# block 1

$ cat src/rtl/ex_stage_md.sv
// Execute stage: operand forwarding, ALU, branch resolution and the EX/MEM register.
// Define EX_MULDIV_EN to build the iterative multiply/divide unit (shift-add / restoring divide).
module ex_stage_md #(
    parameter int XLEN  = 32,
    parameter int CNT_W = $clog2(XLEN) + 1
) (
    input  logic            clk,
    input  logic            reset_n,
    input  logic            flush_e,
    input  logic            regwrite_e,
    input  logic            memwrite_e,
    input  logic            jump_e,
    input  logic            branch_e,
    input  logic            alu_src_e,
    input  logic [1:0]      result_src_e,
    input  logic [3:0]      alu_control_e,
    input  logic [2:0]      branch_control_e,
    input  logic            md_valid_e,
    input  logic [2:0]      md_op_e,
    input  logic [XLEN-1:0] rs1_data_e,
    input  logic [XLEN-1:0] rs2_data_e,
    input  logic [XLEN-1:0] pc_e,
    input  logic [XLEN-1:0] pc_plus_4_e,
    input  logic [XLEN-1:0] immediate_e,
    input  logic [4:0]      rd_e,
    input  logic [XLEN-1:0] alu_result_m,
    input  logic [XLEN-1:0] result_w,
    input  logic [1:0]      forward_a_e,
    input  logic [1:0]      forward_b_e,
    output logic            stall_e,
    output logic            pc_src_e,
    output logic [XLEN-1:0] pc_target_e,
    output logic [XLEN-1:0] alu_result,
    output logic [XLEN-1:0] writedata,
    output logic [XLEN-1:0] ex_mem_pc_plus_4_e,
    output logic [4:0]      ex_mem_rd,
    output logic            ex_mem_regwrite_e,
    output logic [1:0]      ex_mem_result_src_e,
    output logic            ex_mem_memwrite_e
);
    localparam int SHW = $clog2(XLEN);

    localparam logic [3:0] ALU_ADD = 4'd0, ALU_SUB = 4'd1, ALU_AND = 4'd2, ALU_OR  = 4'd3,
                           ALU_XOR = 4'd4, ALU_SLT = 4'd5, ALU_SLTU = 4'd6, ALU_SLL = 4'd7,
                           ALU_SRL = 4'd8, ALU_SRA = 4'd9, ALU_LUI = 4'd10;

    logic [XLEN-1:0] fwd_a, fwd_b, src_b, alu_out;
    logic [SHW-1:0]  shamt;
    logic            br_taken;
    logic            md_done;
    logic [XLEN-1:0] md_res;

    always_comb begin
        case (forward_a_e)
            2'b00:   fwd_a = rs1_data_e;
            2'b01:   fwd_a = result_w;
            2'b10:   fwd_a = alu_result_m;
            default: fwd_a = '0;
        endcase
        case (forward_b_e)
            2'b00:   fwd_b = rs2_data_e;
            2'b01:   fwd_b = result_w;
            2'b10:   fwd_b = alu_result_m;
            default: fwd_b = '0;
        endcase
    end

    assign src_b = alu_src_e ? immediate_e : fwd_b;
    assign shamt = src_b[SHW-1:0];

    always_comb begin
        alu_out = '0;
        case (alu_control_e)
            ALU_ADD:  alu_out = fwd_a + src_b;
            ALU_SUB:  alu_out = fwd_a - src_b;
            ALU_AND:  alu_out = fwd_a & src_b;
            ALU_OR:   alu_out = fwd_a | src_b;
            ALU_XOR:  alu_out = fwd_a ^ src_b;
            ALU_SLT:  alu_out = {{(XLEN-1){1'b0}}, $signed(fwd_a) < $signed(src_b)};
            ALU_SLTU: alu_out = {{(XLEN-1){1'b0}}, fwd_a < src_b};
            ALU_SLL:  alu_out = fwd_a << shamt;
            ALU_SRL:  alu_out = fwd_a >> shamt;
            ALU_SRA:  alu_out = $unsigned($signed(fwd_a) >>> shamt);
            ALU_LUI:  alu_out = src_b;
            default:  alu_out = '0;
        endcase
    end

    // Branches always compare the two register operands, never the immediate.
    always_comb begin
        case (branch_control_e)
            3'b000:  br_taken = (fwd_a == fwd_b);
            3'b001:  br_taken = (fwd_a != fwd_b);
            3'b100:  br_taken = $signed(fwd_a) <  $signed(fwd_b);
            3'b101:  br_taken = $signed(fwd_a) >= $signed(fwd_b);
            3'b110:  br_taken = fwd_a <  fwd_b;
            3'b111:  br_taken = fwd_a >= fwd_b;
            default: br_taken = 1'b0;
        endcase
    end

    assign pc_src_e    = ((branch_e & br_taken) | jump_e) & ~md_valid_e;
    assign pc_target_e = pc_e + immediate_e;

`ifdef EX_MULDIV_EN
    localparam logic [2:0] MD_MUL = 3'd0, MD_MULH = 3'd1, MD_MULHSU = 3'd2, MD_MULHU = 3'd3,
                           MD_DIV = 3'd4, MD_DIVU = 3'd5, MD_REM = 3'd6, MD_REMU = 3'd7;

    typedef enum logic [1:0] {MD_IDLE, MD_BUSY, MD_DONE} md_state_e;

    md_state_e       state_q;
    logic [CNT_W-1:0] cnt_q;
    logic [XLEN-1:0] hi_q, lo_q, opb_q, opa_q;
    logic [2:0]      op_q;
    logic            neg_q, bzero_q;

    logic            a_sgn, b_sgn, a_neg, b_neg;
    logic [XLEN-1:0] a_mag, b_mag;
    logic [XLEN:0]   mul_sum, div_sh;
    logic [XLEN-1:0] div_diff;
    logic            div_ge;

    assign a_sgn = (md_op_e != MD_MULHU) & (md_op_e != MD_DIVU) & (md_op_e != MD_REMU);
    assign b_sgn = a_sgn & (md_op_e != MD_MULHSU);
    assign a_neg = a_sgn & fwd_a[XLEN-1];
    assign b_neg = b_sgn & fwd_b[XLEN-1];
    assign a_mag = a_neg ? -fwd_a : fwd_a;
    assign b_mag = b_neg ? -fwd_b : fwd_b;

    // hi:lo is the product accumulator (multiply) or remainder:quotient (divide).
    assign mul_sum  = {1'b0, hi_q} + (lo_q[0] ? {1'b0, opb_q} : '0);
    assign div_sh   = {hi_q, lo_q[XLEN-1]};
    assign div_ge   = div_sh >= {1'b0, opb_q};
    assign div_diff = div_sh[XLEN-1:0] - opb_q;

    always_ff @(posedge clk or negedge reset_n) begin
        if (!reset_n) begin
            state_q <= MD_IDLE;
            cnt_q   <= '0;
            hi_q    <= '0;
            lo_q    <= '0;
            opb_q   <= '0;
            opa_q   <= '0;
            op_q    <= '0;
            neg_q   <= 1'b0;
            bzero_q <= 1'b0;
        end else if (flush_e) begin
            state_q <= MD_IDLE;
        end else begin
            case (state_q)
                MD_IDLE: if (md_valid_e) begin
                    state_q <= MD_BUSY;
                    cnt_q   <= CNT_W'(XLEN);
                    hi_q    <= '0;
                    lo_q    <= a_mag;
                    opb_q   <= b_mag;
                    opa_q   <= fwd_a;
                    op_q    <= md_op_e;
                    neg_q   <= (md_op_e[2] & md_op_e[1]) ? a_neg : (a_neg ^ b_neg);
                    bzero_q <= (fwd_b == '0);
                end
                MD_BUSY: begin
                    if (op_q[2]) begin
                        hi_q <= div_ge ? div_diff : div_sh[XLEN-1:0];
                        lo_q <= {lo_q[XLEN-2:0], div_ge};
                    end else begin
                        hi_q <= mul_sum[XLEN:1];
                        lo_q <= {mul_sum[0], lo_q[XLEN-1:1]};
                    end
                    cnt_q <= cnt_q - CNT_W'(1);
                    if (cnt_q == CNT_W'(1)) state_q <= MD_DONE;
                end
                MD_DONE: state_q <= MD_IDLE;
                default: state_q <= MD_IDLE;
            endcase
        end
    end

    logic [2*XLEN-1:0] prod, prod_s;
    logic [XLEN-1:0]   quo_s, rem_s;

    assign prod   = {hi_q, lo_q};
    assign prod_s = neg_q ? -prod : prod;
    assign quo_s  = neg_q ? -lo_q : lo_q;
    assign rem_s  = neg_q ? -hi_q : hi_q;

    always_comb begin
        case (op_q)
            MD_MUL:                      md_res = prod_s[XLEN-1:0];
            MD_MULH, MD_MULHSU, MD_MULHU: md_res = prod_s[2*XLEN-1:XLEN];
            MD_DIV, MD_DIVU:             md_res = bzero_q ? '1 : quo_s;
            default:                     md_res = bzero_q ? opa_q : rem_s;
        endcase
    end

    assign md_done = (state_q == MD_DONE);
    assign stall_e = ((state_q == MD_IDLE) & md_valid_e) | (state_q == MD_BUSY);
`else
    logic [2:0]       unused_md_op;
    logic [CNT_W-1:0] unused_cnt;
    assign unused_md_op = md_op_e;
    assign unused_cnt   = '0;
    assign md_done      = 1'b0;
    assign md_res       = '0;
    assign stall_e      = 1'b0;
`endif

    logic [XLEN-1:0] alu_q, wd_q, pc4_q;
    logic [4:0]      rd_q;
    logic            regwrite_q, memwrite_q;
    logic [1:0]      rsrc_q;
    logic [XLEN-1:0] alu_d;

    // A muldiv op outside DONE never reaches here unstalled, so it only lands as 0 when the unit is absent.
    assign alu_d = md_done ? md_res : (md_valid_e ? '0 : alu_out);

    always_ff @(posedge clk or negedge reset_n) begin
        if (!reset_n) begin
            alu_q <= '0; wd_q <= '0; pc4_q <= '0; rd_q <= '0;
            regwrite_q <= 1'b0; memwrite_q <= 1'b0; rsrc_q <= '0;
        end else if (flush_e || stall_e) begin
            alu_q <= '0; wd_q <= '0; pc4_q <= '0; rd_q <= '0;
            regwrite_q <= 1'b0; memwrite_q <= 1'b0; rsrc_q <= '0;
        end else begin
            alu_q      <= alu_d;
            wd_q       <= fwd_b;
            pc4_q      <= pc_plus_4_e;
            rd_q       <= rd_e;
            regwrite_q <= regwrite_e;
            memwrite_q <= memwrite_e;
            rsrc_q     <= result_src_e;
        end
    end

    assign alu_result          = alu_q;
    assign writedata           = wd_q;
    assign ex_mem_pc_plus_4_e  = pc4_q;
    assign ex_mem_rd           = rd_q;
    assign ex_mem_regwrite_e   = regwrite_q;
    assign ex_mem_memwrite_e   = memwrite_q;
    assign ex_mem_result_src_e = rsrc_q;
endmodule

$ cat config.mk
export PLATFORM = sky130hd
export DESIGN_NAME = ex_stage_md
export DESIGN_NICKNAME = d
export VERILOG_FILES = /design/src/rtl/ex_stage_md.sv
export SDC_FILE = /design/constraint.sdc
export NUM_CORES = 1
export LEC_CHECK = 0
export CAP_MARGIN = 40
export CORE_MARGIN = 2
export CORE_UTILIZATION = 50
export CTS_BUF_LIST = sky130_fd_sc_hd__clkbuf_8
export DETAILED_ROUTE_END_ITERATION = 8
export PLACE_DENSITY = 0.92
export SLEW_MARGIN = 20
export SYNTH_ARGS = -nofsm -noshare
export SYNTH_HDL_FRONTEND = slang
export SYNTH_SLANG_ARGS = --single-unit
$ cat constraint.sdc
create_clock -name clk -period 7.95 [get_ports clk]
set_input_delay 1.9875 -clock clk [delete_from_list [all_inputs] [get_ports clk]]
set_output_delay 1.9875 -clock clk [all_outputs]
set_load 0.01 [all_outputs]
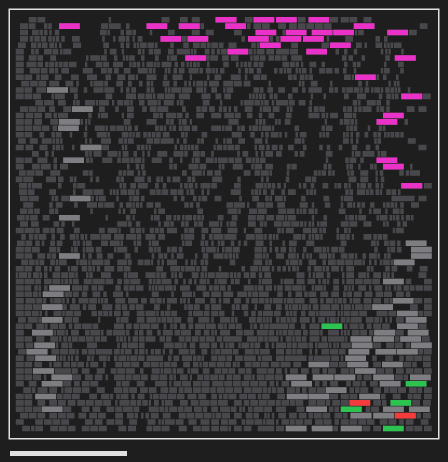
*Sequential cells grouped by signal name, block 1*
Scale bar: 50 um. Other sequential cells in the stronger grey, the rest of the logic in the fainter grey.
Green stands for ex_mem_rd, flops 5, where bottom right. Magenta stands for alu_result, flops 32. Red stands for ex_mem_result_src_e, flops 2.
Another 66 sequential cells are not coloured.

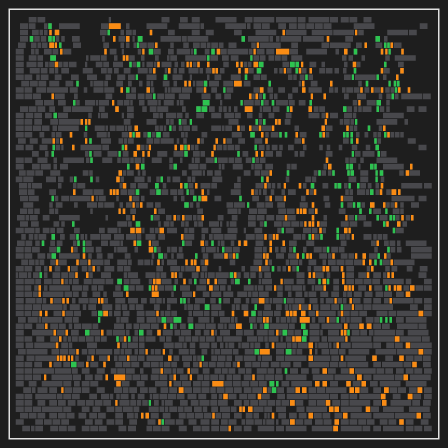
*Selected gate families, block 1*
Green stands for NAND gates, cells 231. Orange stands for NOR gates, cells 414, where all over the die.

==> Slide: Implementation Results <==
Key Metrics from the Run

Status
  • Status: complete, no violations

Yosys
  • Ys flops: between 100 and 150
  • Cells in synth_stat.txt: roughly 2200
  • Count of cell types in the netlist: approximately 91
  • Top cells by count, synth: nor2_1 (296), a21oi_1 (214), ha_1 (167)
  • Ys async rst share: 100%
  • Post-Synthesis Net Count: roughly 2600
  • Yosys warnings: 0
  • Top cells by area: dfrtp_1 (17%), ha_1 (13%), mux2i_1 (10%)

Finish
  • Final layout net count: between 2000 and 3000
  • Post-route cell area: about 21000 um^2
  • Logic area: between 10000 and 15000 um^2
  • Multi-In Gates: around 1800
  • Most common logic cell in the routed design: clkdlybuf4s50_1
  • Seq/total area: 12.6%
  • Biggest Area Class: multi-input combinational cells
  • # fillers: 2661
  • Combinational share of cell area: approximately three fifths

STA
  • Slew at the pin with the worst max-slew slack: approximately 0.90 ns
  • Aggregate negative setup slack: 0 ns
  • Slew Viols, Final: 0
  • Hold_ws: between 1.5 and 2 ns
  • Fin crit share: between 90% and 100%
  • Slew margin rel.: between 30% and 40%

Global routing
  • Tot GR Track Use: between 40% and 50%
  • First-pass GRT wire length: between 100 and 150 mm
  • Initial antenna violation count: 6
  • Number of global-route vias before repair: ~19000
  • Routing usage on met3: between 10 and 15%
  • Met1 usage: between 50 and 60%

Clocking
  • CTS Sinks: between 100 and 150
  • Clk root buf: clkbuf_8
  • Post-cts resize count: 3

Detailed routing
  • Via/cell ratio: between 6 and 7
  • Drt first-iter violations: 3174
  • Routed via count: 19867
  • Met3 wire len: 10.7 mm
  • Top sig layer: met5
  • Drc violations: 0
  • Met1 WL: 29.3 mm

Critical path
  • Critical path depth in cells: 13
  • CP startpoint: immediate_e[3]
  • Crit end category: primary output
  • Worst Setup Start Kind: primary input
  • Setup crit end: pc_target_e[31]
  • Worst path max stage delay: between 0.5 and 0.6 ns
  • Buf+Inv Stages, Crit Path: 2
  • Worst-path maximum fanout: 3

Job
  • MaxCap Viol Count: 0

Power
  • Leak: 9.10 nW
  • Internal power: 1.40 mW

Die
  • Die width: roughly 180 um
  • Chip height: approximately 180 um

Placement
  • DP Worst Slack: -0.174 ns
cells by family after synthesis:
kind of cell / share of synthesized area, %
other: 0.0236
muxes: 11.6
adders and majority gates: 13.5
and+or+nand+nor: 19.5
buffers and inverters: 6.77
xor gates and xnor gates: 3.03
AOI/OAI and AO/OA: 29.0
DFF: 16.5
power by group through the flow:
stage                     registers (mW)  logic, mW  clock network [mW]
after floorplan                    0.593      0.987                   0
after global placement             0.578       1.69                   0
after detailed placement           0.579       1.71                   0
after CTS                          0.569       1.73               0.383
after global routing               0.571       1.90               0.400
final                              0.569       1.81               0.386

# block 2

## config.mk

```make
export PLATFORM = sky130hd
export DESIGN_NAME = spike_encoder
export DESIGN_NICKNAME = d
export VERILOG_FILES = /design/src/rtl/spike_encoder_pkg.sv /design/src/rtl/encoder_pixel_mem.sv /design/src/rtl/spike_encoder.sv
export SDC_FILE = /design/constraint.sdc
export NUM_CORES = 1
export LEC_CHECK = 0
export CAP_MARGIN = 10
export CORE_AREA = 10 10 197 291
export CTS_CLUSTER_DIAMETER = 50
export CTS_CLUSTER_SIZE = 24
export DETAILED_ROUTE_END_ITERATION = 8
export DIE_AREA = 0 0 207 301
export PLACE_DENSITY = 0.66
export SLEW_MARGIN = 10
export SYNTH_ARGS = -nofsm -noshare
export SYNTH_HDL_FRONTEND = slang
export SYNTH_SLANG_ARGS = --single-unit
```

## constraint.sdc

```tcl
create_clock -name clk -period 6.4 [get_ports clk]
set_clock_uncertainty 0.1 [all_clocks]
set_input_delay 1.28 -clock clk [delete_from_list [all_inputs] [get_ports clk]]
set_output_delay 1.28 -clock clk [all_outputs]
set_load 0.05 [all_outputs]
```

## src/rtl/spike_encoder_pkg.sv

```systemverilog
// Shared constants for the spike encoder: default geometry and FSM state encodings.
package spike_encoder_pkg;

    localparam int unsigned DEF_NUM_INPUTS = 64;
    localparam int unsigned DEF_TIMESTEPS  = 16;
    localparam int unsigned DEF_DATA_W     = 8;

    localparam int unsigned STATE_W = 3;

    localparam logic [2:0] ST_IDLE   = 3'd0;
    localparam logic [2:0] ST_SEED   = 3'd1;
    localparam logic [2:0] ST_ENCODE = 3'd2;
    localparam logic [2:0] ST_DRAIN  = 3'd3;
    localparam logic [2:0] ST_DONE   = 3'd4;

endpackage

```

## src/rtl/encoder_pixel_mem.sv

```systemverilog
// Pixel intensity store: register array with one synchronous write port and one
// asynchronous read port. Contents are intentionally not reset.
module encoder_pixel_mem #(
    parameter int unsigned DEPTH  = 64,
    parameter int unsigned DATA_W = 8,
    parameter int unsigned ADDR_W = $clog2(DEPTH)
) (
    input  logic              clk,
    input  logic              we_i,
    input  logic [ADDR_W-1:0] waddr_i,
    input  logic [DATA_W-1:0] wdata_i,
    input  logic [ADDR_W-1:0] raddr_i,
    output logic [DATA_W-1:0] rdata_c_o
);

    logic [DATA_W-1:0] mem_q [DEPTH];

    // Synchronous write of one pixel
    always_ff @(posedge clk) begin
        if (we_i) begin
            mem_q[waddr_i] <= wdata_i;
        end
    end

    // Asynchronous read feeds the comparator in the same cycle
    assign rdata_c_o = mem_q[raddr_i];

endmodule

```

## src/rtl/spike_encoder.sv

```systemverilog
// Rate-coding spike encoder: compares stored pixels with the external LFSR byte and
// streams one spike per pixel per timestep over a valid/ready interface.
// Optional feature: define SPIKE_COUNT_EN to add spike_count_o, a count of accepted
// beats carrying spike=1 (cleared at run start, held after completion).
module spike_encoder
    import spike_encoder_pkg::*;
#(
    parameter int unsigned NUM_INPUTS = DEF_NUM_INPUTS,
    parameter int unsigned TIMESTEPS  = DEF_TIMESTEPS,
    parameter int unsigned DATA_W     = DEF_DATA_W,
    localparam int unsigned IDX_W     = $clog2(NUM_INPUTS),
    localparam int unsigned TS_W      = $clog2(TIMESTEPS)
) (
    input  logic              clk,
    input  logic              rst_n,
    input  logic              pix_we_i,
    input  logic [IDX_W-1:0]  pix_addr_i,
    input  logic [DATA_W-1:0] pix_data_i,
    input  logic [DATA_W-1:0] seed_cfg_i,
    input  logic              start_i,
    input  logic              abort_i,
    input  logic [DATA_W-1:0] rand_i,
    output logic [DATA_W-1:0] seed_o,
    output logic              set_seed_o,
    output logic              spike_valid_o,
    input  logic              spike_ready_i,
    output logic              spike_o,
    output logic [IDX_W-1:0]  spike_idx_o,
    output logic [TS_W-1:0]   timestep_o,
    output logic              busy_o,
    output logic              done_o
`ifdef SPIKE_COUNT_EN
    ,
    output logic [IDX_W+TS_W:0] spike_count_o
`endif
);

    localparam logic [IDX_W-1:0] IDX_LAST = IDX_W'(NUM_INPUTS - 1);
    localparam logic [TS_W-1:0]  TS_LAST  = TS_W'(TIMESTEPS - 1);

    logic [STATE_W-1:0] state_q, state_d;
    logic [IDX_W-1:0]   idx_q, idx_d;
    logic [TS_W-1:0]    ts_q, ts_d;
    logic               valid_q, valid_d;
    logic               spike_q, spike_d;
    logic [IDX_W-1:0]   sidx_q, sidx_d;
    logic [TS_W-1:0]    sts_q, sts_d;
    logic [DATA_W-1:0]  seed_q, seed_d;
    logic               set_seed_q, set_seed_d;
    logic               busy_q, busy_d;
    logic               done_q, done_d;
    logic               load_c;
    logic               pix_we_c;
    logic [DATA_W-1:0]  pix_rd_c;

    // Writes are only accepted while no run is in progress
    assign pix_we_c = pix_we_i && !busy_q;

    encoder_pixel_mem #(
        .DEPTH  (NUM_INPUTS),
        .DATA_W (DATA_W),
        .ADDR_W (IDX_W)
    ) u_pix_mem (
        .clk       (clk),
        .we_i      (pix_we_c),
        .waddr_i   (pix_addr_i),
        .wdata_i   (pix_data_i),
        .raddr_i   (idx_q),
        .rdata_c_o (pix_rd_c)
    );

    // Next-state logic: FSM, scan counters, output beat register and status flags
    always_comb begin
        state_d = state_q;
        idx_d   = idx_q;
        ts_d    = ts_q;
        valid_d = valid_q;
        spike_d = spike_q;
        sidx_d  = sidx_q;
        sts_d   = sts_q;
        load_c  = 1'b0;

        case (state_q)
            ST_IDLE: begin
                if (start_i) begin
                    state_d = ST_SEED;
                    idx_d   = '0;
                    ts_d    = '0;
                end
            end
            ST_SEED: begin
                // Output register is empty here, so the first beat loads on leaving SEED
                state_d = ST_ENCODE;
                load_c  = 1'b1;
            end
            ST_ENCODE: begin
                load_c = !valid_q || spike_ready_i;
                if (load_c && (idx_q == IDX_LAST) && (ts_q == TS_LAST)) begin
                    state_d = ST_DRAIN;
                end
            end
            ST_DRAIN: begin
                if (!valid_q || spike_ready_i) begin
                    valid_d = 1'b0;
                    state_d = ST_DONE;
                end
            end
            ST_DONE: begin
                state_d = ST_IDLE;
            end
            default: begin
                state_d = ST_IDLE;
            end
        endcase

        // A load captures the current rand byte; stalled cycles simply skip theirs
        if (load_c) begin
            valid_d = 1'b1;
            spike_d = rand_i < pix_rd_c;
            sidx_d  = idx_q;
            sts_d   = ts_q;
            if (idx_q == IDX_LAST) begin
                idx_d = '0;
                ts_d  = (ts_q == TS_LAST) ? '0 : ts_q + TS_W'(1);
            end else begin
                idx_d = idx_q + IDX_W'(1);
            end
        end

        // Abort overrides everything, including a simultaneous start
        if (abort_i) begin
            state_d = ST_IDLE;
            idx_d   = '0;
            ts_d    = '0;
            valid_d = 1'b0;
            spike_d = 1'b0;
            sidx_d  = '0;
            sts_d   = '0;
        end

        // Status outputs are registered from the next state so they align with it
        set_seed_d = (state_d == ST_SEED);
        seed_d     = set_seed_d ? seed_cfg_i : '0;
        busy_d     = (state_d == ST_SEED) || (state_d == ST_ENCODE) || (state_d == ST_DRAIN);
        done_d     = (state_d == ST_DONE);
    end

    // State and output registers
    always_ff @(posedge clk or negedge rst_n) begin
        if (!rst_n) begin
            state_q    <= ST_IDLE;
            idx_q      <= '0;
            ts_q       <= '0;
            valid_q    <= 1'b0;
            spike_q    <= 1'b0;
            sidx_q     <= '0;
            sts_q      <= '0;
            seed_q     <= '0;
            set_seed_q <= 1'b0;
            busy_q     <= 1'b0;
            done_q     <= 1'b0;
        end else begin
            state_q    <= state_d;
            idx_q      <= idx_d;
            ts_q       <= ts_d;
            valid_q    <= valid_d;
            spike_q    <= spike_d;
            sidx_q     <= sidx_d;
            sts_q      <= sts_d;
            seed_q     <= seed_d;
            set_seed_q <= set_seed_d;
            busy_q     <= busy_d;
            done_q     <= done_d;
        end
    end

    assign seed_o        = seed_q;
    assign set_seed_o    = set_seed_q;
    assign spike_valid_o = valid_q;
    assign spike_o       = spike_q;
    assign spike_idx_o   = sidx_q;
    assign timestep_o    = sts_q;
    assign busy_o        = busy_q;
    assign done_o        = done_q;

`ifdef SPIKE_COUNT_EN
    localparam int unsigned CNT_W = IDX_W + TS_W + 1;

    logic [CNT_W-1:0] cnt_q, cnt_d;

    // Count accepted beats carrying a spike; cleared as the run enters SEED
    always_comb begin
        cnt_d = cnt_q;
        if (state_d == ST_SEED) begin
            cnt_d = '0;
        end else if (valid_q && spike_ready_i && spike_q) begin
            cnt_d = cnt_q + CNT_W'(1);
        end
    end

    // Spike counter register
    always_ff @(posedge clk or negedge rst_n) begin
        if (!rst_n) begin
            cnt_q <= '0;
        end else begin
            cnt_q <= cnt_d;
        end
    end

    assign spike_count_o = cnt_q;
`endif

endmodule

```

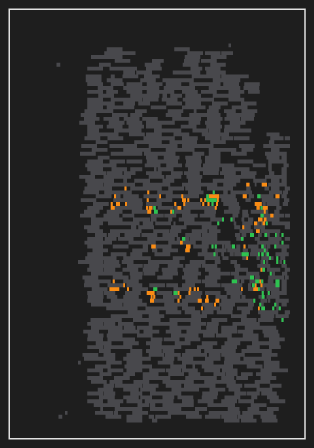
*Selected gate families, block 2*
Green stands for NAND gates, cells 67, where right middle. Orange stands for NOR gates, cells 100.

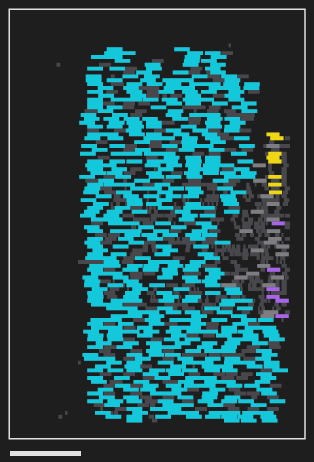
*Sequential cells grouped by signal name, block 2*
Scale bar: 50 um. Other sequential cells in the stronger grey, the rest of the logic in the fainter grey.
Cyan stands for u_pix_mem.mem_q, flops 512. Purple stands for spike_idx_o, flops 6. Yellow stands for seed_o, flops 8.

==> Slide: Implementation Results <==
Key Metrics from the Run

Finish
  • Post-route cell area: 23800 um^2
  • Clock Network Area Fraction: between 4 and 5%
  • Antenna diodes: 0
  • Multi-In Gates: 425
  • NonClk Buf Share: 2.99%
  • Most common logic cell in the routed design: edfxtp_1
  • Final cell count without fillers: 1776
  • Most numerous logic cells after layout: edfxtp_1 (512), mux4_2 (155), nor2_1 (80), clkdlybuf4s50_1 (50), nand2_1 (42)
  • Final layout net count: 1129

Critical path
  • Worst-path maximum fanout: about 75

Global routing
  • Initial antenna violation count: 0
  • Routing usage on met3: under 10%

Detailed routing
  • Drt first-iter violations: 710

Yosys
  • Ao+oa area frac: ~1.4%

Power
  • Main power group: registers
  • Internal power: around 5.1 mW

Status
  • Status: complete, no violations
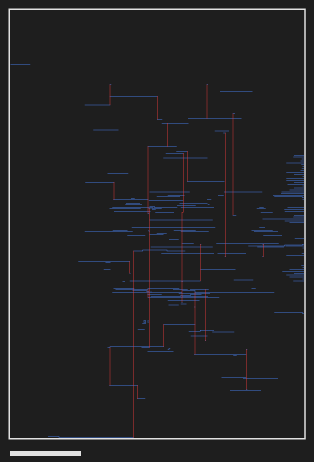
*Wiring by layer, block 2*
Scale bar: 50 um. Only two layers are drawn.
Blue stands for met3, wire length 2430 um. Red stands for met4, wire length 851 um.

## worst max path at each step
| stage | endpoint | slack [ns] | cells after the start |
|---|---|---|---|
| after global placement | spike_o | 2.01 | 13 |
| after CTS | spike_o | 2.03 | 13 |
| after floorplan | spike_o | 2.86 | 15 |
| after detailed placement | spike_o | 2.06 | 13 |
| after global routing | spike_o | 1.82 | 13 |
| final | spike_o | 2.05 | 12 |
## sequential cells by signal, indices dropped and copies added (netlist names), 3 cells and up
signal / flops
idx_q: 6
seed_o: 8
spike_idx_o: 6
state_q: 3
timestep_o: 4
ts_q: 4
u_pix_mem.mem_q: 512

# block 3

### Wiring by layer, block 3

Scale bar: 20 um. Only two layers are drawn.
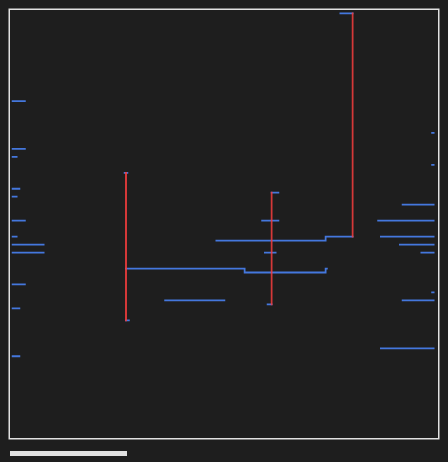
$ cat src/rtl/vpe_seq_pkg.sv
// vpe_seq_pkg: shared state encoding, size defaults and group decode for the VPE SAT sequencer
package vpe_seq_pkg;
  localparam int NGRP_D = 8;
  localparam int ITER_W_D = 16;
  localparam int SETTLE_D = 2;
  typedef logic [2:0] state_t;
  localparam state_t S_IDLE   = 3'd0;
  localparam state_t S_LOAD   = 3'd1;
  localparam state_t S_WRITE  = 3'd2;
  localparam state_t S_PRESET = 3'd3;
  localparam state_t S_EVAL   = 3'd4;
  localparam state_t S_UPDATE = 3'd5;
  localparam state_t S_DONE   = 3'd6;
  function automatic logic [31:0] onehot(input logic [4:0] g);
    return 32'd1 << g;
  endfunction
endpackage

$ cat src/rtl/vpe_sat_sequencer.sv
// vpe_sat_sequencer: load/preset/evaluate/update control FSM for one VPE slave column array
// VPE_SEQ_ANNEAL_EN: stochastic mode only during the first half of the iteration budget
import vpe_seq_pkg::*;
module vpe_sat_sequencer #(
  parameter int NGRP = NGRP_D,
  parameter int ITER_W = ITER_W_D,
  parameter int SETTLE = SETTLE_D
) (
  input  logic                    clk,
  input  logic                    rst_n,
  input  logic                    start,
  input  logic                    ld_valid,
  output logic                    ld_ready,
  input  logic [$clog2(NGRP)-1:0] ld_grp,
  input  logic                    ld_sign,
  input  logic                    ld_last,
  input  logic [ITER_W-1:0]       cfg_maxit,
  input  logic                    cfg_vinit,
  input  logic                    cfg_stoch,
  input  logic                    satisfy,
  output logic                    sram_state,
  output logic [NGRP-1:0]         bl_en,
  output logic                    wl_sign,
  output logic                    var_state,
  output logic                    v_pre,
  output logic                    vul_en,
  output logic                    stochastic_mode,
  output logic                    busy,
  output logic                    done,
  output logic                    solved,
  output logic [ITER_W-1:0]       iter_cnt
);
  localparam int EW = $clog2(SETTLE + 1);
  state_t state;
  logic [EW-1:0] ecnt;
  logic [ITER_W-1:0] maxit_q;
  logic vinit_q, stoch_q, sign_q, last_q;
  logic [$clog2(NGRP)-1:0] grp_q;
  logic ev_last, running;
  assign ev_last = ecnt == EW'(SETTLE - 1);
  assign running = state == S_EVAL || state == S_UPDATE;
  always_ff @(posedge clk or negedge rst_n) begin
    if (!rst_n) begin
      state <= S_IDLE;
      ecnt <= '0;
      iter_cnt <= '0;
      solved <= 1'b0;
      maxit_q <= '0;
      vinit_q <= 1'b0;
      stoch_q <= 1'b0;
      sign_q <= 1'b0;
      last_q <= 1'b0;
      grp_q <= '0;
    end else begin
      case (state)
        S_IDLE, S_DONE: if (start) begin
          state <= S_LOAD;
          iter_cnt <= '0;
          solved <= 1'b0;
          maxit_q <= cfg_maxit;
          vinit_q <= cfg_vinit;
          stoch_q <= cfg_stoch;
        end
        S_LOAD: if (ld_valid) begin
          state <= S_WRITE;
          grp_q <= ld_grp;
          sign_q <= ld_sign;
          last_q <= ld_last;
        end
        S_WRITE: state <= last_q ? S_PRESET : S_LOAD;
        S_PRESET: begin
          state <= S_EVAL;
          ecnt <= '0;
        end
        S_EVAL: if (!ev_last) ecnt <= ecnt + 1'b1;
          else if (satisfy) begin
            state <= S_DONE;
            solved <= 1'b1;
          end else state <= iter_cnt == maxit_q ? S_DONE : S_UPDATE;
        S_UPDATE: begin
          state <= S_EVAL;
          ecnt <= '0;
          iter_cnt <= iter_cnt + ITER_W'(~&iter_cnt);
        end
        default: state <= S_IDLE;
      endcase
    end
  end
  assign ld_ready = state == S_LOAD;
  assign sram_state = state == S_LOAD || state == S_WRITE;
  assign bl_en = state == S_WRITE ? NGRP'(onehot(5'(grp_q))) : '0;
  assign wl_sign = state == S_WRITE && sign_q;
  assign var_state = state == S_PRESET;
  assign v_pre = state == S_PRESET && vinit_q;
  assign vul_en = state == S_UPDATE;
  assign busy = !(state == S_IDLE || state == S_DONE);
  assign done = state == S_DONE;
`ifdef VPE_SEQ_ANNEAL_EN
  assign stochastic_mode = running && stoch_q && iter_cnt < (maxit_q >> 1);
`else
  assign stochastic_mode = running && stoch_q;
`endif
endmodule

$ cat config.mk
export PLATFORM = sky130hd
export DESIGN_NAME = vpe_sat_sequencer
export DESIGN_NICKNAME = d
export VERILOG_FILES = /design/src/rtl/vpe_seq_pkg.sv /design/src/rtl/vpe_sat_sequencer.sv
export SDC_FILE = /design/constraint.sdc
export NUM_CORES = 1
export LEC_CHECK = 0
export ABC_AREA = 1
export ABC_CLOCK_PERIOD_IN_PS = 4700
export CAP_MARGIN = 0
export CORE_UTILIZATION = 49
export DETAILED_ROUTE_END_ITERATION = 8
export PLACE_DENSITY = 0.8
export REMOVE_ABC_BUFFERS = 1
export SYNTH_ARGS = -nofsm -noshare
export SYNTH_HDL_FRONTEND = slang
export SYNTH_SLANG_ARGS = --single-unit
$ cat constraint.sdc
create_clock -name clk -period 4.7 [get_ports clk]
set_input_delay 0.94 -clock clk [delete_from_list [all_inputs] [get_ports clk]]
set_output_delay 0.94 -clock clk [all_outputs]
set_load 0.02 [all_outputs]
==> Slide: Implementation Results <==
Key Metrics from the Run

Yosys
  • Adder share: between 1.5 and 2%
  • Ao+oa area frac: 11.9%
  • Count of cell types in the netlist: 33
  • Synthesized area per cell: 7.13 um^2
  • YS chip area: about 2500 um^2
  • Ys flops: 45
  • Top cells by area: dfrtp_1 (46%), nand2_1 (17%), inv_1 (8.1%)
  • Number of enable flip-flop cells: 0
  • Post-Syn Area: around 2500 um^2
  • Mux frac, synth: less than 1%
  • Dominant cell area share: between 40% and 50%
  • Ys flop type: dfrtp_1

STA
  • Final min period: 3.20 ns
  • Aggregate negative setup slack: 0 ns
  • Slew margin rel.: about a third
  • Slew Viols, Final: 0
  • Fmax: around 0.31 GHz
  • Finish-stage setup viols: 0
  • Post-route setup slack: ~1.5 ns

Global routing
  • First-pass GRT wire length: 9.09 mm
  • Tot GR Track Use: between 20% and 30%
  • Initial antenna violation count: 0
  • GRT overflow: 0
  • Number of global-route vias before repair: between 2000 and 2500

Finish
  • Combinational share of cell area: 34.2%
  • Logic area: between 1000 and 1500 um^2
  • # fillers: roughly 440
  • Biggest Area Class: flip-flops and latches
  • Multi-In Gates: roughly 240
  • Clock Network Area Fraction: around 2.6%
  • Bufs w/o clock: 61
  • Most common logic cell in the routed design: nand2_1
  • Area Overhead vs Synth: 29.5%
  • Clk_buf instances: 6
  • Layout cells sized above 1: 4.89%
  • Final layout net count: between 400 and 500
  • Final cell count without fillers: 476
  • Antenna diodes: 0

Clocking
  • TritonCTS clock tree: yes
  • Post-CTS setup buffers: 0
  • Max clock buf depth: 2
  • Clock latency (worst-skew pair): just under 0.3 ns
  • CTS Sinks: approximately 45
  • Worst-path clk slew: around 0.08 ns
  • H-tree Lvls: 2

Die
  • Ports: 62
  • Fp_density: 51.6%
  • # rows: 25
  • Chip height: 73.0 um
  • Core area: roughly 4800 um^2

Status
  • Status: complete, no violations

Critical path
  • Crit Path Class: flop to primary output
  • R2r setup slk: between 2 and 2.5 ns
  • Worst-path maximum fanout: 5
  • R2R Path End: iter_cnt[10]
  • Worst Setup Start Kind: flop

Detailed routing
  • Detail Route Antenna Nets: 0
  • Total Wirelength: between 5 and 6 mm
  • Routed via count: 2287
  • Drt first-iter violations: between 80 and 90
  • Via/cell ratio: 4.80

Hold path
  • Hold Crit Depth: 1
  • HP Start: last_q

Power
  • Power Density: 487 nW/um^2
  • Seq group: about 0.60 mW
  • Comb power frac: ~46%
  • Clock share of power: 15.0%
  • Pwr Total: 1.56 mW
  • Internal power: about 0.9 mW
  • Psw: about 0.65 mW
About 'Wiring by layer' of block 3:
Blue stands for met3, wire length 150 um. Red stands for met4, wire length 82.3 um.

==> per-layer routing <==
metal	part of all wire [%]	track usage, %
met5	0	0
met4	1.5	7.19
met3	2.7	3.31
met2	48	36.7
met1	48	29.8
==> critical path, stage by stage, from the launching register on <==
cell and delay [ns]:
dfrtp_1 0.43, inv_1 0.11, nand2_1 0.11, nor2_1 0.20, inv_1 0.09, or2_2 0.32
nor2_1 0.10, clkdlybuf4s50_1 0.61
==> sequential cells by signal, summed over array words and instances (netlist names) <==
register,cells
ecnt,2
grp_q,3
iter_cnt,16
last_q,1
maxit_q,16
sign_q,1
solved,1
state,3
stoch_q,1
vinit_q,1

# block 4

==> src/rtl/imem_loader_pkg.sv <==
// Shared types and constants for the instruction-memory image loader.
package imem_loader_pkg;

  typedef enum logic [2:0] {
    IDLE,
    CNT_LO,
    CNT_HI,
    DATA,
    CHK,
    DONE,
    ERR
  } state_e;

  localparam logic [7:0] SYNC_BYTE_DEF = 8'hA5;

  localparam logic [1:0] ERR_NONE = 2'd0;
  localparam logic [1:0] ERR_OVF  = 2'd1;
  localparam logic [1:0] ERR_CSUM = 2'd2;
  localparam logic [1:0] ERR_TMO  = 2'd3;

endpackage

==> src/rtl/imem_loader_timeout.sv <==
// Idle-cycle counter: counts enabled cycles since the last clear and flags
// the cycle on which the count would reach TIMEOUT_CYC.
module loader_timeout #(
  parameter int TIMEOUT_CYC = 100000
) (
  input  logic clk,
  input  logic rst,
  input  logic clr,
  input  logic en,
  output logic expired
);

  localparam int CNT_W = $clog2(TIMEOUT_CYC + 1);
  localparam logic [CNT_W-1:0] LAST = CNT_W'(TIMEOUT_CYC - 1);

  logic [CNT_W-1:0] cnt_q, cnt_d;

  always_comb begin
    cnt_d = cnt_q;
    if (clr)     cnt_d = '0;
    else if (en) cnt_d = cnt_q + CNT_W'(1);
  end

  always_ff @(posedge clk) begin
    if (rst) cnt_q <= '0;
    else     cnt_q <= cnt_d;
  end

  assign expired = en && !clr && (cnt_q == LAST);

endmodule

==> src/rtl/imem_loader.sv <==
// Byte-stream instruction-memory loader: sync, 16-bit word count, little-endian
// words, XOR checksum; releases the CPU only after a verified image.
module imem_loader
  import imem_loader_pkg::*;
#(
  parameter int         INST_W      = 26,
  parameter int         ADDR_W      = 10,
  parameter int         TIMEOUT_CYC = 100000,
  parameter logic [7:0] SYNC_BYTE   = SYNC_BYTE_DEF
) (
  input  logic              clk,
  input  logic              rst,
  input  logic [7:0]        in_data,
  input  logic              in_valid,
  output logic              in_ready,
  output logic [ADDR_W-1:0] imem_addr,
  output logic [INST_W-1:0] imem_wdata,
  output logic              imem_we,
  output logic              cpu_rst_hold,
  output logic              done,
  output logic              err,
  output logic [1:0]        err_code
);

  localparam logic [16:0] MAX_WORDS = 17'(2 ** ADDR_W);

  state_e            state_q, state_d;
  logic [15:0]       cnt_q, cnt_d;
  logic [ADDR_W:0]   widx_q, widx_d;
  logic [1:0]        bidx_q, bidx_d;
  logic [31:0]       word_q, word_d;
  logic [7:0]        csum_q, csum_d;
  logic              imem_we_q, imem_we_d;
  logic [ADDR_W-1:0] imem_addr_q, imem_addr_d;
  logic [INST_W-1:0] imem_wdata_q, imem_wdata_d;
  logic              hold_q, hold_d;
  logic              done_q, done_d;
  logic              err_q, err_d;
  logic [1:0]        err_code_q, err_code_d;

  logic              xfer, active, tmo_expired, restart;
  logic [31:0]       new_word;
  logic [15:0]       n_words;
  logic [ADDR_W:0]   widx_inc;

  assign in_ready = !rst;
  assign xfer     = in_valid && !rst;
  assign active   = (state_q == CNT_LO) || (state_q == CNT_HI) ||
                    (state_q == DATA)   || (state_q == CHK);
  assign restart  = xfer && (in_data == SYNC_BYTE);
  assign new_word = {in_data, word_q[31:8]};
  assign n_words  = {in_data, cnt_q[7:0]};
  assign widx_inc = widx_q + {{ADDR_W{1'b0}}, 1'b1};

  loader_timeout #(.TIMEOUT_CYC(TIMEOUT_CYC)) u_tmo (
    .clk     (clk),
    .rst     (rst),
    .clr     (xfer || !active),
    .en      (active),
    .expired (tmo_expired)
  );

  always_comb begin
    state_d      = state_q;
    cnt_d        = cnt_q;
    widx_d       = widx_q;
    bidx_d       = bidx_q;
    word_d       = word_q;
    csum_d       = csum_q;
    imem_we_d    = 1'b0;
    imem_addr_d  = imem_addr_q;
    imem_wdata_d = imem_wdata_q;
    hold_d       = hold_q;
    done_d       = done_q;
    err_d        = err_q;
    err_code_d   = err_code_q;

    if (active && xfer) csum_d = csum_q ^ in_data;

    case (state_q)
      IDLE, DONE, ERR: begin
        if (restart) begin
          state_d     = CNT_LO;
          csum_d      = 8'h00;
          bidx_d      = 2'd0;
          widx_d      = '0;
          imem_addr_d = '0;
          hold_d      = 1'b1;
          done_d      = 1'b0;
          err_d       = 1'b0;
          err_code_d  = ERR_NONE;
        end
      end
      CNT_LO: if (xfer) begin
        cnt_d   = {8'h00, in_data};
        state_d = CNT_HI;
      end
      CNT_HI: if (xfer) begin
        cnt_d = n_words;
        if ({1'b0, n_words} > MAX_WORDS) begin
          state_d    = ERR;
          err_d      = 1'b1;
          err_code_d = ERR_OVF;
        end else if (n_words == 16'd0) begin
          state_d = CHK;
        end else begin
          state_d = DATA;
        end
      end
      DATA: if (xfer) begin
        word_d = new_word;
        bidx_d = bidx_q + 2'd1;
        if (bidx_q == 2'd3) begin
          imem_we_d    = 1'b1;
          imem_addr_d  = widx_q[ADDR_W-1:0];
          imem_wdata_d = new_word[INST_W-1:0];
          widx_d       = widx_inc;
          if (16'(widx_inc) == cnt_q) state_d = CHK;
        end
      end
      CHK: if (xfer) begin
        if (in_data == csum_q) begin
          state_d = DONE;
          done_d  = 1'b1;
          hold_d  = 1'b0;
        end else begin
          state_d    = ERR;
          err_d      = 1'b1;
          err_code_d = ERR_CSUM;
        end
      end
      default: state_d = IDLE;
    endcase

    // Idle too long mid-image; any partial word is simply abandoned.
    if (active && tmo_expired) begin
      state_d    = ERR;
      err_d      = 1'b1;
      err_code_d = ERR_TMO;
      hold_d     = 1'b1;
    end
  end

  always_ff @(posedge clk) begin
    if (rst) begin
      state_q      <= IDLE;
      cnt_q        <= '0;
      widx_q       <= '0;
      bidx_q       <= '0;
      word_q       <= '0;
      csum_q       <= '0;
      imem_we_q    <= 1'b0;
      imem_addr_q  <= '0;
      imem_wdata_q <= '0;
      hold_q       <= 1'b1;
      done_q       <= 1'b0;
      err_q        <= 1'b0;
      err_code_q   <= ERR_NONE;
    end else begin
      state_q      <= state_d;
      cnt_q        <= cnt_d;
      widx_q       <= widx_d;
      bidx_q       <= bidx_d;
      word_q       <= word_d;
      csum_q       <= csum_d;
      imem_we_q    <= imem_we_d;
      imem_addr_q  <= imem_addr_d;
      imem_wdata_q <= imem_wdata_d;
      hold_q       <= hold_d;
      done_q       <= done_d;
      err_q        <= err_d;
      err_code_q   <= err_code_d;
    end
  end

  assign imem_we      = imem_we_q;
  assign imem_addr    = imem_addr_q;
  assign imem_wdata   = imem_wdata_q;
  assign cpu_rst_hold = hold_q;
  assign done         = done_q;
  assign err          = err_q;
  assign err_code     = err_code_q;

endmodule
==> config.mk <==
export PLATFORM = sky130hd
export DESIGN_NAME = imem_loader
export DESIGN_NICKNAME = d
export VERILOG_FILES = /design/src/rtl/imem_loader_pkg.sv /design/src/rtl/imem_loader_timeout.sv /design/src/rtl/imem_loader.sv
export SDC_FILE = /design/constraint.sdc
export NUM_CORES = 1
export LEC_CHECK = 0
export ABC_AREA = 1
export CAP_MARGIN = 25
export CORE_ASPECT_RATIO = 0.7
export CORE_UTILIZATION = 50
export CTS_BUF_LIST = sky130_fd_sc_hd__clkbuf_4
export CTS_CLUSTER_SIZE = 20
export DETAILED_ROUTE_END_ITERATION = 7
export PLACE_DENSITY = 0.71
export REMOVE_ABC_BUFFERS = 1
export SYNTH_ARGS = -nofsm -noshare
export SYNTH_HDL_FRONTEND = slang
export SYNTH_HIERARCHICAL = 1
export SYNTH_SLANG_ARGS = --single-unit
==> constraint.sdc <==
create_clock -name clk -period 2.7 [get_ports clk]
set_input_delay 0.405 -clock clk [delete_from_list [all_inputs] [get_ports clk]]
set_output_delay 0.405 -clock clk [all_outputs]
set_load 0.05 [all_outputs]
==> Slide: Implementation Results <==
Key Metrics from the Run

Finish
  • Max FFs per register: 26
  • Seq/total area: between 30 and 40%
  • Most numerous logic cells after layout: nand2_1 (165), nor2_1 (136), dfxtp_1 (123), o21ai_0 (72), inv_1 (59)
  • Antenna diodes: 0
  • Clk_buf instances: 18
  • Most common logic cell in the routed design: nand2_1
  • Clock Network Area Fraction: ~4.7%
  • Biggest Area Class: multi-input combinational cells
  • Final cell count without fillers: approximately 1000
  • Logic area: 2770 um^2
  • Utilization after layout: approximately 63%
  • # fillers: ~1000

Critical path
  • Worst Path Required: 3.11 ns
  • Crit end category: flop
  • Critical path depth in cells: 16
  • Worst Setup Start Kind: flop
  • FF-to-FF path depth: 16
  • Crit path DAT: approximately 2.8 ns
  • CP Cell Sequence: nor2_1 > nor2_1 > inv_1 > nand2_2 > nand2_1 > nor2_1 > nand3_1 > nor2_1 > nand2_1 > nor3_1 > nand2_2 > nand3_1 > or2_0 > nand3_2 > nor3_1 > nor2_1

Global routing
  • GRT busiest layer: met1
  • Largest net degree at the start of global routing: slightly above 70
  • Tot GR Track Use: between 20% and 30%
  • GRT overflow: 0

Hold path
  • Worst hold endpoint: err
  • Hold Crit Depth: 2

Clocking
  • Clock latency (worst-skew pair): 0.53 ns
  • TritonCTS clock tree: yes
  • Hold_buf cts: 0
  • Worst-path clk slew: approximately 0.11 ns
  • Post-CTS setup buffers: 0

Die
  • Chip height: ~91 um
  • Die width: between 100 and 150 um
  • Fp_density: 52.8%
  • N_taps: around 150
  • # rows: 31

Power
  • Leak: between 2 and 3 nW
  • Clock group power: 1.44 mW
  • Psw: 1.34 mW
  • Power Density: 625 nW/um^2
  • Main power group: registers
  • Internal power: 2.83 mW
  • Clock share of power: 34.6%
  • Seq group: 1.94 mW

Yosys
  • Seq share, synth: a little over two fifths
  • Mux frac, synth: 0%
  • Adder share: less than 1%
  • Area leader, netlist: dfxtp_1
  • Synthesized area per cell: around 7.1 um^2
  • Ys async rst share: 0%
  • Dominant cell area share: a little over two fifths
  • Yosys warnings: 6
  • Yosys xor share: 1.40%
  • Ys flop type: dfxtp_1
  • Post-Syn Instances: 792
  • Ys flops: about 120

Detailed routing
  • Routed via count: ~5400
  • Detail Route Antenna Nets: 0
  • Met1 WL: about 7.2 mm
  • Top sig layer: met4
  • Drc violations: 0
  • Met3 wire len: approximately 800 um

STA
  • Fmax: about 0.42 GHz
  • Slew Viols, Final: 0
  • Worst Skew: between 0.02 and 0.025 ns
  • Final min period: 2.36 ns
  • RSZ-0062 raised after global routing: no

Placement
  • Port buffer count: 53
  • Post-DP HPWL: 10.0 mm

Status
  • Status: complete, no violations
## per-stage QoR
| step | cell area (um^2) | total power, mW |
|---|---|---|
| after global routing | 6670 | 4.36 |
| after floorplan | 5480 | 2.48 |
| after detailed placement | 6350 | 2.75 |
| final | 6670 | 4.17 |
| after global placement | 6350 | 2.73 |
| after CTS | 6670 | 4.18 |
## cell usage after synthesis (all sizes together) (2+ instances only)
master and count:
ha 3, or2 2, nor2 146, o21ai 73, nor3 17, nor4 2, nand3 50, inv 67
clkbuf 23, xor2 9, a211oi 19, a31oi 6, buf 8, nand4 12, dfxtp 123, a21oi 50
nand2 176
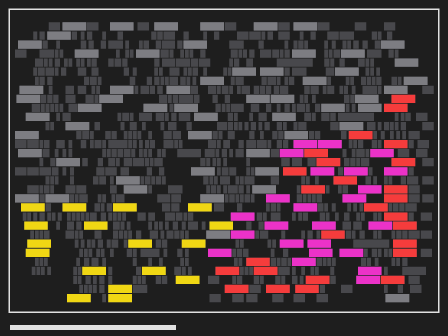
*Sequential cells grouped by signal name, block 4*
Scale bar: 50 um. Other sequential cells in the stronger grey, the rest of the logic in the fainter grey.
Yellow stands for u_tmo/cnt_q, flops 17. Red stands for imem_wdata, flops 26. Magenta stands for word_q, flops 24.
Another 56 sequential cells are not coloured.


# block 5

$ cat src/rtl/hsid_min_dist_sel.sv
// hsid_min_dist_sel
// Watches the accumulator output stream and keeps the smallest and largest final
// distance (with its reference index) over one search of library_size references.
// A one-cycle done pulse marks the point where the results are final.
module hsid_min_dist_sel #(
  parameter int DATA_WIDTH_ACC    = 24,
  parameter int HSP_LIBRARY_WIDTH = 6
) (
  input  logic                         clk,
  input  logic                         rst_n,
  input  logic                         start,
  input  logic [HSP_LIBRARY_WIDTH:0]   library_size,
  input  logic                         acc_valid,
  input  logic [DATA_WIDTH_ACC-1:0]    acc_value,
  input  logic                         acc_last,
  input  logic [HSP_LIBRARY_WIDTH-1:0] acc_ref,
  output logic                         busy,
  output logic                         done,
  output logic [HSP_LIBRARY_WIDTH-1:0] min_ref,
  output logic [DATA_WIDTH_ACC-1:0]    min_value,
  output logic [HSP_LIBRARY_WIDTH-1:0] max_ref,
  output logic [DATA_WIDTH_ACC-1:0]    max_value,
  output logic [HSP_LIBRARY_WIDTH:0]   result_count
);

  typedef enum logic [1:0] {
    ST_IDLE = 2'd0,
    ST_RUN  = 2'd1,
    ST_DONE = 2'd2
  } state_t;

  state_t                       state_reg;
  logic [HSP_LIBRARY_WIDTH:0]   size_reg;

  logic                         candidate;
  logic                         start_ok;
  logic                         first_cand;
  logic [HSP_LIBRARY_WIDTH:0]   count_inc;

  // Only the final beat of a reference is a distance; partial sums never qualify.
  assign candidate  = acc_valid && acc_last;
  // A zero-length search would never finish, so such a start is ignored.
  assign start_ok   = start && (library_size != '0);
  assign first_cand = (result_count == '0);
  assign count_inc  = result_count + 1'b1;

  // Search FSM with all outputs registered; start always wins over a same-cycle candidate.
  always_ff @(posedge clk or negedge rst_n) begin
    if (!rst_n) begin
      state_reg    <= ST_IDLE;
      size_reg     <= '0;
      busy         <= 1'b0;
      done         <= 1'b0;
      min_ref      <= '0;
      min_value    <= '0;
      max_ref      <= '0;
      max_value    <= '0;
      result_count <= '0;
    end else begin
      case (state_reg)
        ST_IDLE: begin
          done <= 1'b0;
          if (start_ok) begin
            state_reg    <= ST_RUN;
            busy         <= 1'b1;
            size_reg     <= library_size;
            result_count <= '0;
            min_value    <= '1;
            max_value    <= '0;
          end
        end

        ST_RUN: begin
          if (start_ok) begin
            // Abort and restart with the new size; any candidate this cycle is dropped.
            size_reg     <= library_size;
            result_count <= '0;
            min_value    <= '1;
            max_value    <= '0;
          end else if (candidate) begin
            result_count <= count_inc;
            // Strict compares keep the earliest reference on ties.
            if (first_cand || (acc_value < min_value)) begin
              min_value <= acc_value;
              min_ref   <= acc_ref;
            end
            if (first_cand || (acc_value > max_value)) begin
              max_value <= acc_value;
              max_ref   <= acc_ref;
            end
            if (count_inc == size_reg) begin
              state_reg <= ST_DONE;
              busy      <= 1'b0;
              done      <= 1'b1;
            end
          end
        end

        ST_DONE: begin
          done <= 1'b0;
          if (start_ok) begin
            state_reg    <= ST_RUN;
            busy         <= 1'b1;
            size_reg     <= library_size;
            result_count <= '0;
            min_value    <= '1;
            max_value    <= '0;
          end else begin
            state_reg <= ST_IDLE;
          end
        end

        default: begin
          state_reg <= ST_IDLE;
          busy      <= 1'b0;
          done      <= 1'b0;
        end
      endcase
    end
  end

endmodule
$ cat config.mk
export PLATFORM = sky130hd
export DESIGN_NAME = hsid_min_dist_sel
export DESIGN_NICKNAME = d
export VERILOG_FILES = /design/src/rtl/hsid_min_dist_sel.sv
export SDC_FILE = /design/constraint.sdc
export NUM_CORES = 1
export LEC_CHECK = 0
export CAP_MARGIN = 20
export CORE_MARGIN = 2
export CORE_UTILIZATION = 49
export CTS_BUF_LIST = sky130_fd_sc_hd__clkbuf_8
export CTS_CLUSTER_SIZE = 8
export DETAILED_ROUTE_END_ITERATION = 10
export PLACE_DENSITY = 0.81
export SLEW_MARGIN = 20
export SYNTH_ARGS = -nofsm -noshare
export SYNTH_HDL_FRONTEND = slang
export SYNTH_SLANG_ARGS = --single-unit
$ cat constraint.sdc
create_clock -name clk -period 7.2 [get_ports clk]
set_input_delay 2.16 -clock clk [delete_from_list [all_inputs] [get_ports clk]]
set_output_delay 2.16 -clock clk [all_outputs]
set_load 0.02 [all_outputs]
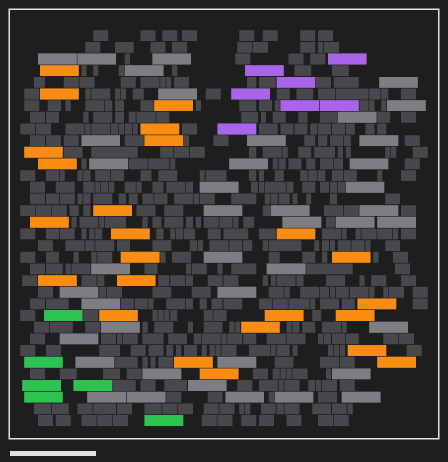
*Sequential cells grouped by signal name, block 5*
Scale bar: 20 um. Other sequential cells in the stronger grey, the rest of the logic in the fainter grey.
Purple stands for size_reg, flops 7. Orange stands for min_value, flops 24. Green stands for max_ref, flops 6, where bottom left.
Another 41 sequential cells are not coloured.

==> Slide: Implementation Results <==
Key Metrics from the Run

Detailed routing
  • Met1 WL: around 4.7 mm
  • Via/cell ratio: between 5 and 6
  • Routed via count: between 3000 and 4000
  • Routed wl met2: approximately 5.5 mm

Finish
  • Clk_buf instances: 9
  • Utilization after layout: 67.0%
  • Reg area: about 2000 um^2
  • Logic area: 2280 um^2
  • Flop count: between 70 and 80
  • Final layout net count: around 620
  • Bufs w/o clock: roughly 110
  • NonClk Buf Share: a little under a fifth
  • Post-route cell area: approximately 6000 um^2

Global routing
  • Met2 Resource Use GR: 40.0%
  • Met1 usage: 29.6%
  • First-pass GRT wire length: approximately 18 mm

Yosys
  • Ys flops: 78
  • Comb area leader: adder cells
  • Ys async rst share: 100%
  • Post-Synthesis Net Count: slightly above 500
  • Adder share: between 10% and 20%
  • Simple Share, Synth: 11.0%
  • YS chip area: 4500 um^2

Power
  • Pwr Total: between 1.5 and 2 mW

Critical path
  • Crit path DAT: 5.28 ns
  • Critical path depth in cells: 10
  • Worst r2r src: min_value[5]
  • Worst Path Required: ~7.5 ns
  • Buf+Inv Stages, Crit Path: 2
  • Crit end category: flop

Clocking
  • Max clock buf depth: 2
  • H-tree Lvls: 3

Hold path
  • Hold WC Path Type: flop to flop

Die
  • Ports: 111
  • Die width: 99.8 um
  • Core area: between 8000 and 9000 um^2
  • Die area: 9970 um^2
  • # rows: 34

Placement
  • Post-DP HPWL: 8.01 mm
  • Gpl congestion: approximately 0.9

Status
  • Status: complete, no violations

STA
  • Hold_ws: 0.494 ns
synth_stat cells (4+ instances only):
cell,count
clkbuf_1,5
o22a_1,24
xor2_1,6
ha_1,49
mux2_2,9
inv_1,53
a21oi_1,20
mux2_4,6
nand2_1,47
nor2_1,8
dfrtp_1,78
o21ai_0,13
a21o_1,4
mux2i_1,24
mux2_1,4
and3_1,4
nand3_1,9
xnor2_1,6
nand4_1,6
where the power goes:
group | switching (mW) | total (mW) | internal [mW]
clock | 0.167 | 0.361 | 0.193
combinational | 0.327 | 0.622 | 0.295
sequential | 0.0578 | 0.574 | 0.516
total | 0.552 | 1.56 | 1.01

# block 6

==> src/rtl/multdiv_pkg.sv <==
// Shared types and constants for the iterative multiply/divide sequencer.
package multdiv_pkg;

  // Sequencer states
  typedef enum logic [1:0] {
    ST_IDLE = 2'd0,
    ST_RUN  = 2'd1,
    ST_FIX  = 2'd2,
    ST_DONE = 2'd3
  } md_state_e;

  // Operation selector captured at issue
  typedef enum logic {
    OP_MULT = 1'b0,
    OP_DIV  = 1'b1
  } md_op_e;

  // Default iteration count (one iteration per operand bit)
  localparam int MD_ITERS = 32;

  // Most negative 32-bit two's-complement value
  localparam logic [31:0] MIN_INT = 32'h8000_0000;

endpackage

==> src/rtl/multdiv_iter_dp.sv <==
// One-bit-per-cycle unsigned datapath shared by multiply and divide.
//   Multiply: {acc, sr} is the 2*WIDTH product, dvs holds the multiplicand,
//             sr initially holds the multiplier and is consumed LSB first.
//   Divide:   acc is the partial remainder, sr shifts the dividend out MSB
//             first and the quotient bits in LSB first, dvs holds the divisor.
module multdiv_iter_dp
  import multdiv_pkg::*;
#(
  parameter int WIDTH = MD_ITERS
) (
  input  logic             clock,
  input  logic             reset,
  input  md_op_e           op_i,
  input  logic             load_i,
  input  logic             step_i,
  input  logic [WIDTH-1:0] mag_a_i,
  input  logic [WIDTH-1:0] mag_b_i,
  output logic [WIDTH-1:0] acc_o,
  output logic [WIDTH-1:0] sr_o
);

  logic [WIDTH-1:0] acc_q, acc_d;
  logic [WIDTH-1:0] sr_q, sr_d;
  logic [WIDTH-1:0] dvs_q, dvs_d;

  logic [WIDTH:0]   mul_sum;
  logic [WIDTH:0]   div_shift;
  logic [WIDTH:0]   div_trial;
  logic             div_fits;

  // One iteration of shift-add (multiply) or restoring shift-subtract (divide)
  always_comb begin
    mul_sum   = {1'b0, acc_q} + (sr_q[0] ? {1'b0, dvs_q} : '0);
    div_shift = {acc_q, sr_q[WIDTH-1]};
    div_trial = div_shift - {1'b0, dvs_q};
    div_fits  = (div_shift >= {1'b0, dvs_q});

    acc_d = acc_q;
    sr_d  = sr_q;
    dvs_d = dvs_q;
    if (load_i) begin
      acc_d = '0;
      if (op_i == OP_MULT) begin
        sr_d  = mag_b_i;
        dvs_d = mag_a_i;
      end else begin
        sr_d  = mag_a_i;
        dvs_d = mag_b_i;
      end
    end else if (step_i) begin
      if (op_i == OP_MULT) begin
        acc_d = mul_sum[WIDTH:1];
        sr_d  = {mul_sum[0], sr_q[WIDTH-1:1]};
      end else if (div_fits) begin
        // Partial remainder is always below the divisor, so WIDTH bits suffice
        acc_d = div_trial[WIDTH-1:0];
        sr_d  = {sr_q[WIDTH-2:0], 1'b1};
      end else begin
        acc_d = div_shift[WIDTH-1:0];
        sr_d  = {sr_q[WIDTH-2:0], 1'b0};
      end
    end
  end

  // Datapath registers, cleared on reset so no stale partial result survives
  always_ff @(posedge clock) begin
    if (reset) begin
      acc_q <= '0;
      sr_q  <= '0;
      dvs_q <= '0;
    end else begin
      acc_q <= acc_d;
      sr_q  <= sr_d;
      dvs_q <= dvs_d;
    end
  end

  assign acc_o = acc_q;
  assign sr_o  = sr_q;

endmodule

==> src/rtl/multdiv_sequencer.sv <==
// Iterative signed multiply/divide sequencer: issue capture, WIDTH-step
// datapath run, sign fix-up with exception detection, tagged result strobe.
// Optional build macro MULTDIV_EARLY_OUT_EN: zero-operand multiplies and
// zero-dividend divides complete straight from issue without iterating.
module multdiv_sequencer
  import multdiv_pkg::*;
#(
  parameter int WIDTH = MD_ITERS,
  parameter int TAGW  = 5
) (
  input  logic             clock,
  input  logic             reset,
  input  logic             ctrl_MULT,
  input  logic             ctrl_DIV,
  input  logic [WIDTH-1:0] data_operandA,
  input  logic [WIDTH-1:0] data_operandB,
  input  logic [TAGW-1:0]  i_rd,
  input  logic             flush,
  output logic             running,
  output logic [WIDTH-1:0] data_result,
  output logic             data_exception,
  output logic             data_resultRDY,
  output logic [TAGW-1:0]  o_rd
);

  localparam logic [5:0] CNT_LAST = 6'(WIDTH - 1);

  md_state_e        state_q;
  md_op_e           op_q;
  logic [5:0]       cnt_q;
  logic             neg_q;
  logic             bzero_q;
  logic [TAGW-1:0]  rd_q;
  logic             running_q;
  logic             rdy_q;
  logic [WIDTH-1:0] result_q;
  logic             exc_q;

  md_op_e           issue_op;
  logic             issue_ok;
  logic             eo_hit;
  md_op_e           dp_op;
  logic             dp_step;
  logic [WIDTH-1:0] mag_a, mag_b;
  logic [WIDTH-1:0] dp_acc, dp_sr;

  logic [2*WIDTH-1:0] prod_u, prod_s;
  logic [WIDTH-1:0]   quot_s;
  logic [WIDTH-1:0]   fix_result_d;
  logic               fix_exc_d;

  // Two's-complement magnitude; the most negative value maps to 2^(WIDTH-1)
  function automatic logic [WIDTH-1:0] fn_mag(input logic [WIDTH-1:0] v);
    return v[WIDTH-1] ? ('0 - v) : v;
  endfunction

  // Signed product overflows WIDTH when its top WIDTH+1 bits are not all equal
  function automatic logic fn_mul_ovf(input logic [2*WIDTH-1:0] p);
    logic [WIDTH:0] top;
    top = p[2*WIDTH-1:WIDTH-1];
    return !((&top) || !(|top));
  endfunction

  // Issue decode; MULT wins when both request bits are set
  always_comb begin
    issue_op = ctrl_MULT ? OP_MULT : OP_DIV;
    issue_ok = ((state_q == ST_IDLE) || (state_q == ST_DONE)) &&
               (ctrl_MULT || ctrl_DIV) && !flush;
    mag_a    = fn_mag(data_operandA);
    mag_b    = fn_mag(data_operandB);
    dp_op    = issue_ok ? issue_op : op_q;
    dp_step  = (state_q == ST_RUN) && !flush;
  end

`ifdef MULTDIV_EARLY_OUT_EN
  // Results known to be zero skip the iteration; divide-by-zero still runs
  assign eo_hit = (issue_op == OP_MULT)
                ? ((data_operandA == '0) || (data_operandB == '0))
                : ((data_operandA == '0) && (data_operandB != '0));
`else
  assign eo_hit = 1'b0;
`endif

  multdiv_iter_dp #(
    .WIDTH(WIDTH)
  ) u_dp (
    .clock   (clock),
    .reset   (reset),
    .op_i    (dp_op),
    .load_i  (issue_ok),
    .step_i  (dp_step),
    .mag_a_i (mag_a),
    .mag_b_i (mag_b),
    .acc_o   (dp_acc),
    .sr_o    (dp_sr)
  );

  // Sign correction and exception evaluation applied in the FIX state
  always_comb begin
    prod_u = {dp_acc, dp_sr};
    prod_s = neg_q ? ('0 - prod_u) : prod_u;
    quot_s = neg_q ? ('0 - dp_sr) : dp_sr;
    if (op_q == OP_MULT) begin
      fix_result_d = prod_s[WIDTH-1:0];
      fix_exc_d    = fn_mul_ovf(prod_s);
    end else if (bzero_q) begin
      fix_result_d = '0;
      fix_exc_d    = 1'b1;
    end else begin
      // A positive quotient with the top bit set is only MIN / -1
      fix_result_d = quot_s;
      fix_exc_d    = !neg_q && dp_sr[WIDTH-1];
    end
  end

  // Control FSM with registered outputs
  always_ff @(posedge clock) begin
    if (reset) begin
      state_q   <= ST_IDLE;
      op_q      <= OP_MULT;
      cnt_q     <= '0;
      neg_q     <= 1'b0;
      bzero_q   <= 1'b0;
      rd_q      <= '0;
      running_q <= 1'b0;
      rdy_q     <= 1'b0;
      result_q  <= '0;
      exc_q     <= 1'b0;
    end else begin
      rdy_q <= 1'b0;
      case (state_q)
        ST_IDLE, ST_DONE: begin
          state_q <= ST_IDLE;
          if (issue_ok) begin
            op_q    <= issue_op;
            neg_q   <= data_operandA[WIDTH-1] ^ data_operandB[WIDTH-1];
            bzero_q <= (data_operandB == '0);
            rd_q    <= i_rd;
            cnt_q   <= '0;
            if (eo_hit) begin
              state_q  <= ST_DONE;
              rdy_q    <= 1'b1;
              result_q <= '0;
              exc_q    <= 1'b0;
            end else begin
              state_q   <= ST_RUN;
              running_q <= 1'b1;
            end
          end
        end
        ST_RUN: begin
          if (flush) begin
            state_q   <= ST_IDLE;
            running_q <= 1'b0;
          end else begin
            cnt_q <= cnt_q + 6'd1;
            if (cnt_q == CNT_LAST) begin
              state_q <= ST_FIX;
            end
          end
        end
        ST_FIX: begin
          running_q <= 1'b0;
          if (flush) begin
            state_q <= ST_IDLE;
          end else begin
            state_q  <= ST_DONE;
            rdy_q    <= 1'b1;
            result_q <= fix_result_d;
            exc_q    <= fix_exc_d;
          end
        end
        default: begin
          state_q   <= ST_IDLE;
          running_q <= 1'b0;
        end
      endcase
    end
  end

  assign running        = running_q;
  assign data_result    = result_q;
  assign data_exception = exc_q;
  assign data_resultRDY = rdy_q;
  assign o_rd           = rd_q;

endmodule

==> config.mk <==
export PLATFORM = sky130hd
export DESIGN_NAME = multdiv_sequencer
export DESIGN_NICKNAME = d
export VERILOG_FILES = /design/src/rtl/multdiv_pkg.sv /design/src/rtl/multdiv_iter_dp.sv /design/src/rtl/multdiv_sequencer.sv
export SDC_FILE = /design/constraint.sdc
export NUM_CORES = 1
export LEC_CHECK = 0
export ABC_AREA = 0
export CAP_MARGIN = 20
export CORE_MARGIN = 2
export CORE_UTILIZATION = 40
export DETAILED_ROUTE_END_ITERATION = 8
export PLACE_DENSITY = 0.71
export SYNTH_ARGS = -nofsm -noshare
export SYNTH_HDL_FRONTEND = slang
export SYNTH_SLANG_ARGS = --single-unit
==> constraint.sdc <==
create_clock -name clock -period 4.7 [get_ports clock]
set_input_delay 0.94 -clock clock [delete_from_list [all_inputs] [get_ports clock]]
set_output_delay 0.94 -clock clock [all_outputs]
set_load 0.05 [all_outputs]
==> Slide: Implementation Results <==
Key Metrics from the Run

Status
  • Status: complete, no violations

Finish
  • Clk_buf instances: 17
  • Post-route cell area: ~16000 um^2
  • Reg area: approximately 2900 um^2
  • Multi-In Gates: 1524
  • Most common logic cell in the routed design: nor2_1
  • Layout cells sized above 1: about 7%
  • Logic area: 10000 um^2
  • Biggest Area Class: multi-input combinational cells
  • Signal inverters: around 67
  • Final cell count without fillers: about 2400

Clocking
  • Worst-path clk slew: approximately 0.070 ns
  • TritonCTS Buffers: 17
  • Post-CTS setup buffers: 0

Yosys
  • Ys flops: roughly 150
  • Number of enable flip-flop cells: 0
  • Seq share, synth: between 20% and 30%
  • Most frequent cell after synthesis: nor2_1
  • Ys async rst share: 0%
  • Post-Syn Instances: approximately 1900
  • Area leader, netlist: dfxtp_1

Critical path
  • FF-to-FF path depth: 9
  • Worst r2r src: u_dp.sr_o[6]
  • Critical-path top delay cell: nor2b_1
  • Crit Path Class: flop to flop
  • Worst path max stage delay: 0.61 ns
  • Setup crit end: data_exception
  • Worst-path maximum fanout: 12
  • CP delay by family, top: simple AND/OR/NAND/NOR gates

STA
  • Worst Skew: approximately 0.02 ns
  • Fin crit share: a little under nine tenths
  • Aggregate negative setup slack: 0 ns
  • Finish-stage setup viols: 0
  • Fin. Hold Viols: 0

Global routing
  • Number of global-route vias before repair: roughly 13000
  • Initial antenna violation count: 0
  • Routing usage on met3: about 4.6%

Job
  • Tool Warnings: 27
  • MaxCap Viol Count: 0

Die
  • # rows: roughly 68
  • Die area: ~36000 um^2
  • Chip height: 190 um

Detailed routing
  • WL per Instance: 21.4 um
  • Detail Route Antenna Nets: 0
  • Drt first-iter violations: 1717

Power
  • Main power group: combinational cells
  • Sw frac: roughly two fifths
  • Clock group power: approximately 1.4 mW

Hold path
  • HP Start: u_dp.dvs_q[15]

Placement
  • DP Worst Slack: roughly 0.45 ns
## sequential cells by signal (all words and copies together), names as in the netlist
| signal | cells |
|---|---|
| u_dp.sr_o | 32 |
| o_rd | 5 |
| neg_q | 1 |
| u_dp.acc_o | 32 |
| data_exception | 1 |
| running | 1 |
| cnt_q | 6 |
| data_result | 32 |
| data_resultRDY | 1 |
| state_q | 2 |
| u_dp.dvs_q | 32 |
| bzero_q | 1 |
| op_q | 1 |
## layer usage
layer	wire length, um	share of wire (%)
met3	4430	8.7
met1	22700	45
met5	0	0
met2	22100	43
met4	1720	3.4
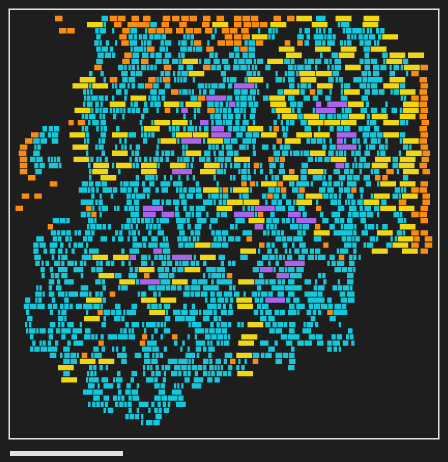
*Placement by cell class, block 6*
Scale bar: 50 um.
Cyan stands for all other logic, cells 1591. Orange stands for other buffers and delay cells, cells 157. Purple stands for clock drivers and dummy loads, cells 32. Yellow stands for flip-flops, cells 147.

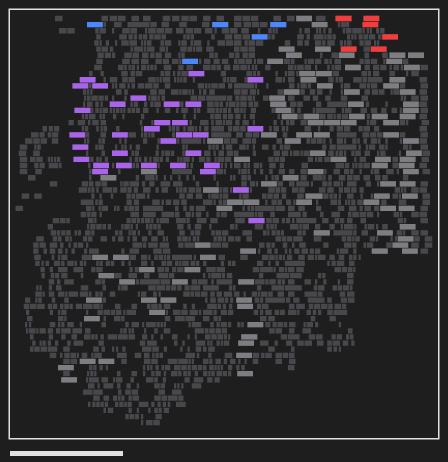
*Sequential cells grouped by signal name, block 6*
Scale bar: 50 um. Other sequential cells in the stronger grey, the rest of the logic in the fainter grey.
Blue stands for o_rd, flops 5, where top middle. Red stands for cnt_q, flops 6, where top right. Purple stands for u_dp.dvs_q, flops 32.


# block 7

**src/rtl/ifetch_queue.sv**
```systemverilog
// Instruction fetch queue: issues one read at a time to instruction memory,
// buffers returned words with their addresses and hands them to decode.
// Optional macro IFQ_BYPASS_EN: forwards an ack word straight to decode
// in the ack cycle when the queue is empty.
module ifetch_queue #(
    parameter int unsigned ADDR_W  = 16,
    parameter int unsigned INSTR_W = 16,
    parameter int unsigned DEPTH   = 4
) (
    input  logic                     clk_i,
    input  logic                     rst_i,
    input  logic [ADDR_W-1:0]        pc_addr_i,
    output logic                     pc_hold_o,
    input  logic                     flush_i,
    output logic                     imem_req_o,
    output logic [ADDR_W-1:0]        imem_addr_o,
    input  logic                     imem_ack_i,
    input  logic [INSTR_W-1:0]       imem_rdata_i,
    output logic                     instr_valid_o,
    output logic [INSTR_W-1:0]       instr_o,
    output logic [ADDR_W-1:0]        instr_pc_o,
    input  logic                     instr_ready_i,
    output logic [$clog2(DEPTH):0]   fifo_count_o
);

    localparam int unsigned PTR_W   = $clog2(DEPTH);
    localparam int unsigned CNT_W   = PTR_W + 1;
    localparam int unsigned ENTRY_W = ADDR_W + INSTR_W;
    localparam logic [CNT_W-1:0] FULL_CNT = CNT_W'(DEPTH);

    typedef enum logic [1:0] {
        S_IDLE     = 2'd0,
        S_WAIT_ACK = 2'd1,
        S_DROP     = 2'd2
    } state_e;

    state_e              state_q, state_d;
    logic                req_q, req_d;
    logic [ADDR_W-1:0]   addr_q, addr_d;
    logic [PTR_W-1:0]    rd_ptr_q, wr_ptr_q;
    logic [CNT_W-1:0]    count_q, count_d;
    logic [ENTRY_W-1:0]  mem_q [DEPTH];

    logic                issue;
    logic                fifo_valid;
    logic                fifo_push;
    logic                fifo_pop;
    logic                byp_take;
    logic [ENTRY_W-1:0]  head;

    assign fifo_valid = (count_q != '0);
    assign head       = mem_q[rd_ptr_q];

`ifdef IFQ_BYPASS_EN
    logic byp_valid;
    // Empty queue and a live ack: present the memory word directly.
    assign byp_valid     = (state_q == S_WAIT_ACK) && imem_ack_i && !flush_i && !fifo_valid;
    assign byp_take      = byp_valid && instr_ready_i;
    assign instr_valid_o = fifo_valid || byp_valid;
    assign instr_o       = fifo_valid ? head[INSTR_W-1:0] : imem_rdata_i;
    assign instr_pc_o    = fifo_valid ? head[ENTRY_W-1:INSTR_W] : addr_q;
`else
    assign byp_take      = 1'b0;
    assign instr_valid_o = fifo_valid;
    assign instr_o       = head[INSTR_W-1:0];
    assign instr_pc_o    = head[ENTRY_W-1:INSTR_W];
`endif

    assign pc_hold_o    = !issue;
    assign imem_req_o   = req_q;
    assign imem_addr_o  = addr_q;
    assign fifo_count_o = count_q;

    // State register and registered memory request.
    always_ff @(posedge clk_i or posedge rst_i) begin
        if (rst_i) begin
            state_q <= S_IDLE;
            req_q   <= 1'b0;
            addr_q  <= '0;
        end else begin
            state_q <= state_d;
            req_q   <= req_d;
            addr_q  <= addr_d;
        end
    end

    // Next-state: one outstanding read; a flush while waiting turns it stale.
    always_comb begin
        state_d = state_q;
        case (state_q)
            S_IDLE:     if (issue) state_d = S_WAIT_ACK;
            S_WAIT_ACK: begin
                if (imem_ack_i)   state_d = S_IDLE;
                else if (flush_i) state_d = S_DROP;
            end
            S_DROP:     if (imem_ack_i) state_d = S_IDLE;
            default:    state_d = S_IDLE;
        endcase
    end

    // Outputs: issue decision, request hold/release and queue control.
    always_comb begin
        issue     = 1'b0;
        req_d     = req_q;
        addr_d    = addr_q;
        fifo_push = 1'b0;
        fifo_pop  = 1'b0;
        case (state_q)
            S_IDLE: begin
                issue = (count_q < FULL_CNT) && !flush_i;
                if (issue) begin
                    req_d  = 1'b1;
                    addr_d = pc_addr_i;
                end
            end
            S_WAIT_ACK: begin
                if (imem_ack_i) begin
                    req_d     = 1'b0;
                    fifo_push = !flush_i && !byp_take;
                end
            end
            S_DROP: begin
                if (imem_ack_i) req_d = 1'b0;
            end
            default: req_d = 1'b0;
        endcase
        fifo_pop = fifo_valid && instr_ready_i && !flush_i;
    end

    // Occupancy: flush empties the queue; push+pop leaves it unchanged.
    always_comb begin
        count_d = count_q;
        if (flush_i) begin
            count_d = '0;
        end else begin
            case ({fifo_push, fifo_pop})
                2'b10:   count_d = count_q + CNT_W'(1);
                2'b01:   count_d = count_q - CNT_W'(1);
                default: count_d = count_q;
            endcase
        end
    end

    // Queue pointers and occupancy.
    always_ff @(posedge clk_i or posedge rst_i) begin
        if (rst_i) begin
            rd_ptr_q <= '0;
            wr_ptr_q <= '0;
            count_q  <= '0;
        end else begin
            count_q <= count_d;
            if (flush_i) begin
                rd_ptr_q <= '0;
                wr_ptr_q <= '0;
            end else begin
                if (fifo_push) wr_ptr_q <= wr_ptr_q + PTR_W'(1);
                if (fifo_pop)  rd_ptr_q <= rd_ptr_q + PTR_W'(1);
            end
        end
    end

    // Queue storage; contents are don't-care while unoccupied.
    always_ff @(posedge clk_i) begin
        if (fifo_push) mem_q[wr_ptr_q] <= {addr_q, imem_rdata_i};
    end

endmodule

```
**config.mk**
```make
export PLATFORM = sky130hd
export DESIGN_NAME = ifetch_queue
export DESIGN_NICKNAME = d
export VERILOG_FILES = /design/src/rtl/ifetch_queue.sv
export SDC_FILE = /design/constraint.sdc
export NUM_CORES = 1
export LEC_CHECK = 0
export CAP_MARGIN = 20
export CORE_ASPECT_RATIO = 2
export CORE_UTILIZATION = 45
export CTS_CLUSTER_DIAMETER = 120
export DETAILED_ROUTE_END_ITERATION = 10
export HOLD_SLACK_MARGIN = 0.03
export MAX_ROUTING_LAYER = met4
export PLACE_DENSITY_LB_ADDON = 0.12
export SLEW_MARGIN = 10
export SYNTH_ARGS = -nofsm -noshare
export SYNTH_HDL_FRONTEND = slang
export SYNTH_SLANG_ARGS = --single-unit
```
**constraint.sdc**
```tcl
create_clock -name clk_i -period 5.6 [get_ports clk_i]
set_clock_uncertainty 0.15 [all_clocks]
set_input_delay 1.12 -clock clk_i [delete_from_list [all_inputs] [get_ports clk_i]]
set_output_delay 1.12 -clock clk_i [all_outputs]
set_load 0.02 [all_outputs]
```
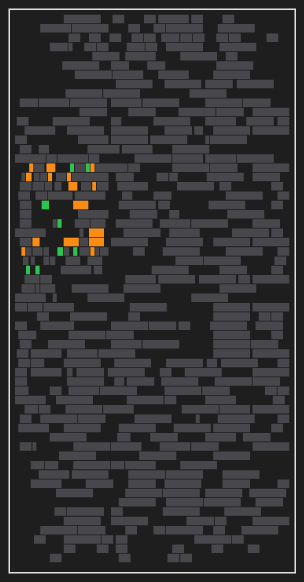
*Selected gate families, block 7*
Green stands for NAND gates, cells 8, where left middle. Orange stands for NOR gates, cells 15.

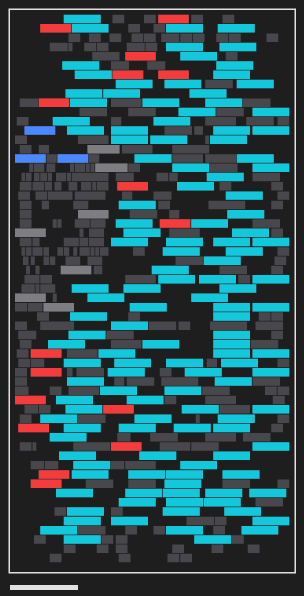
*Sequential cells grouped by signal name, block 7*
Scale bar: 20 um. Other sequential cells in the stronger grey, the rest of the logic in the fainter grey.
Blue stands for fifo_count_o, flops 3. Red stands for imem_addr_o, flops 16. Cyan stands for mem_q, flops 128, where all over the die.

==> Slide: Implementation Results <==
Key Metrics from the Run

Yosys
  • Mux frac, synth: 16.3%
  • Post-Syn Instances: 276
  • Comb area leader: multiplexers

Clocking
  • Max clock buf depth: 2

Power
  • Internal power: around 2.9 mW
  • Main power group: registers
  • Clock group power: roughly 1.3 mW
  • Psw: 1.10 mW

STA
  • Final min period: 4.32 ns
  • Hold_ws: 0.395 ns
  • Slew margin rel.: between 40% and 50%
  • Fmax: around 0.23 GHz
  • Fin. Hold Viols: 0

Detailed routing
  • Pre-antenna DRT Iters: 4
  • WL per Instance: a little under 20 um

Status
  • Status: complete, no violations

Die
  • Die area: between 10000 and 15000 um^2
  • Fp_density: 46.0%

Global routing
  • Met1 usage: roughly 18%

Placement
  • Port buffer count: 90
  • Placed insts: around 510

Finish
  • Final layout net count: between 400 and 500

Critical path
  • Crit end category: primary output
-- layout make-up --
cell class,instances,area [um^2]
multi-input cells,101,1340
clock buffers,19,433
clock inverters,13,238
fillers,937,5220
flip-flops and latches,154,4500
well taps,152,190
inverters,9,33.8
repair buffers,96,966
-- per-layer routing --
metal,share of wire (%),up-vias
li1,-,1308
met1,37,1485
met2,57,82
met3,4.2,14
met4,2.5,0
met5,0,-

# block 8

===== src/rtl/fl_ticket_splitter_mcast_pkg.sv =====
// Shared types and helpers for the multicast FrameLink ticket splitter.
// Latency: n/a (declarations only).
// Backpressure: n/a.
package fl_ticket_splitter_mcast_pkg;

  // Splitter control states; plain constants keep the encoding visible in waves.
  typedef logic [1:0] state_t;
  localparam state_t IDLE = 2'd0;
  localparam state_t FWD  = 2'd1;
  localparam state_t DROP = 2'd2;

  // Steering modes.
  localparam int MODE_MASK = 0;
  localparam int MODE_RR   = 1;

  // Ceiling log2 for sizing pointers and counters.
  function automatic int clog2(input int value);
    int r;
    r = 0;
    while ((1 << r) < value) r++;
    return r;
  endfunction

  // REM width; a one-byte bus still gets a 1-bit field so slices stay legal.
  function automatic int rem_width(input int data_width);
    int r;
    r = clog2(data_width / 8);
    return (r < 1) ? 1 : r;
  endfunction

endpackage


===== src/rtl/fl_ticket_splitter_mcast_if.sv =====
// FrameLink ingress, N egress ports, ticket in/out and drop counter bundle.
// Latency: n/a (wiring only).
// Backpressure: active-low SRC/DST ready pairs, ticket VLD/RQ handshakes.
interface fl_ticket_splitter_mcast_if
  import fl_ticket_splitter_mcast_pkg::*;
#(
  parameter int DATA_WIDTH   = 64,
  parameter int OUTPUT_COUNT = 4,
  parameter int TICKET_WIDTH = 16,
  parameter int CNT_WIDTH    = 16,
  parameter int DREM_WIDTH   = rem_width(DATA_WIDTH)
);
  logic [DATA_WIDTH-1:0]                RX_DATA;
  logic [DREM_WIDTH-1:0]                RX_REM;
  logic                                 RX_SOF_N, RX_EOF_N, RX_SOP_N, RX_EOP_N;
  logic                                 RX_SRC_RDY_N, RX_DST_RDY_N;
  logic [TICKET_WIDTH-1:0]              CTRL_DATA_IN;
  logic [OUTPUT_COUNT-1:0]              CTRL_MASK_IN;
  logic                                 CTRL_DATA_IN_VLD, CTRL_DATA_IN_RQ;
  logic [OUTPUT_COUNT*DATA_WIDTH-1:0]   TX_DATA;
  logic [OUTPUT_COUNT*DREM_WIDTH-1:0]   TX_REM;
  logic [OUTPUT_COUNT-1:0]              TX_SOF_N, TX_EOF_N, TX_SOP_N, TX_EOP_N;
  logic [OUTPUT_COUNT-1:0]              TX_SRC_RDY_N, TX_DST_RDY_N;
  logic [OUTPUT_COUNT*TICKET_WIDTH-1:0] CTRL_DATA_OUT;
  logic [OUTPUT_COUNT-1:0]              CTRL_DATA_OUT_VLD, CTRL_DATA_OUT_RQ;
  logic [CNT_WIDTH-1:0]                 DROP_CNT;

  // Environment side: drives ingress, tickets and egress readiness.
  modport master (
    output RX_DATA, RX_REM, RX_SOF_N, RX_EOF_N, RX_SOP_N, RX_EOP_N, RX_SRC_RDY_N,
    input  RX_DST_RDY_N,
    output CTRL_DATA_IN, CTRL_MASK_IN, CTRL_DATA_IN_VLD,
    input  CTRL_DATA_IN_RQ,
    input  TX_DATA, TX_REM, TX_SOF_N, TX_EOF_N, TX_SOP_N, TX_EOP_N, TX_SRC_RDY_N,
    output TX_DST_RDY_N,
    input  CTRL_DATA_OUT, CTRL_DATA_OUT_VLD,
    output CTRL_DATA_OUT_RQ,
    input  DROP_CNT
  );

  // Splitter side.
  modport slave (
    input  RX_DATA, RX_REM, RX_SOF_N, RX_EOF_N, RX_SOP_N, RX_EOP_N, RX_SRC_RDY_N,
    output RX_DST_RDY_N,
    input  CTRL_DATA_IN, CTRL_MASK_IN, CTRL_DATA_IN_VLD,
    output CTRL_DATA_IN_RQ,
    output TX_DATA, TX_REM, TX_SOF_N, TX_EOF_N, TX_SOP_N, TX_EOP_N, TX_SRC_RDY_N,
    input  TX_DST_RDY_N,
    output CTRL_DATA_OUT, CTRL_DATA_OUT_VLD,
    input  CTRL_DATA_OUT_RQ,
    output DROP_CNT
  );
endinterface


===== src/rtl/fl_ticket_splitter_mcast_fifo.sv =====
// First-word-fall-through register FIFO holding tickets for one output.
// Latency: a pushed entry is visible at the head one cycle later.
// Backpressure: push ignored while full, pop ignored while empty.
module fl_ticket_fifo
  import fl_ticket_splitter_mcast_pkg::*;
#(
  parameter int TICKET_WIDTH = 16,
  parameter int ITEMS        = 16
) (
  input  logic                    CLK,
  input  logic                    RESET,
  input  logic [TICKET_WIDTH-1:0] push_dat_i,
  input  logic                    push_i,
  input  logic                    pop_i,
  output logic [TICKET_WIDTH-1:0] head_dat_o,
  output logic                    head_vld_o,
  output logic                    full_o
);
  localparam int AW = clog2(ITEMS);
  localparam int CW = AW + 1;

  logic [TICKET_WIDTH-1:0] mem_q [ITEMS];
  logic [AW-1:0]           wr_q, rd_q;
  logic [CW-1:0]           cnt_q, cnt_d;
  logic                    do_push, do_pop;

  assign full_o     = (cnt_q == CW'(ITEMS));
  assign head_vld_o = (cnt_q != '0);
  assign head_dat_o = mem_q[rd_q];
  assign do_push    = push_i & ~full_o;
  assign do_pop     = pop_i & head_vld_o;

  // Occupancy follows the qualified push/pop pair.
  always_comb begin
    cnt_d = cnt_q;
    if (do_push && !do_pop)      cnt_d = cnt_q + 1'b1;
    else if (!do_push && do_pop) cnt_d = cnt_q - 1'b1;
  end

  // Pointers and count; power-of-two depth lets pointers wrap naturally.
  always_ff @(posedge CLK or posedge RESET) begin
    if (RESET) begin
      wr_q  <= '0;
      rd_q  <= '0;
      cnt_q <= '0;
    end else begin
      if (do_push) wr_q <= wr_q + 1'b1;
      if (do_pop)  rd_q <= rd_q + 1'b1;
      cnt_q <= cnt_d;
    end
  end

  // Storage needs no reset: entries are only read while counted as valid.
  always_ff @(posedge CLK) begin
    if (do_push) mem_q[wr_q] <= push_dat_i;
  end
endmodule


===== src/rtl/fl_ticket_splitter_mcast.sv =====
// Pairs each frame with a ticket and forwards it to a mask/round-robin set of outputs.
// Latency: zero-cycle data path; ticket taken in IDLE, so one bubble between frames.
// Backpressure: ingress stalls until every selected output is ready (lockstep).
module fl_ticket_splitter_mcast
  import fl_ticket_splitter_mcast_pkg::*;
#(
  parameter int DATA_WIDTH        = 64,
  parameter int OUTPUT_COUNT      = 4,
  parameter int TICKET_WIDTH      = 16,
  parameter int TICKET_FIFO_ITEMS = 16,
  parameter int MODE              = MODE_MASK,
  parameter int CNT_WIDTH         = 16
) (
  input logic                       CLK,
  input logic                       RESET,
  fl_ticket_splitter_mcast_if.slave bus
);
  localparam int DREM_WIDTH = rem_width(DATA_WIDTH);
  localparam int RR_WIDTH   = clog2(OUTPUT_COUNT);

  state_t                  state_q, state_d;
  logic [OUTPUT_COUNT-1:0] target_q, target_d, target_sel;
  logic [RR_WIDTH-1:0]     rr_q, rr_d;
  logic [CNT_WIDTH-1:0]    drop_cnt_q, drop_cnt_d;
  logic [OUTPUT_COUNT-1:0] fifo_full, fifo_vld;
  logic                    accept, xfer, rx_dst_rdy_n, fwd;

  // Candidate destination set for the ticket currently offered.
  always_comb begin
    target_sel = '0;
    if (MODE == MODE_RR) target_sel[rr_q] = 1'b1;
    else                 target_sel = bus.CTRL_MASK_IN;
  end

  // Full check uses registered flags, so a same-cycle pop never frees a slot.
  // No accept is signalled while reset is held.
  assign accept = (state_q == IDLE) & bus.CTRL_DATA_IN_VLD
                & ~|(target_sel & fifo_full) & ~RESET;
  assign bus.CTRL_DATA_IN_RQ = accept;
  assign fwd = (state_q == FWD);

  // Ingress readiness: closed in IDLE, lockstep OR in FWD, open sink in DROP.
  always_comb begin
    rx_dst_rdy_n = 1'b1;
    if (state_q == FWD)       rx_dst_rdy_n = |(bus.TX_DST_RDY_N & target_q);
    else if (state_q == DROP) rx_dst_rdy_n = 1'b0;
  end
  assign bus.RX_DST_RDY_N = rx_dst_rdy_n;
  assign xfer = ~bus.RX_SRC_RDY_N & ~rx_dst_rdy_n;

  // Frame sequencing, round-robin advance and drop accounting.
  always_comb begin
    state_d    = state_q;
    target_d   = target_q;
    rr_d       = rr_q;
    drop_cnt_d = drop_cnt_q;
    case (state_q)
      IDLE: if (accept) begin
        target_d = target_sel;
        state_d  = (|target_sel) ? FWD : DROP;
        if (MODE == MODE_RR)
          rr_d = (rr_q == RR_WIDTH'(OUTPUT_COUNT - 1)) ? '0 : rr_q + 1'b1;
      end
      FWD:  if (xfer && !bus.RX_EOF_N) state_d = IDLE;
      DROP: if (xfer && !bus.RX_EOF_N) begin
        state_d = IDLE;
        if (drop_cnt_q != {CNT_WIDTH{1'b1}}) drop_cnt_d = drop_cnt_q + 1'b1;
      end
      default: state_d = IDLE;
    endcase
  end

  // Control registers; reset abandons any frame in flight.
  always_ff @(posedge CLK or posedge RESET) begin
    if (RESET) begin
      state_q    <= IDLE;
      target_q   <= '0;
      rr_q       <= '0;
      drop_cnt_q <= '0;
    end else begin
      state_q    <= state_d;
      target_q   <= target_d;
      rr_q       <= rr_d;
      drop_cnt_q <= drop_cnt_d;
    end
  end
  assign bus.DROP_CNT = drop_cnt_q;

  // Data and delimiters fan out to every output; only SRC_RDY_N selects.
  always_comb begin
    for (int i = 0; i < OUTPUT_COUNT; i++) begin
      bus.TX_DATA[i*DATA_WIDTH +: DATA_WIDTH] = bus.RX_DATA;
      bus.TX_REM[i*DREM_WIDTH +: DREM_WIDTH]  = bus.RX_REM;
      bus.TX_SOF_N[i]     = bus.RX_SOF_N;
      bus.TX_EOF_N[i]     = bus.RX_EOF_N;
      bus.TX_SOP_N[i]     = bus.RX_SOP_N;
      bus.TX_EOP_N[i]     = bus.RX_EOP_N;
      bus.TX_SRC_RDY_N[i] = bus.RX_SRC_RDY_N | ~(fwd & target_q[i]);
    end
  end
  assign bus.CTRL_DATA_OUT_VLD = fifo_vld;

  for (genvar i = 0; i < OUTPUT_COUNT; i++) begin : g_fifo
    fl_ticket_fifo #(
      .TICKET_WIDTH (TICKET_WIDTH),
      .ITEMS        (TICKET_FIFO_ITEMS)
    ) u_fifo (
      .CLK        (CLK),
      .RESET      (RESET),
      .push_dat_i (bus.CTRL_DATA_IN),
      .push_i     (accept & target_sel[i]),
      .pop_i      (bus.CTRL_DATA_OUT_RQ[i]),
      .head_dat_o (bus.CTRL_DATA_OUT[i*TICKET_WIDTH +: TICKET_WIDTH]),
      .head_vld_o (fifo_vld[i]),
      .full_o     (fifo_full[i])
    );
  end
endmodule


===== src/flat_wrapper.sv =====
// flat-port wrapper written by rule: the top's interface ports become plain ports
module fl_ticket_splitter_mcast_flat import fl_ticket_splitter_mcast_pkg::*;
#(
  parameter int DATA_WIDTH        = 64,
  parameter int OUTPUT_COUNT      = 4,
  parameter int TICKET_WIDTH      = 16,
  parameter int TICKET_FIFO_ITEMS = 16,
  parameter int MODE              = MODE_MASK,
  parameter int CNT_WIDTH         = 16
)
  (CLK, RESET, bus_RX_DATA, bus_RX_REM, bus_RX_SOF_N, bus_RX_EOF_N, bus_RX_SOP_N, bus_RX_EOP_N, bus_RX_SRC_RDY_N, bus_RX_DST_RDY_N, bus_CTRL_DATA_IN, bus_CTRL_MASK_IN, bus_CTRL_DATA_IN_VLD, bus_CTRL_DATA_IN_RQ, bus_TX_DATA, bus_TX_REM, bus_TX_SOF_N, bus_TX_EOF_N, bus_TX_SOP_N, bus_TX_EOP_N, bus_TX_SRC_RDY_N, bus_TX_DST_RDY_N, bus_CTRL_DATA_OUT, bus_CTRL_DATA_OUT_VLD, bus_CTRL_DATA_OUT_RQ, bus_DROP_CNT);
  fl_ticket_splitter_mcast_if #(.DATA_WIDTH(DATA_WIDTH), .OUTPUT_COUNT(OUTPUT_COUNT), .TICKET_WIDTH(TICKET_WIDTH), .CNT_WIDTH(CNT_WIDTH)) bus_i ();
  input logic CLK;
  input logic RESET;
  input wire logic [$bits(bus_i.RX_DATA)-1:0] bus_RX_DATA;
  input wire logic [$bits(bus_i.RX_REM)-1:0] bus_RX_REM;
  input wire logic [$bits(bus_i.RX_SOF_N)-1:0] bus_RX_SOF_N;
  input wire logic [$bits(bus_i.RX_EOF_N)-1:0] bus_RX_EOF_N;
  input wire logic [$bits(bus_i.RX_SOP_N)-1:0] bus_RX_SOP_N;
  input wire logic [$bits(bus_i.RX_EOP_N)-1:0] bus_RX_EOP_N;
  input wire logic [$bits(bus_i.RX_SRC_RDY_N)-1:0] bus_RX_SRC_RDY_N;
  output wire logic [$bits(bus_i.RX_DST_RDY_N)-1:0] bus_RX_DST_RDY_N;
  input wire logic [$bits(bus_i.CTRL_DATA_IN)-1:0] bus_CTRL_DATA_IN;
  input wire logic [$bits(bus_i.CTRL_MASK_IN)-1:0] bus_CTRL_MASK_IN;
  input wire logic [$bits(bus_i.CTRL_DATA_IN_VLD)-1:0] bus_CTRL_DATA_IN_VLD;
  output wire logic [$bits(bus_i.CTRL_DATA_IN_RQ)-1:0] bus_CTRL_DATA_IN_RQ;
  output wire logic [$bits(bus_i.TX_DATA)-1:0] bus_TX_DATA;
  output wire logic [$bits(bus_i.TX_REM)-1:0] bus_TX_REM;
  output wire logic [$bits(bus_i.TX_SOF_N)-1:0] bus_TX_SOF_N;
  output wire logic [$bits(bus_i.TX_EOF_N)-1:0] bus_TX_EOF_N;
  output wire logic [$bits(bus_i.TX_SOP_N)-1:0] bus_TX_SOP_N;
  output wire logic [$bits(bus_i.TX_EOP_N)-1:0] bus_TX_EOP_N;
  output wire logic [$bits(bus_i.TX_SRC_RDY_N)-1:0] bus_TX_SRC_RDY_N;
  input wire logic [$bits(bus_i.TX_DST_RDY_N)-1:0] bus_TX_DST_RDY_N;
  output wire logic [$bits(bus_i.CTRL_DATA_OUT)-1:0] bus_CTRL_DATA_OUT;
  output wire logic [$bits(bus_i.CTRL_DATA_OUT_VLD)-1:0] bus_CTRL_DATA_OUT_VLD;
  input wire logic [$bits(bus_i.CTRL_DATA_OUT_RQ)-1:0] bus_CTRL_DATA_OUT_RQ;
  output wire logic [$bits(bus_i.DROP_CNT)-1:0] bus_DROP_CNT;
  assign bus_i.RX_DATA = bus_RX_DATA;
  assign bus_i.RX_REM = bus_RX_REM;
  assign bus_i.RX_SOF_N = bus_RX_SOF_N;
  assign bus_i.RX_EOF_N = bus_RX_EOF_N;
  assign bus_i.RX_SOP_N = bus_RX_SOP_N;
  assign bus_i.RX_EOP_N = bus_RX_EOP_N;
  assign bus_i.RX_SRC_RDY_N = bus_RX_SRC_RDY_N;
  assign bus_RX_DST_RDY_N = bus_i.RX_DST_RDY_N;
  assign bus_i.CTRL_DATA_IN = bus_CTRL_DATA_IN;
  assign bus_i.CTRL_MASK_IN = bus_CTRL_MASK_IN;
  assign bus_i.CTRL_DATA_IN_VLD = bus_CTRL_DATA_IN_VLD;
  assign bus_CTRL_DATA_IN_RQ = bus_i.CTRL_DATA_IN_RQ;
  assign bus_TX_DATA = bus_i.TX_DATA;
  assign bus_TX_REM = bus_i.TX_REM;
  assign bus_TX_SOF_N = bus_i.TX_SOF_N;
  assign bus_TX_EOF_N = bus_i.TX_EOF_N;
  assign bus_TX_SOP_N = bus_i.TX_SOP_N;
  assign bus_TX_EOP_N = bus_i.TX_EOP_N;
  assign bus_TX_SRC_RDY_N = bus_i.TX_SRC_RDY_N;
  assign bus_i.TX_DST_RDY_N = bus_TX_DST_RDY_N;
  assign bus_CTRL_DATA_OUT = bus_i.CTRL_DATA_OUT;
  assign bus_CTRL_DATA_OUT_VLD = bus_i.CTRL_DATA_OUT_VLD;
  assign bus_i.CTRL_DATA_OUT_RQ = bus_CTRL_DATA_OUT_RQ;
  assign bus_DROP_CNT = bus_i.DROP_CNT;
  fl_ticket_splitter_mcast #(.DATA_WIDTH(DATA_WIDTH), .OUTPUT_COUNT(OUTPUT_COUNT), .TICKET_WIDTH(TICKET_WIDTH), .TICKET_FIFO_ITEMS(TICKET_FIFO_ITEMS), .MODE(MODE), .CNT_WIDTH(CNT_WIDTH)) u_core (.CLK(CLK), .RESET(RESET), .bus(bus_i));
endmodule

===== config.mk =====
export PLATFORM = sky130hd
export DESIGN_NAME = fl_ticket_splitter_mcast_flat
export DESIGN_NICKNAME = d
export VERILOG_FILES = /design/src/rtl/fl_ticket_splitter_mcast_pkg.sv /design/src/rtl/fl_ticket_splitter_mcast_if.sv /design/src/rtl/fl_ticket_splitter_mcast_fifo.sv /design/src/rtl/fl_ticket_splitter_mcast.sv /design/src/flat_wrapper.sv
export SDC_FILE = /design/constraint.sdc
export NUM_CORES = 1
export LEC_CHECK = 0
export CORE_ASPECT_RATIO = 2
export CORE_UTILIZATION = 30
export DETAILED_ROUTE_END_ITERATION = 10
export SLEW_MARGIN = 20
export SYNTH_ARGS = -nofsm -noshare
export SYNTH_HDL_FRONTEND = slang
export SYNTH_SLANG_ARGS = --single-unit

===== constraint.sdc =====
create_clock -name CLK -period 9.5 [get_ports CLK]
set_clock_uncertainty 0.2 [all_clocks]
set_input_delay 0.95 -clock CLK [delete_from_list [all_inputs] [get_ports CLK]]
set_output_delay 0.95 -clock CLK [all_outputs]
set_load 0.05 [all_outputs]

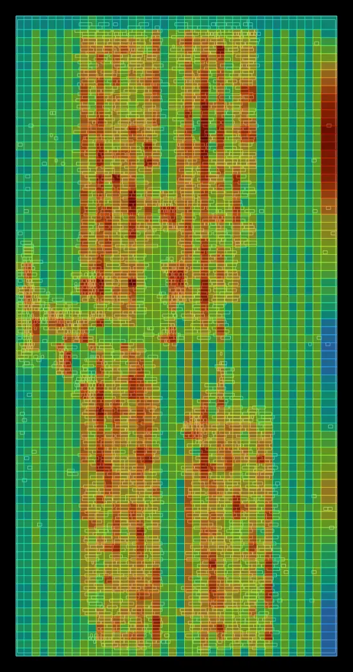
*Routing congestion, block 8*
met2 Resource Use GR: 27.1%
met1 usage: 14.5%
GRT busiest layer: met2

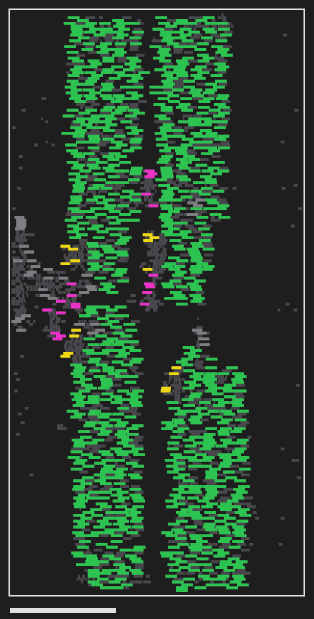
*Sequential cells grouped by signal name, block 8*
Scale bar: 100 um. Other sequential cells in the stronger grey, the rest of the logic in the fainter grey.
Yellow stands for u_core.g_fifo.u_fifo.wr_q, flops 16. Magenta stands for u_core.g_fifo.u_fifo.cnt_q, flops 20. Green stands for u_core.g_fifo.u_fifo.mem_q, flops 1024.
Another 38 sequential cells are not coloured.

==> Slide: Implementation Results <==
Key Metrics from the Run

Clocking
  • CTS Sinks: between 1000 and 1500
  • Clock latency (worst-skew pair): 0.67 ns
  • Post-cts resize count: 0
  • TritonCTS Buffers: approximately 90
  • H-tree Lvls: 3

Power
  • Power Density: approximately 290 nW/um^2
  • Max rail drop VDD: between 0.15 and 0.2 mV
  • Pwr Total: between 10 and 15 mW
  • Leak: 15.7 nW

Critical path
  • CP startpoint: u_core.g_fifo[0].u_fifo.rd_q[0]
  • Worst-path maximum fanout: between 50 and 60
  • Critical path depth in cells: 4
  • CP Cell Sequence: buf_4 > mux4_2 > mux4_2 > clkdlybuf4s50_1
  • Crit path DAT: roughly 4.1 ns
  • Worst Path Required: 8.35 ns
  • Crit Path Class: flop to primary output
  • Critical-path top delay cell: buf_4
  • Setup crit end: bus_CTRL_DATA_OUT[1]
  • Worst Setup Start Kind: flop

Detailed routing
  • Routed wl met2: approximately 61 mm
  • Via/cell ratio: 4.89
  • Top sig layer: met5
  • Total Wirelength: about 110 mm

STA
  • Slew at the pin with the worst max-slew slack: 1.17 ns
  • Finish-stage setup viols: 0
  • Slew margin rel.: 22.2%
  • Aggregate negative setup slack: 0 ns
  • Post-route setup slack: about 4.2 ns

Global routing
  • First-pass GRT wire length: roughly 150 mm
  • Number of global-route vias before repair: ~22000
  • Largest net degree at the start of global routing: about 68
  • Routing usage on met3: 1.75%

Placement
  • DP Worst Slack: around 4.6 ns
  • Post-DP HPWL: 67.1 mm
  • Placed insts: between 3000 and 4000
  • Port buffer count: roughly 130

Job
  • MaxCap Viol Count: 0

Die
  • N_taps: 1919
  • Fp_density: ~30%
  • # rows: 200

Yosys
  • Top cells by count, synth: edfxtp_1 (1024), mux4_2 (320), buf_4 (292)
  • Mux frac, synth: between 15 and 20%
  • Cells in synth_stat.txt: 2182
  • Ao+oa area frac: less than 1%
  • Post-Syn Instances: between 2000 and 2500
  • Ys async rst share: 6.74%

Finish
  • Seq/total area: between 60 and 70%
  • Logic area: around 9900 um^2
  • Final cell count without fillers: 4088
  • Biggest Area Class: flip-flops and latches
  • Clk_buf instances: 104

Status
  • Status: complete, no violations

Hold path
  • HP Start: u_core.g_fifo[2].u_fifo.cnt_q[4]
[state kept, by name, summed over array words and instances, names as in the netlist]
| signal | flops |
|---|---|
| u_core.bus.DROP_CNT | 16 |
| u_core.state_q | 2 |
| u_core.g_fifo.u_fifo.mem_q | 1024 |
| u_core.target_q | 4 |
| u_core.g_fifo.u_fifo.wr_q | 16 |
| u_core.g_fifo.u_fifo.cnt_q | 20 |
| u_core.g_fifo.u_fifo.rd_q | 16 |
[power breakdown]
part           internal, mW  total [mW]  switching, mW
registers              5.51        5.89          0.380
clock network          1.99        3.74           1.75
logic                  2.12        4.79           2.67

# block 9

[config.mk]
export PLATFORM = sky130hd
export DESIGN_NAME = me_search_array
export DESIGN_NICKNAME = d
export VERILOG_FILES = /design/src/rtl/me_search_array.sv
export SDC_FILE = /design/constraint.sdc
export NUM_CORES = 2
export LEC_CHECK = 0
export CORE_MARGIN = 3
export CORE_UTILIZATION = 45
export CTS_CLUSTER_SIZE = 14
export DETAILED_ROUTE_END_ITERATION = 10
export PLACE_DENSITY = 0.66
export SYNTH_ARGS = -nofsm -noshare
export SYNTH_HDL_FRONTEND = slang
export SYNTH_SLANG_ARGS = --single-unit
[constraint.sdc]
create_clock -name clk_i -period 32.2 [get_ports clk_i]
set_clock_uncertainty 0.1 [all_clocks]
set_input_delay 3.22 -clock clk_i [delete_from_list [all_inputs] [get_ports clk_i]]
set_output_delay 3.22 -clock clk_i [all_outputs]
set_load 0.02 [all_outputs]
[src/rtl/me_search_array.sv]
// Full-search block-matching motion estimator with NUM_PE parallel SAD lanes (one dx per lane).
// Defining ME_SAD_STREAM_EN adds a registered per-candidate SAD stream (sad_valid/value/dx/dy).
module me_search_array #(
   parameter int BLOCK_N = 16,
   parameter int RANGE   = 8,
   parameter int PIX_W   = 8,
   parameter int SAD_W   = 16,
   parameter int NUM_PE  = 16,
   localparam int SW   = BLOCK_N + 2*RANGE,
   localparam int MV_W = $clog2(2*RANGE),
   localparam int AR_W = $clog2(BLOCK_N*BLOCK_N),
   localparam int AS_W = $clog2(SW*SW)
) (
   input  logic                     clk_i,
   input  logic                     rst_i,
   input  logic                     start_i,
   output logic                     busy_o,
   output logic                     done_o,
   output logic                     rd_en_o,
   output logic [AR_W-1:0]          addr_r_o,
   output logic [AS_W-1:0]          addr_s_o,
   input  logic [PIX_W-1:0]         r_data_i,
   input  logic [NUM_PE*PIX_W-1:0]  s_data_i,
   output logic [SAD_W-1:0]         best_sad_o,
   output logic [MV_W-1:0]          mv_x_o,
   output logic [MV_W-1:0]          mv_y_o
`ifdef ME_SAD_STREAM_EN
   ,
   output logic                     sad_valid_o,
   output logic [SAD_W-1:0]         sad_value_o,
   output logic [MV_W-1:0]          sad_dx_o,
   output logic [MV_W-1:0]          sad_dy_o
`endif
);
   localparam int XW   = (BLOCK_N > 1) ? $clog2(BLOCK_N) : 1;
   localparam int LN_W = (NUM_PE > 1) ? $clog2(NUM_PE) : 1;

   typedef enum logic [1:0] {S_IDLE, S_FETCH, S_DRAIN, S_DONE} state_t;

   state_t            state_q;
   logic              busy_q, done_q, rd_en_q;
   logic [AR_W-1:0]   addr_r_q;
   logic [AS_W-1:0]   addr_s_q;
   logic [XW-1:0]     x_q, y_q, x_d, y_d;
   logic [MV_W-1:0]   dx0_q, dy_q, dx0_d, dy_d;
   logic              x_end, y_end, dx_end, dy_end, last_addr, accept;
   logic [SAD_W-1:0]  best_sad_q;
   logic [MV_W-1:0]   mv_x_q, mv_y_q;

   logic              s1_vld_q, s1_first_q, s1_last_q;
   logic [MV_W-1:0]   s1_dy_q, s1_dx0_q;
   logic [PIX_W-1:0]  abs_diff [NUM_PE];
   logic [PIX_W-1:0]  diff_q [NUM_PE];
   logic [SAD_W:0]    acc_sum [NUM_PE];
   logic [SAD_W-1:0]  acc_sat [NUM_PE];
   logic [SAD_W-1:0]  acc_q [NUM_PE];
   logic [SAD_W-1:0]  snap_q [NUM_PE];
   logic              acc_full_q;
   logic [MV_W-1:0]   acc_dy_q, acc_dx0_q, snap_dy_q, snap_dx0_q;
   logic              walk_q, first_cand_q, snap_last, walk_end;
   logic [LN_W-1:0]   lane_q;
   logic [SAD_W-1:0]  best_q, cand_sad;
   logic [MV_W-1:0]   bx_q, by_q, cand_dx, cand_dy;

   assign accept = (state_q == S_IDLE) && start_i;

   always_comb begin
      x_d    = x_q;
      y_d    = y_q;
      dx0_d  = dx0_q;
      dy_d   = dy_q;
      x_end  = (x_q == XW'(BLOCK_N-1));
      y_end  = (y_q == XW'(BLOCK_N-1));
      dx_end = (dx0_q == MV_W'(2*RANGE-NUM_PE));
      dy_end = (dy_q == MV_W'(2*RANGE-1));
      if (!x_end) begin
         x_d = x_q + XW'(1);
      end else begin
         x_d = '0;
         if (!y_end) begin
            y_d = y_q + XW'(1);
         end else begin
            y_d = '0;
            if (!dx_end) begin
               dx0_d = dx0_q + MV_W'(NUM_PE);
            end else begin
               dx0_d = '0;
               dy_d  = dy_q + MV_W'(1);
            end
         end
      end
      last_addr = x_end && y_end && dx_end && dy_end;
   end

   // Control FSM; the scan counters track the address currently on the bus.
   always_ff @(posedge clk_i or posedge rst_i) begin
      if (rst_i) begin
         state_q    <= S_IDLE;
         busy_q     <= 1'b0;
         done_q     <= 1'b0;
         rd_en_q    <= 1'b0;
         addr_r_q   <= '0;
         addr_s_q   <= '0;
         x_q        <= '0;
         y_q        <= '0;
         dx0_q      <= '0;
         dy_q       <= '0;
         best_sad_q <= '1;
         mv_x_q     <= '0;
         mv_y_q     <= '0;
      end else begin
         done_q <= 1'b0;
         case (state_q)
            S_IDLE: begin
               if (start_i) begin
                  state_q  <= S_FETCH;
                  busy_q   <= 1'b1;
                  rd_en_q  <= 1'b1;
                  addr_r_q <= '0;
                  addr_s_q <= '0;
                  x_q      <= '0;
                  y_q      <= '0;
                  dx0_q    <= '0;
                  dy_q     <= '0;
               end
            end
            S_FETCH: begin
               if (last_addr) begin
                  rd_en_q <= 1'b0;
                  state_q <= S_DRAIN;
               end else begin
                  x_q      <= x_d;
                  y_q      <= y_d;
                  dx0_q    <= dx0_d;
                  dy_q     <= dy_d;
                  addr_r_q <= AR_W'(int'(y_d)*BLOCK_N + int'(x_d));
                  addr_s_q <= AS_W'((int'(y_d) + int'(dy_d))*SW + int'(x_d) + int'(dx0_d));
               end
            end
            S_DRAIN: begin
               if (walk_end && snap_last) state_q <= S_DONE;
            end
            S_DONE: begin
               done_q     <= 1'b1;
               busy_q     <= 1'b0;
               best_sad_q <= best_q;
               mv_x_q     <= bx_q;
               mv_y_q     <= by_q;
               state_q    <= S_IDLE;
            end
            default: state_q <= S_IDLE;
         endcase
      end
   end

   always_comb begin
      for (int k = 0; k < NUM_PE; k++) begin
         abs_diff[k] = (r_data_i >= s_data_i[k*PIX_W +: PIX_W]) ?
                       r_data_i - s_data_i[k*PIX_W +: PIX_W] :
                       s_data_i[k*PIX_W +: PIX_W] - r_data_i;
         acc_sum[k]  = {1'b0, acc_q[k]} + (SAD_W+1)'(diff_q[k]);
         acc_sat[k]  = acc_sum[k][SAD_W] ? '1 : acc_sum[k][SAD_W-1:0];
      end
   end

   assign cand_sad  = snap_q[lane_q];
   assign cand_dx   = snap_dx0_q + MV_W'(lane_q) - MV_W'(RANGE);
   assign cand_dy   = snap_dy_q - MV_W'(RANGE);
   assign walk_end  = walk_q && (lane_q == LN_W'(NUM_PE-1));
   assign snap_last = (snap_dy_q == MV_W'(2*RANGE-1)) && (snap_dx0_q == MV_W'(2*RANGE-NUM_PE));

   // Absolute difference, accumulate, snapshot and serial compare walk.
   always_ff @(posedge clk_i or posedge rst_i) begin
      if (rst_i) begin
         s1_vld_q     <= 1'b0;
         s1_first_q   <= 1'b0;
         s1_last_q    <= 1'b0;
         s1_dy_q      <= '0;
         s1_dx0_q     <= '0;
         acc_full_q   <= 1'b0;
         acc_dy_q     <= '0;
         acc_dx0_q    <= '0;
         snap_dy_q    <= '0;
         snap_dx0_q   <= '0;
         walk_q       <= 1'b0;
         lane_q       <= '0;
         first_cand_q <= 1'b0;
         best_q       <= '1;
         bx_q         <= '0;
         by_q         <= '0;
         for (int k = 0; k < NUM_PE; k++) begin
            diff_q[k] <= '0;
            acc_q[k]  <= '0;
            snap_q[k] <= '0;
         end
      end else begin
         s1_vld_q   <= rd_en_q;
         s1_first_q <= (x_q == '0) && (y_q == '0);
         s1_last_q  <= x_end && y_end;
         s1_dy_q    <= dy_q;
         s1_dx0_q   <= dx0_q;
         for (int k = 0; k < NUM_PE; k++) diff_q[k] <= abs_diff[k];

         acc_full_q <= s1_vld_q && s1_last_q;
         if (s1_vld_q) begin
            if (s1_first_q) begin
               acc_dy_q  <= s1_dy_q;
               acc_dx0_q <= s1_dx0_q;
            end
            for (int k = 0; k < NUM_PE; k++)
               acc_q[k] <= s1_first_q ? SAD_W'(diff_q[k]) : acc_sat[k];
         end

         if (acc_full_q) begin
            for (int k = 0; k < NUM_PE; k++) snap_q[k] <= acc_q[k];
            snap_dy_q  <= acc_dy_q;
            snap_dx0_q <= acc_dx0_q;
            walk_q     <= 1'b1;
            lane_q     <= '0;
         end else if (walk_q) begin
            lane_q <= lane_q + LN_W'(1);
            if (walk_end) walk_q <= 1'b0;
         end

         // Strict less-than keeps the earliest candidate on ties.
         if (walk_q && (first_cand_q || (cand_sad < best_q))) begin
            best_q <= cand_sad;
            bx_q   <= cand_dx;
            by_q   <= cand_dy;
         end
         if (accept)      first_cand_q <= 1'b1;
         else if (walk_q) first_cand_q <= 1'b0;
      end
   end

   assign busy_o     = busy_q;
   assign done_o     = done_q;
   assign rd_en_o    = rd_en_q;
   assign addr_r_o   = addr_r_q;
   assign addr_s_o   = addr_s_q;
   assign best_sad_o = best_sad_q;
   assign mv_x_o     = mv_x_q;
   assign mv_y_o     = mv_y_q;

`ifdef ME_SAD_STREAM_EN
   logic              sad_valid_q;
   logic [SAD_W-1:0]  sad_value_q;
   logic [MV_W-1:0]   sad_dx_q, sad_dy_q;

   always_ff @(posedge clk_i or posedge rst_i) begin
      if (rst_i) begin
         sad_valid_q <= 1'b0;
         sad_value_q <= '0;
         sad_dx_q    <= '0;
         sad_dy_q    <= '0;
      end else begin
         sad_valid_q <= walk_q;
         if (walk_q) begin
            sad_value_q <= cand_sad;
            sad_dx_q    <= cand_dx;
            sad_dy_q    <= cand_dy;
         end
      end
   end

   assign sad_valid_o = sad_valid_q;
   assign sad_value_o = sad_value_q;
   assign sad_dx_o    = sad_dx_q;
   assign sad_dy_o    = sad_dy_q;
`endif
endmodule
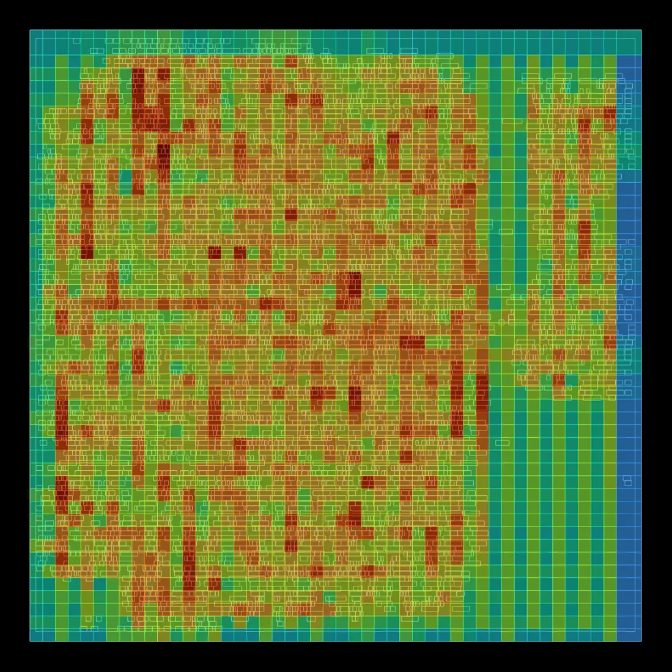
*Routing congestion, block 9*
met2 Resource Use GR: 34.1%
GRT busiest layer: met2

-- critical path: stages --
cell,delay [ns]
clkdlybuf4s50_1,0.45
buf_4,0.32
inv_1,0.57
ha_1,0.69
and4_1,0.22
o21ai_0,0.12
a41oi_1,0.98
mux2_2,0.44
o31a_1,0.30
o21ai_0,0.23
a21boi_0,0.15
a31oi_1,0.20
-- per-stage QoR --
stage,util [%],setup WS [ns]
2_1_floorplan,-,7.80
3_3_place_gp,48.8,24.23
3_5_place_dp,48.8,24.18
4_1_cts,51.5,24.85
5_1_grt,51.5,24.48
6_report,51.5,24.73
==> Slide: Implementation Results <==
Key Metrics from the Run

Power
  • Comb pwr: 0.823 mW
  • Max rail drop VDD: about 0.036 mV
  • Internal power: 1.97 mW
  • Pwr Total: about 2.9 mW
  • Comb power frac: 28.1%
  • Seq group: around 1.1 mW

Critical path
  • Worst-path maximum fanout: 17
  • Setup crit end: diff_q[23]
  • Crit path DAT: 7.92 ns
  • Worst r2r src: lane_q[0]
  • CP startpoint: r_data_i[4]
  • Worst Setup Start Kind: primary input
  • R2R Path End: by_q[0]

STA
  • Fin. Hold Viols: 0
  • Aggregate negative setup slack: 0 ns
  • RSZ-0062 raised after global routing: no
  • Finish-stage setup viols: 0

Yosys
  • Comb area leader: AND-OR/OR-AND gates
  • Dominant cell area share: a little under two fifths
  • Number of enable flip-flop cells: 0
  • Yosys xor share: under 10%

Finish
  • Bufs w/o clock: between 200 and 250
  • Signal inverters: between 300 and 400
  • Logic area: ~26000 um^2
  • Biggest Area Class: multi-input combinational cells
  • Flop count: approximately 750
  • # fillers: approximately 9300
  • Seq/total area: between 30% and 40%
  • Clock Network Area Fraction: 5.33%
  • Final layout net count: between 5000 and 6000

Clocking
  • Post-cts resize count: 0
  • Hold_buf cts: 0
  • H-tree Lvls: 3
  • Clk root buf: clkbuf_16

Job
  • Tool Warnings: between 150 and 200
  • MaxCap Viol Count: 0

Status
  • Status: complete, no violations

Global routing
  • Number of global-route vias before repair: 34101
  • Initial antenna violation count: 1
  • Tot GR Track Use: between 20% and 30%
  • Routing usage on met3: 4.14%
  • Largest net degree at the start of global routing: approximately 170

Hold path
  • Worst hold endpoint: acc_dx0_q[3]
  • HP Start: s1_dx0_q[3]

Detailed routing
  • Via/cell ratio: just under 6
  • Routed wl met2: between 50 and 60 mm
  • Routed via count: around 35000
  • WL per Instance: roughly 20 um
  • Top sig layer: met4
  • Met3 wire len: 7.72 mm

Die
  • Chip height: roughly 330 um
  • Fp_density: around 46%
  • # rows: 118
  • Die width: about 330 um
  • Die area: between 100000 and 150000 um^2

# block 10

### Selected gate families, block 10

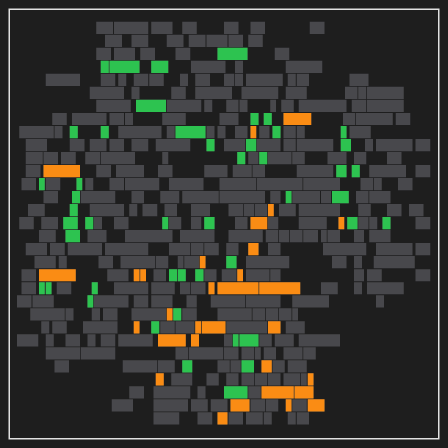
<file path="config.mk">
export PLATFORM = sky130hd
export DESIGN_NAME = run_session_sequencer
export DESIGN_NICKNAME = d
export VERILOG_FILES = /design/src/rtl/rpms_pkg.sv /design/src/rtl/sample_pacer.sv /design/src/rtl/run_session_sequencer.sv
export SDC_FILE = /design/constraint.sdc
export NUM_CORES = 1
export LEC_CHECK = 0
export CAP_MARGIN = 20
export CORE_MARGIN = 1
export CORE_UTILIZATION = 30
export DETAILED_ROUTE_END_ITERATION = 10
export SETUP_SLACK_MARGIN = 0.4
export SKIP_LAST_GASP = 1
export SLEW_MARGIN = 20
export SYNTH_ARGS = -nofsm -noshare
export SYNTH_HDL_FRONTEND = slang
export SYNTH_HIERARCHICAL = 1
export SYNTH_SLANG_ARGS = --single-unit
</file>
<file path="constraint.sdc">
create_clock -name clk -period 2 [get_ports clk]
set_clock_uncertainty 0.2 [all_clocks]
set_input_delay 0.2 -clock clk [delete_from_list [all_inputs] [get_ports clk]]
set_output_delay 0.2 -clock clk [all_outputs]
set_load 0.01 [all_outputs]
</file>
<file path="src/rtl/rpms_pkg.sv">
// rpms_pkg: shared session state encoding and datapath field widths for the run pipeline
package rpms_pkg;
  typedef enum logic [2:0] {
    IDLE  = 3'd0,
    CLEAR = 3'd1,
    RUN   = 3'd2,
    PAUSE = 3'd3,
    DONE  = 3'd4
  } state_t;
  localparam int HR_W = 8;
  localparam int STEPS_W = 3;
  localparam int STRIDE_W = 8;
  localparam int STEPS_MAX_D = 4;
endpackage

</file>
<file path="src/rtl/sample_pacer.sv">
// sample_pacer: sample-slot prescaler that can be cleared, frozen or advanced; flags the last tick of each slot
module sample_pacer #(
  parameter int TICKS_PER_SAMPLE = 4
) (
  input  logic clk,
  input  logic rst,
  input  logic clr,
  input  logic en,
  output logic sample_due
);
  localparam int W = $clog2(TICKS_PER_SAMPLE);
  localparam logic [W-1:0] LAST = W'(TICKS_PER_SAMPLE - 1);
  logic [W-1:0] cnt;
  assign sample_due = cnt == LAST;
  always_ff @(posedge clk) begin
    if (rst || clr) cnt <= '0;
    else if (en) cnt <= sample_due ? '0 : cnt + 1'b1;
  end
endmodule

</file>
<file path="src/rtl/run_session_sequencer.sv">
// run_session_sequencer: session FSM that paces, sanitises and holds samples for the step calculator.
// Optional zero-step auto-pause is built when RUN_SESSION_AUTOPAUSE_EN is defined.
module run_session_sequencer
  import rpms_pkg::*;
#(
  parameter int TICKS_PER_SAMPLE  = 4,
  parameter int MAX_SAMPLES       = 20,
  parameter int CLEAR_CYCLES      = 2,
  parameter int STEPS_MAX         = STEPS_MAX_D,
  parameter int AUTOPAUSE_SAMPLES = 3
) (
  input  logic                clk,
  input  logic                rst,
  input  logic                start,
  input  logic                pause,
  input  logic                stop,
  input  logic [HR_W-1:0]     hr_in,
  input  logic [STEPS_W-1:0]  steps_in,
  input  logic [STRIDE_W-1:0] stride_in,
  output logic                dp_rst,
  output logic                valid_input,
  output logic [HR_W-1:0]     hr_input,
  output logic [STEPS_W-1:0]  steps_per_second,
  output logic [STRIDE_W-1:0] stride_length,
  output logic [2:0]          state_o,
  output logic                busy,
  output logic                done,
  output logic [7:0]          sample_count,
  output logic [7:0]          dropout_count
`ifdef RUN_SESSION_AUTOPAUSE_EN
  ,
  output logic                autopaused
`endif
);
  state_t state, state_n;
  logic [7:0] clr_cnt;
  logic due, run_en, accept, drop, last, zero_hit, clr_entry;
  logic [STEPS_W-1:0] steps_c;
  sample_pacer #(.TICKS_PER_SAMPLE(TICKS_PER_SAMPLE)) u_pacer (
    .clk       (clk),
    .rst       (rst),
    .clr       (state == CLEAR),
    .en        (run_en),
    .sample_due(due)
  );
  assign steps_c   = (steps_in > STEPS_W'(STEPS_MAX)) ? STEPS_W'(STEPS_MAX) : steps_in;
  assign run_en    = state == RUN && !stop && !pause;
  assign accept    = run_en && due && hr_in != '0;
  assign drop      = run_en && due && hr_in == '0;
  assign last      = accept && sample_count == 8'(MAX_SAMPLES - 1);
  assign clr_entry = state != CLEAR && state_n == CLEAR;
  assign state_o   = state;
  assign dp_rst    = state == CLEAR;
  assign busy      = state == CLEAR || state == RUN || state == PAUSE;
  assign done      = state == DONE;
  always_comb begin
    state_n = state;
    unique case (state)
      IDLE:    state_n = start ? CLEAR : IDLE;
      CLEAR:   state_n = clr_cnt == 8'(CLEAR_CYCLES - 1) ? RUN : CLEAR;
      RUN:     state_n = stop ? DONE : pause ? PAUSE : last ? DONE : zero_hit ? PAUSE : RUN;
      PAUSE:   state_n = stop ? DONE : start ? RUN : PAUSE;
      DONE:    state_n = start ? CLEAR : DONE;
      default: state_n = IDLE;
    endcase
  end
  always_ff @(posedge clk) begin
    if (rst) begin
      state            <= IDLE;
      clr_cnt          <= '0;
      valid_input      <= 1'b0;
      hr_input         <= '0;
      steps_per_second <= '0;
      stride_length    <= '0;
      sample_count     <= '0;
      dropout_count    <= '0;
    end else begin
      state       <= state_n;
      clr_cnt     <= state == CLEAR ? clr_cnt + 8'd1 : '0;
      valid_input <= accept;
      if (accept) begin
        hr_input         <= hr_in;
        steps_per_second <= steps_c;
        stride_length    <= stride_in;
        sample_count     <= sample_count + 8'd1;
      end
      if (drop && dropout_count != 8'hff) dropout_count <= dropout_count + 8'd1;
      if (clr_entry) begin
        sample_count  <= '0;
        dropout_count <= '0;
      end
    end
  end
`ifdef RUN_SESSION_AUTOPAUSE_EN
  logic [7:0] zero_cnt;
  assign zero_hit = accept && steps_c == '0 && zero_cnt == 8'(AUTOPAUSE_SAMPLES - 1);
  always_ff @(posedge clk) begin
    if (rst || clr_entry || (state == PAUSE && state_n == RUN)) zero_cnt <= '0;
    else if (accept) zero_cnt <= steps_c == '0 ? zero_cnt + 8'd1 : '0;
    // From RUN, a PAUSE next-state without the pause command can only come from the zero-step run
    if (rst) autopaused <= 1'b0;
    else autopaused <= state_n == PAUSE && (state == PAUSE ? autopaused : state == RUN && !pause);
  end
`else
  assign zero_hit = 1'b0;
`endif
endmodule

</file>
==> Slide: Implementation Results <==
Key Metrics from the Run

Yosys
  • Dominant cell area share: between 40 and 50%

Critical path
  • CP Cell Sequence: nor4b_4 > nand2_2 > buf_12 > or4_4 > a21oi_2
  • Crit end category: flop
  • R2R Path End: dropout_count[5]
  • Crit path DAT: 1.92 ns

Placement
  • Placed inst area: approximately 3300 um^2
  • DP Worst Slack: -0.220 ns

Die
  • N_taps: ~99
  • Chip height: a little under 90 um

Hold path
  • Worst hold endpoint: hr_input[3]

Finish
  • Reg area: 1020 um^2
  • Multi-In Gates: 194
  • Most numerous logic cells after layout: dlygate4sd2_1 (37), buf_4 (34), dfxtp_1 (29), a21oi_1 (21), nand3_1 (19)

Global routing
  • First-pass GRT wire length: between 10 and 15 mm

STA
  • Post-route setup slack: 0.120 ns
  • Aggregate negative setup slack: 0 ns

Clocking
  • H-tree Lvls: 2

Status
  • Status: complete, no violations
## Picture notes: 'Selected gate families' of block 10
Green stands for NAND gates, cells 47. Orange stands for NOR gates, cells 31.

==> layer usage <==
| metal | part of all wire (%) | vias to the layer above | track usage [%] | routed length [um] |
|---|---|---|---|---|
| met2 | 49 | 61 | 28.9 | 3450 |
| met1 | 45 | 1144 | 22.0 | 3130 |
| met3 | 4.9 | 6 | 4.34 | 347 |
| met5 | 0 | - | 0 | 0 |
| met4 | 1.3 | 0 | 6.35 | 91 |
| li1 | - | 1198 | - | - |
==> power breakdown <==
group,internal (mW),switching (mW),total (mW)
sequential,0.975,0.00428,0.979
combinational,0.0957,0.0917,0.187
clock,0.358,0.332,0.690
total,1.43,0.428,1.86


==> screenshots <==
Wiring by layer.
panel A
Scale bar: 20 um. Only two layers are drawn.
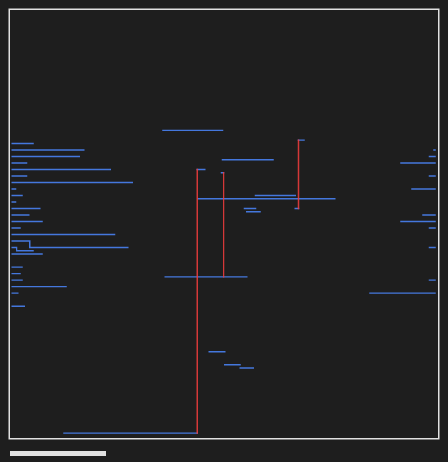
panel B
Scale bar: 50 um. Only two layers are drawn.
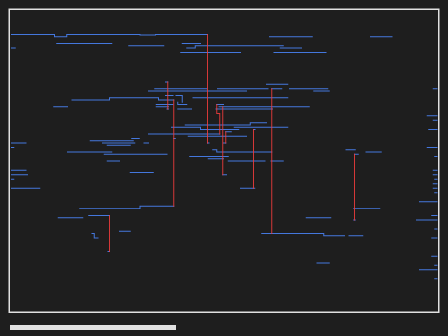
panel C
Scale bar: 100 um. Only two layers are drawn.
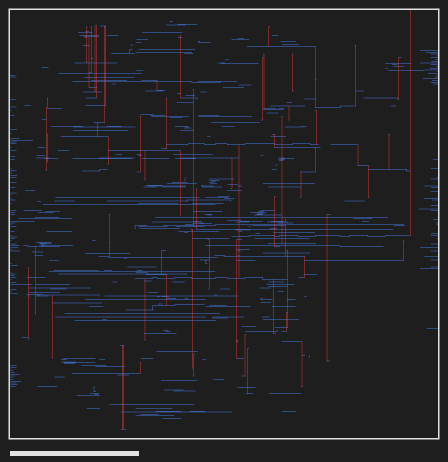
panel D
Scale bar: 20 um. Only two layers are drawn.
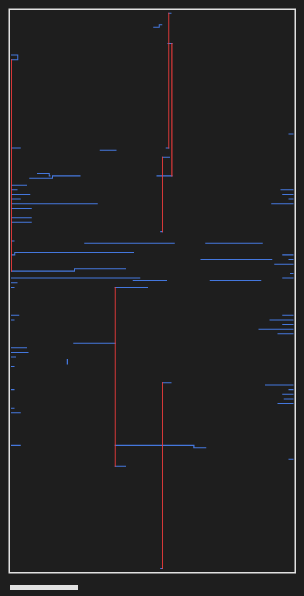
panel E
Scale bar: 100 um. Only two layers are drawn.
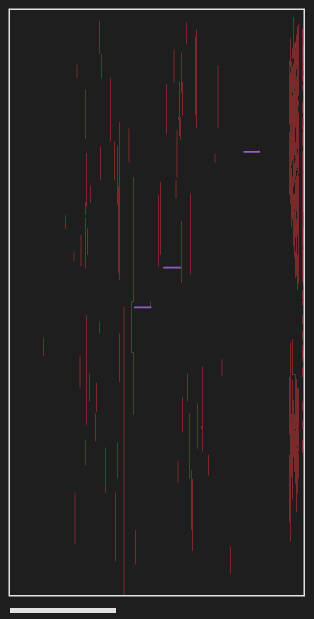
panel F
Scale bar: 50 um. Only two layers are drawn.
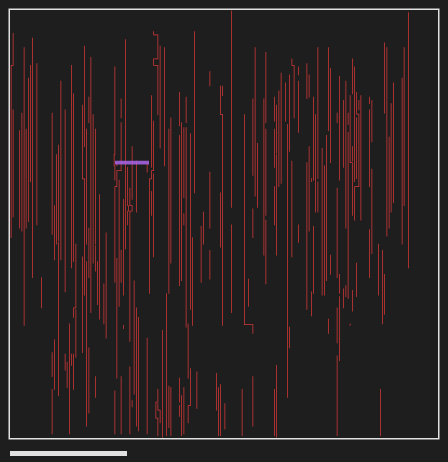
Block 1 is panel F.
Block 4 is panel B.
Block 7 is panel D.
Block 10 is panel A.
Block 9 is panel C.
Block 8 is panel E.


==> gallery <==
Sequential cells grouped by signal name.
shot_01.png
Scale bar: 100 um. Other sequential cells in the stronger grey, the rest of the logic in the fainter grey.
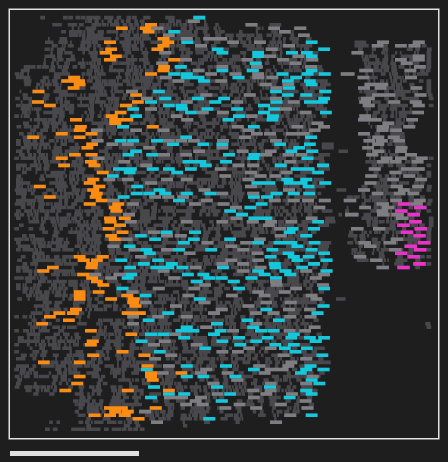
shot_02.png
Scale bar: 20 um. Other sequential cells in the stronger grey, the rest of the logic in the fainter grey.
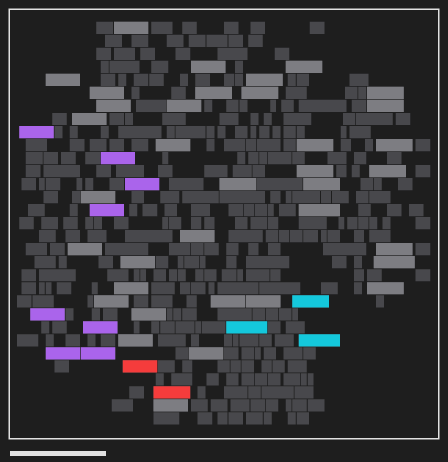
shot_03.png
Scale bar: 20 um. Other sequential cells in the stronger grey, the rest of the logic in the fainter grey.
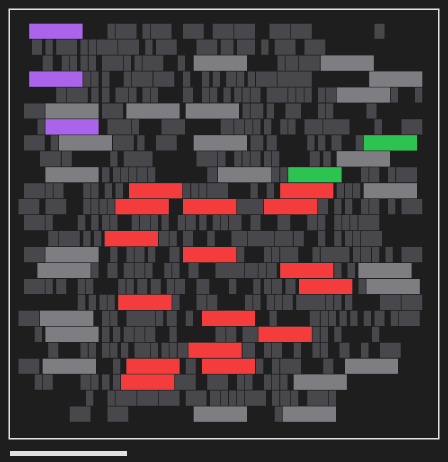
| picture | from |
|---|---|
| shot_02.png | block 10 |
| shot_03.png | block 3 |
| shot_01.png | block 9 |

Power figures rest on the tool's default switching activity, not on a simulated workload.
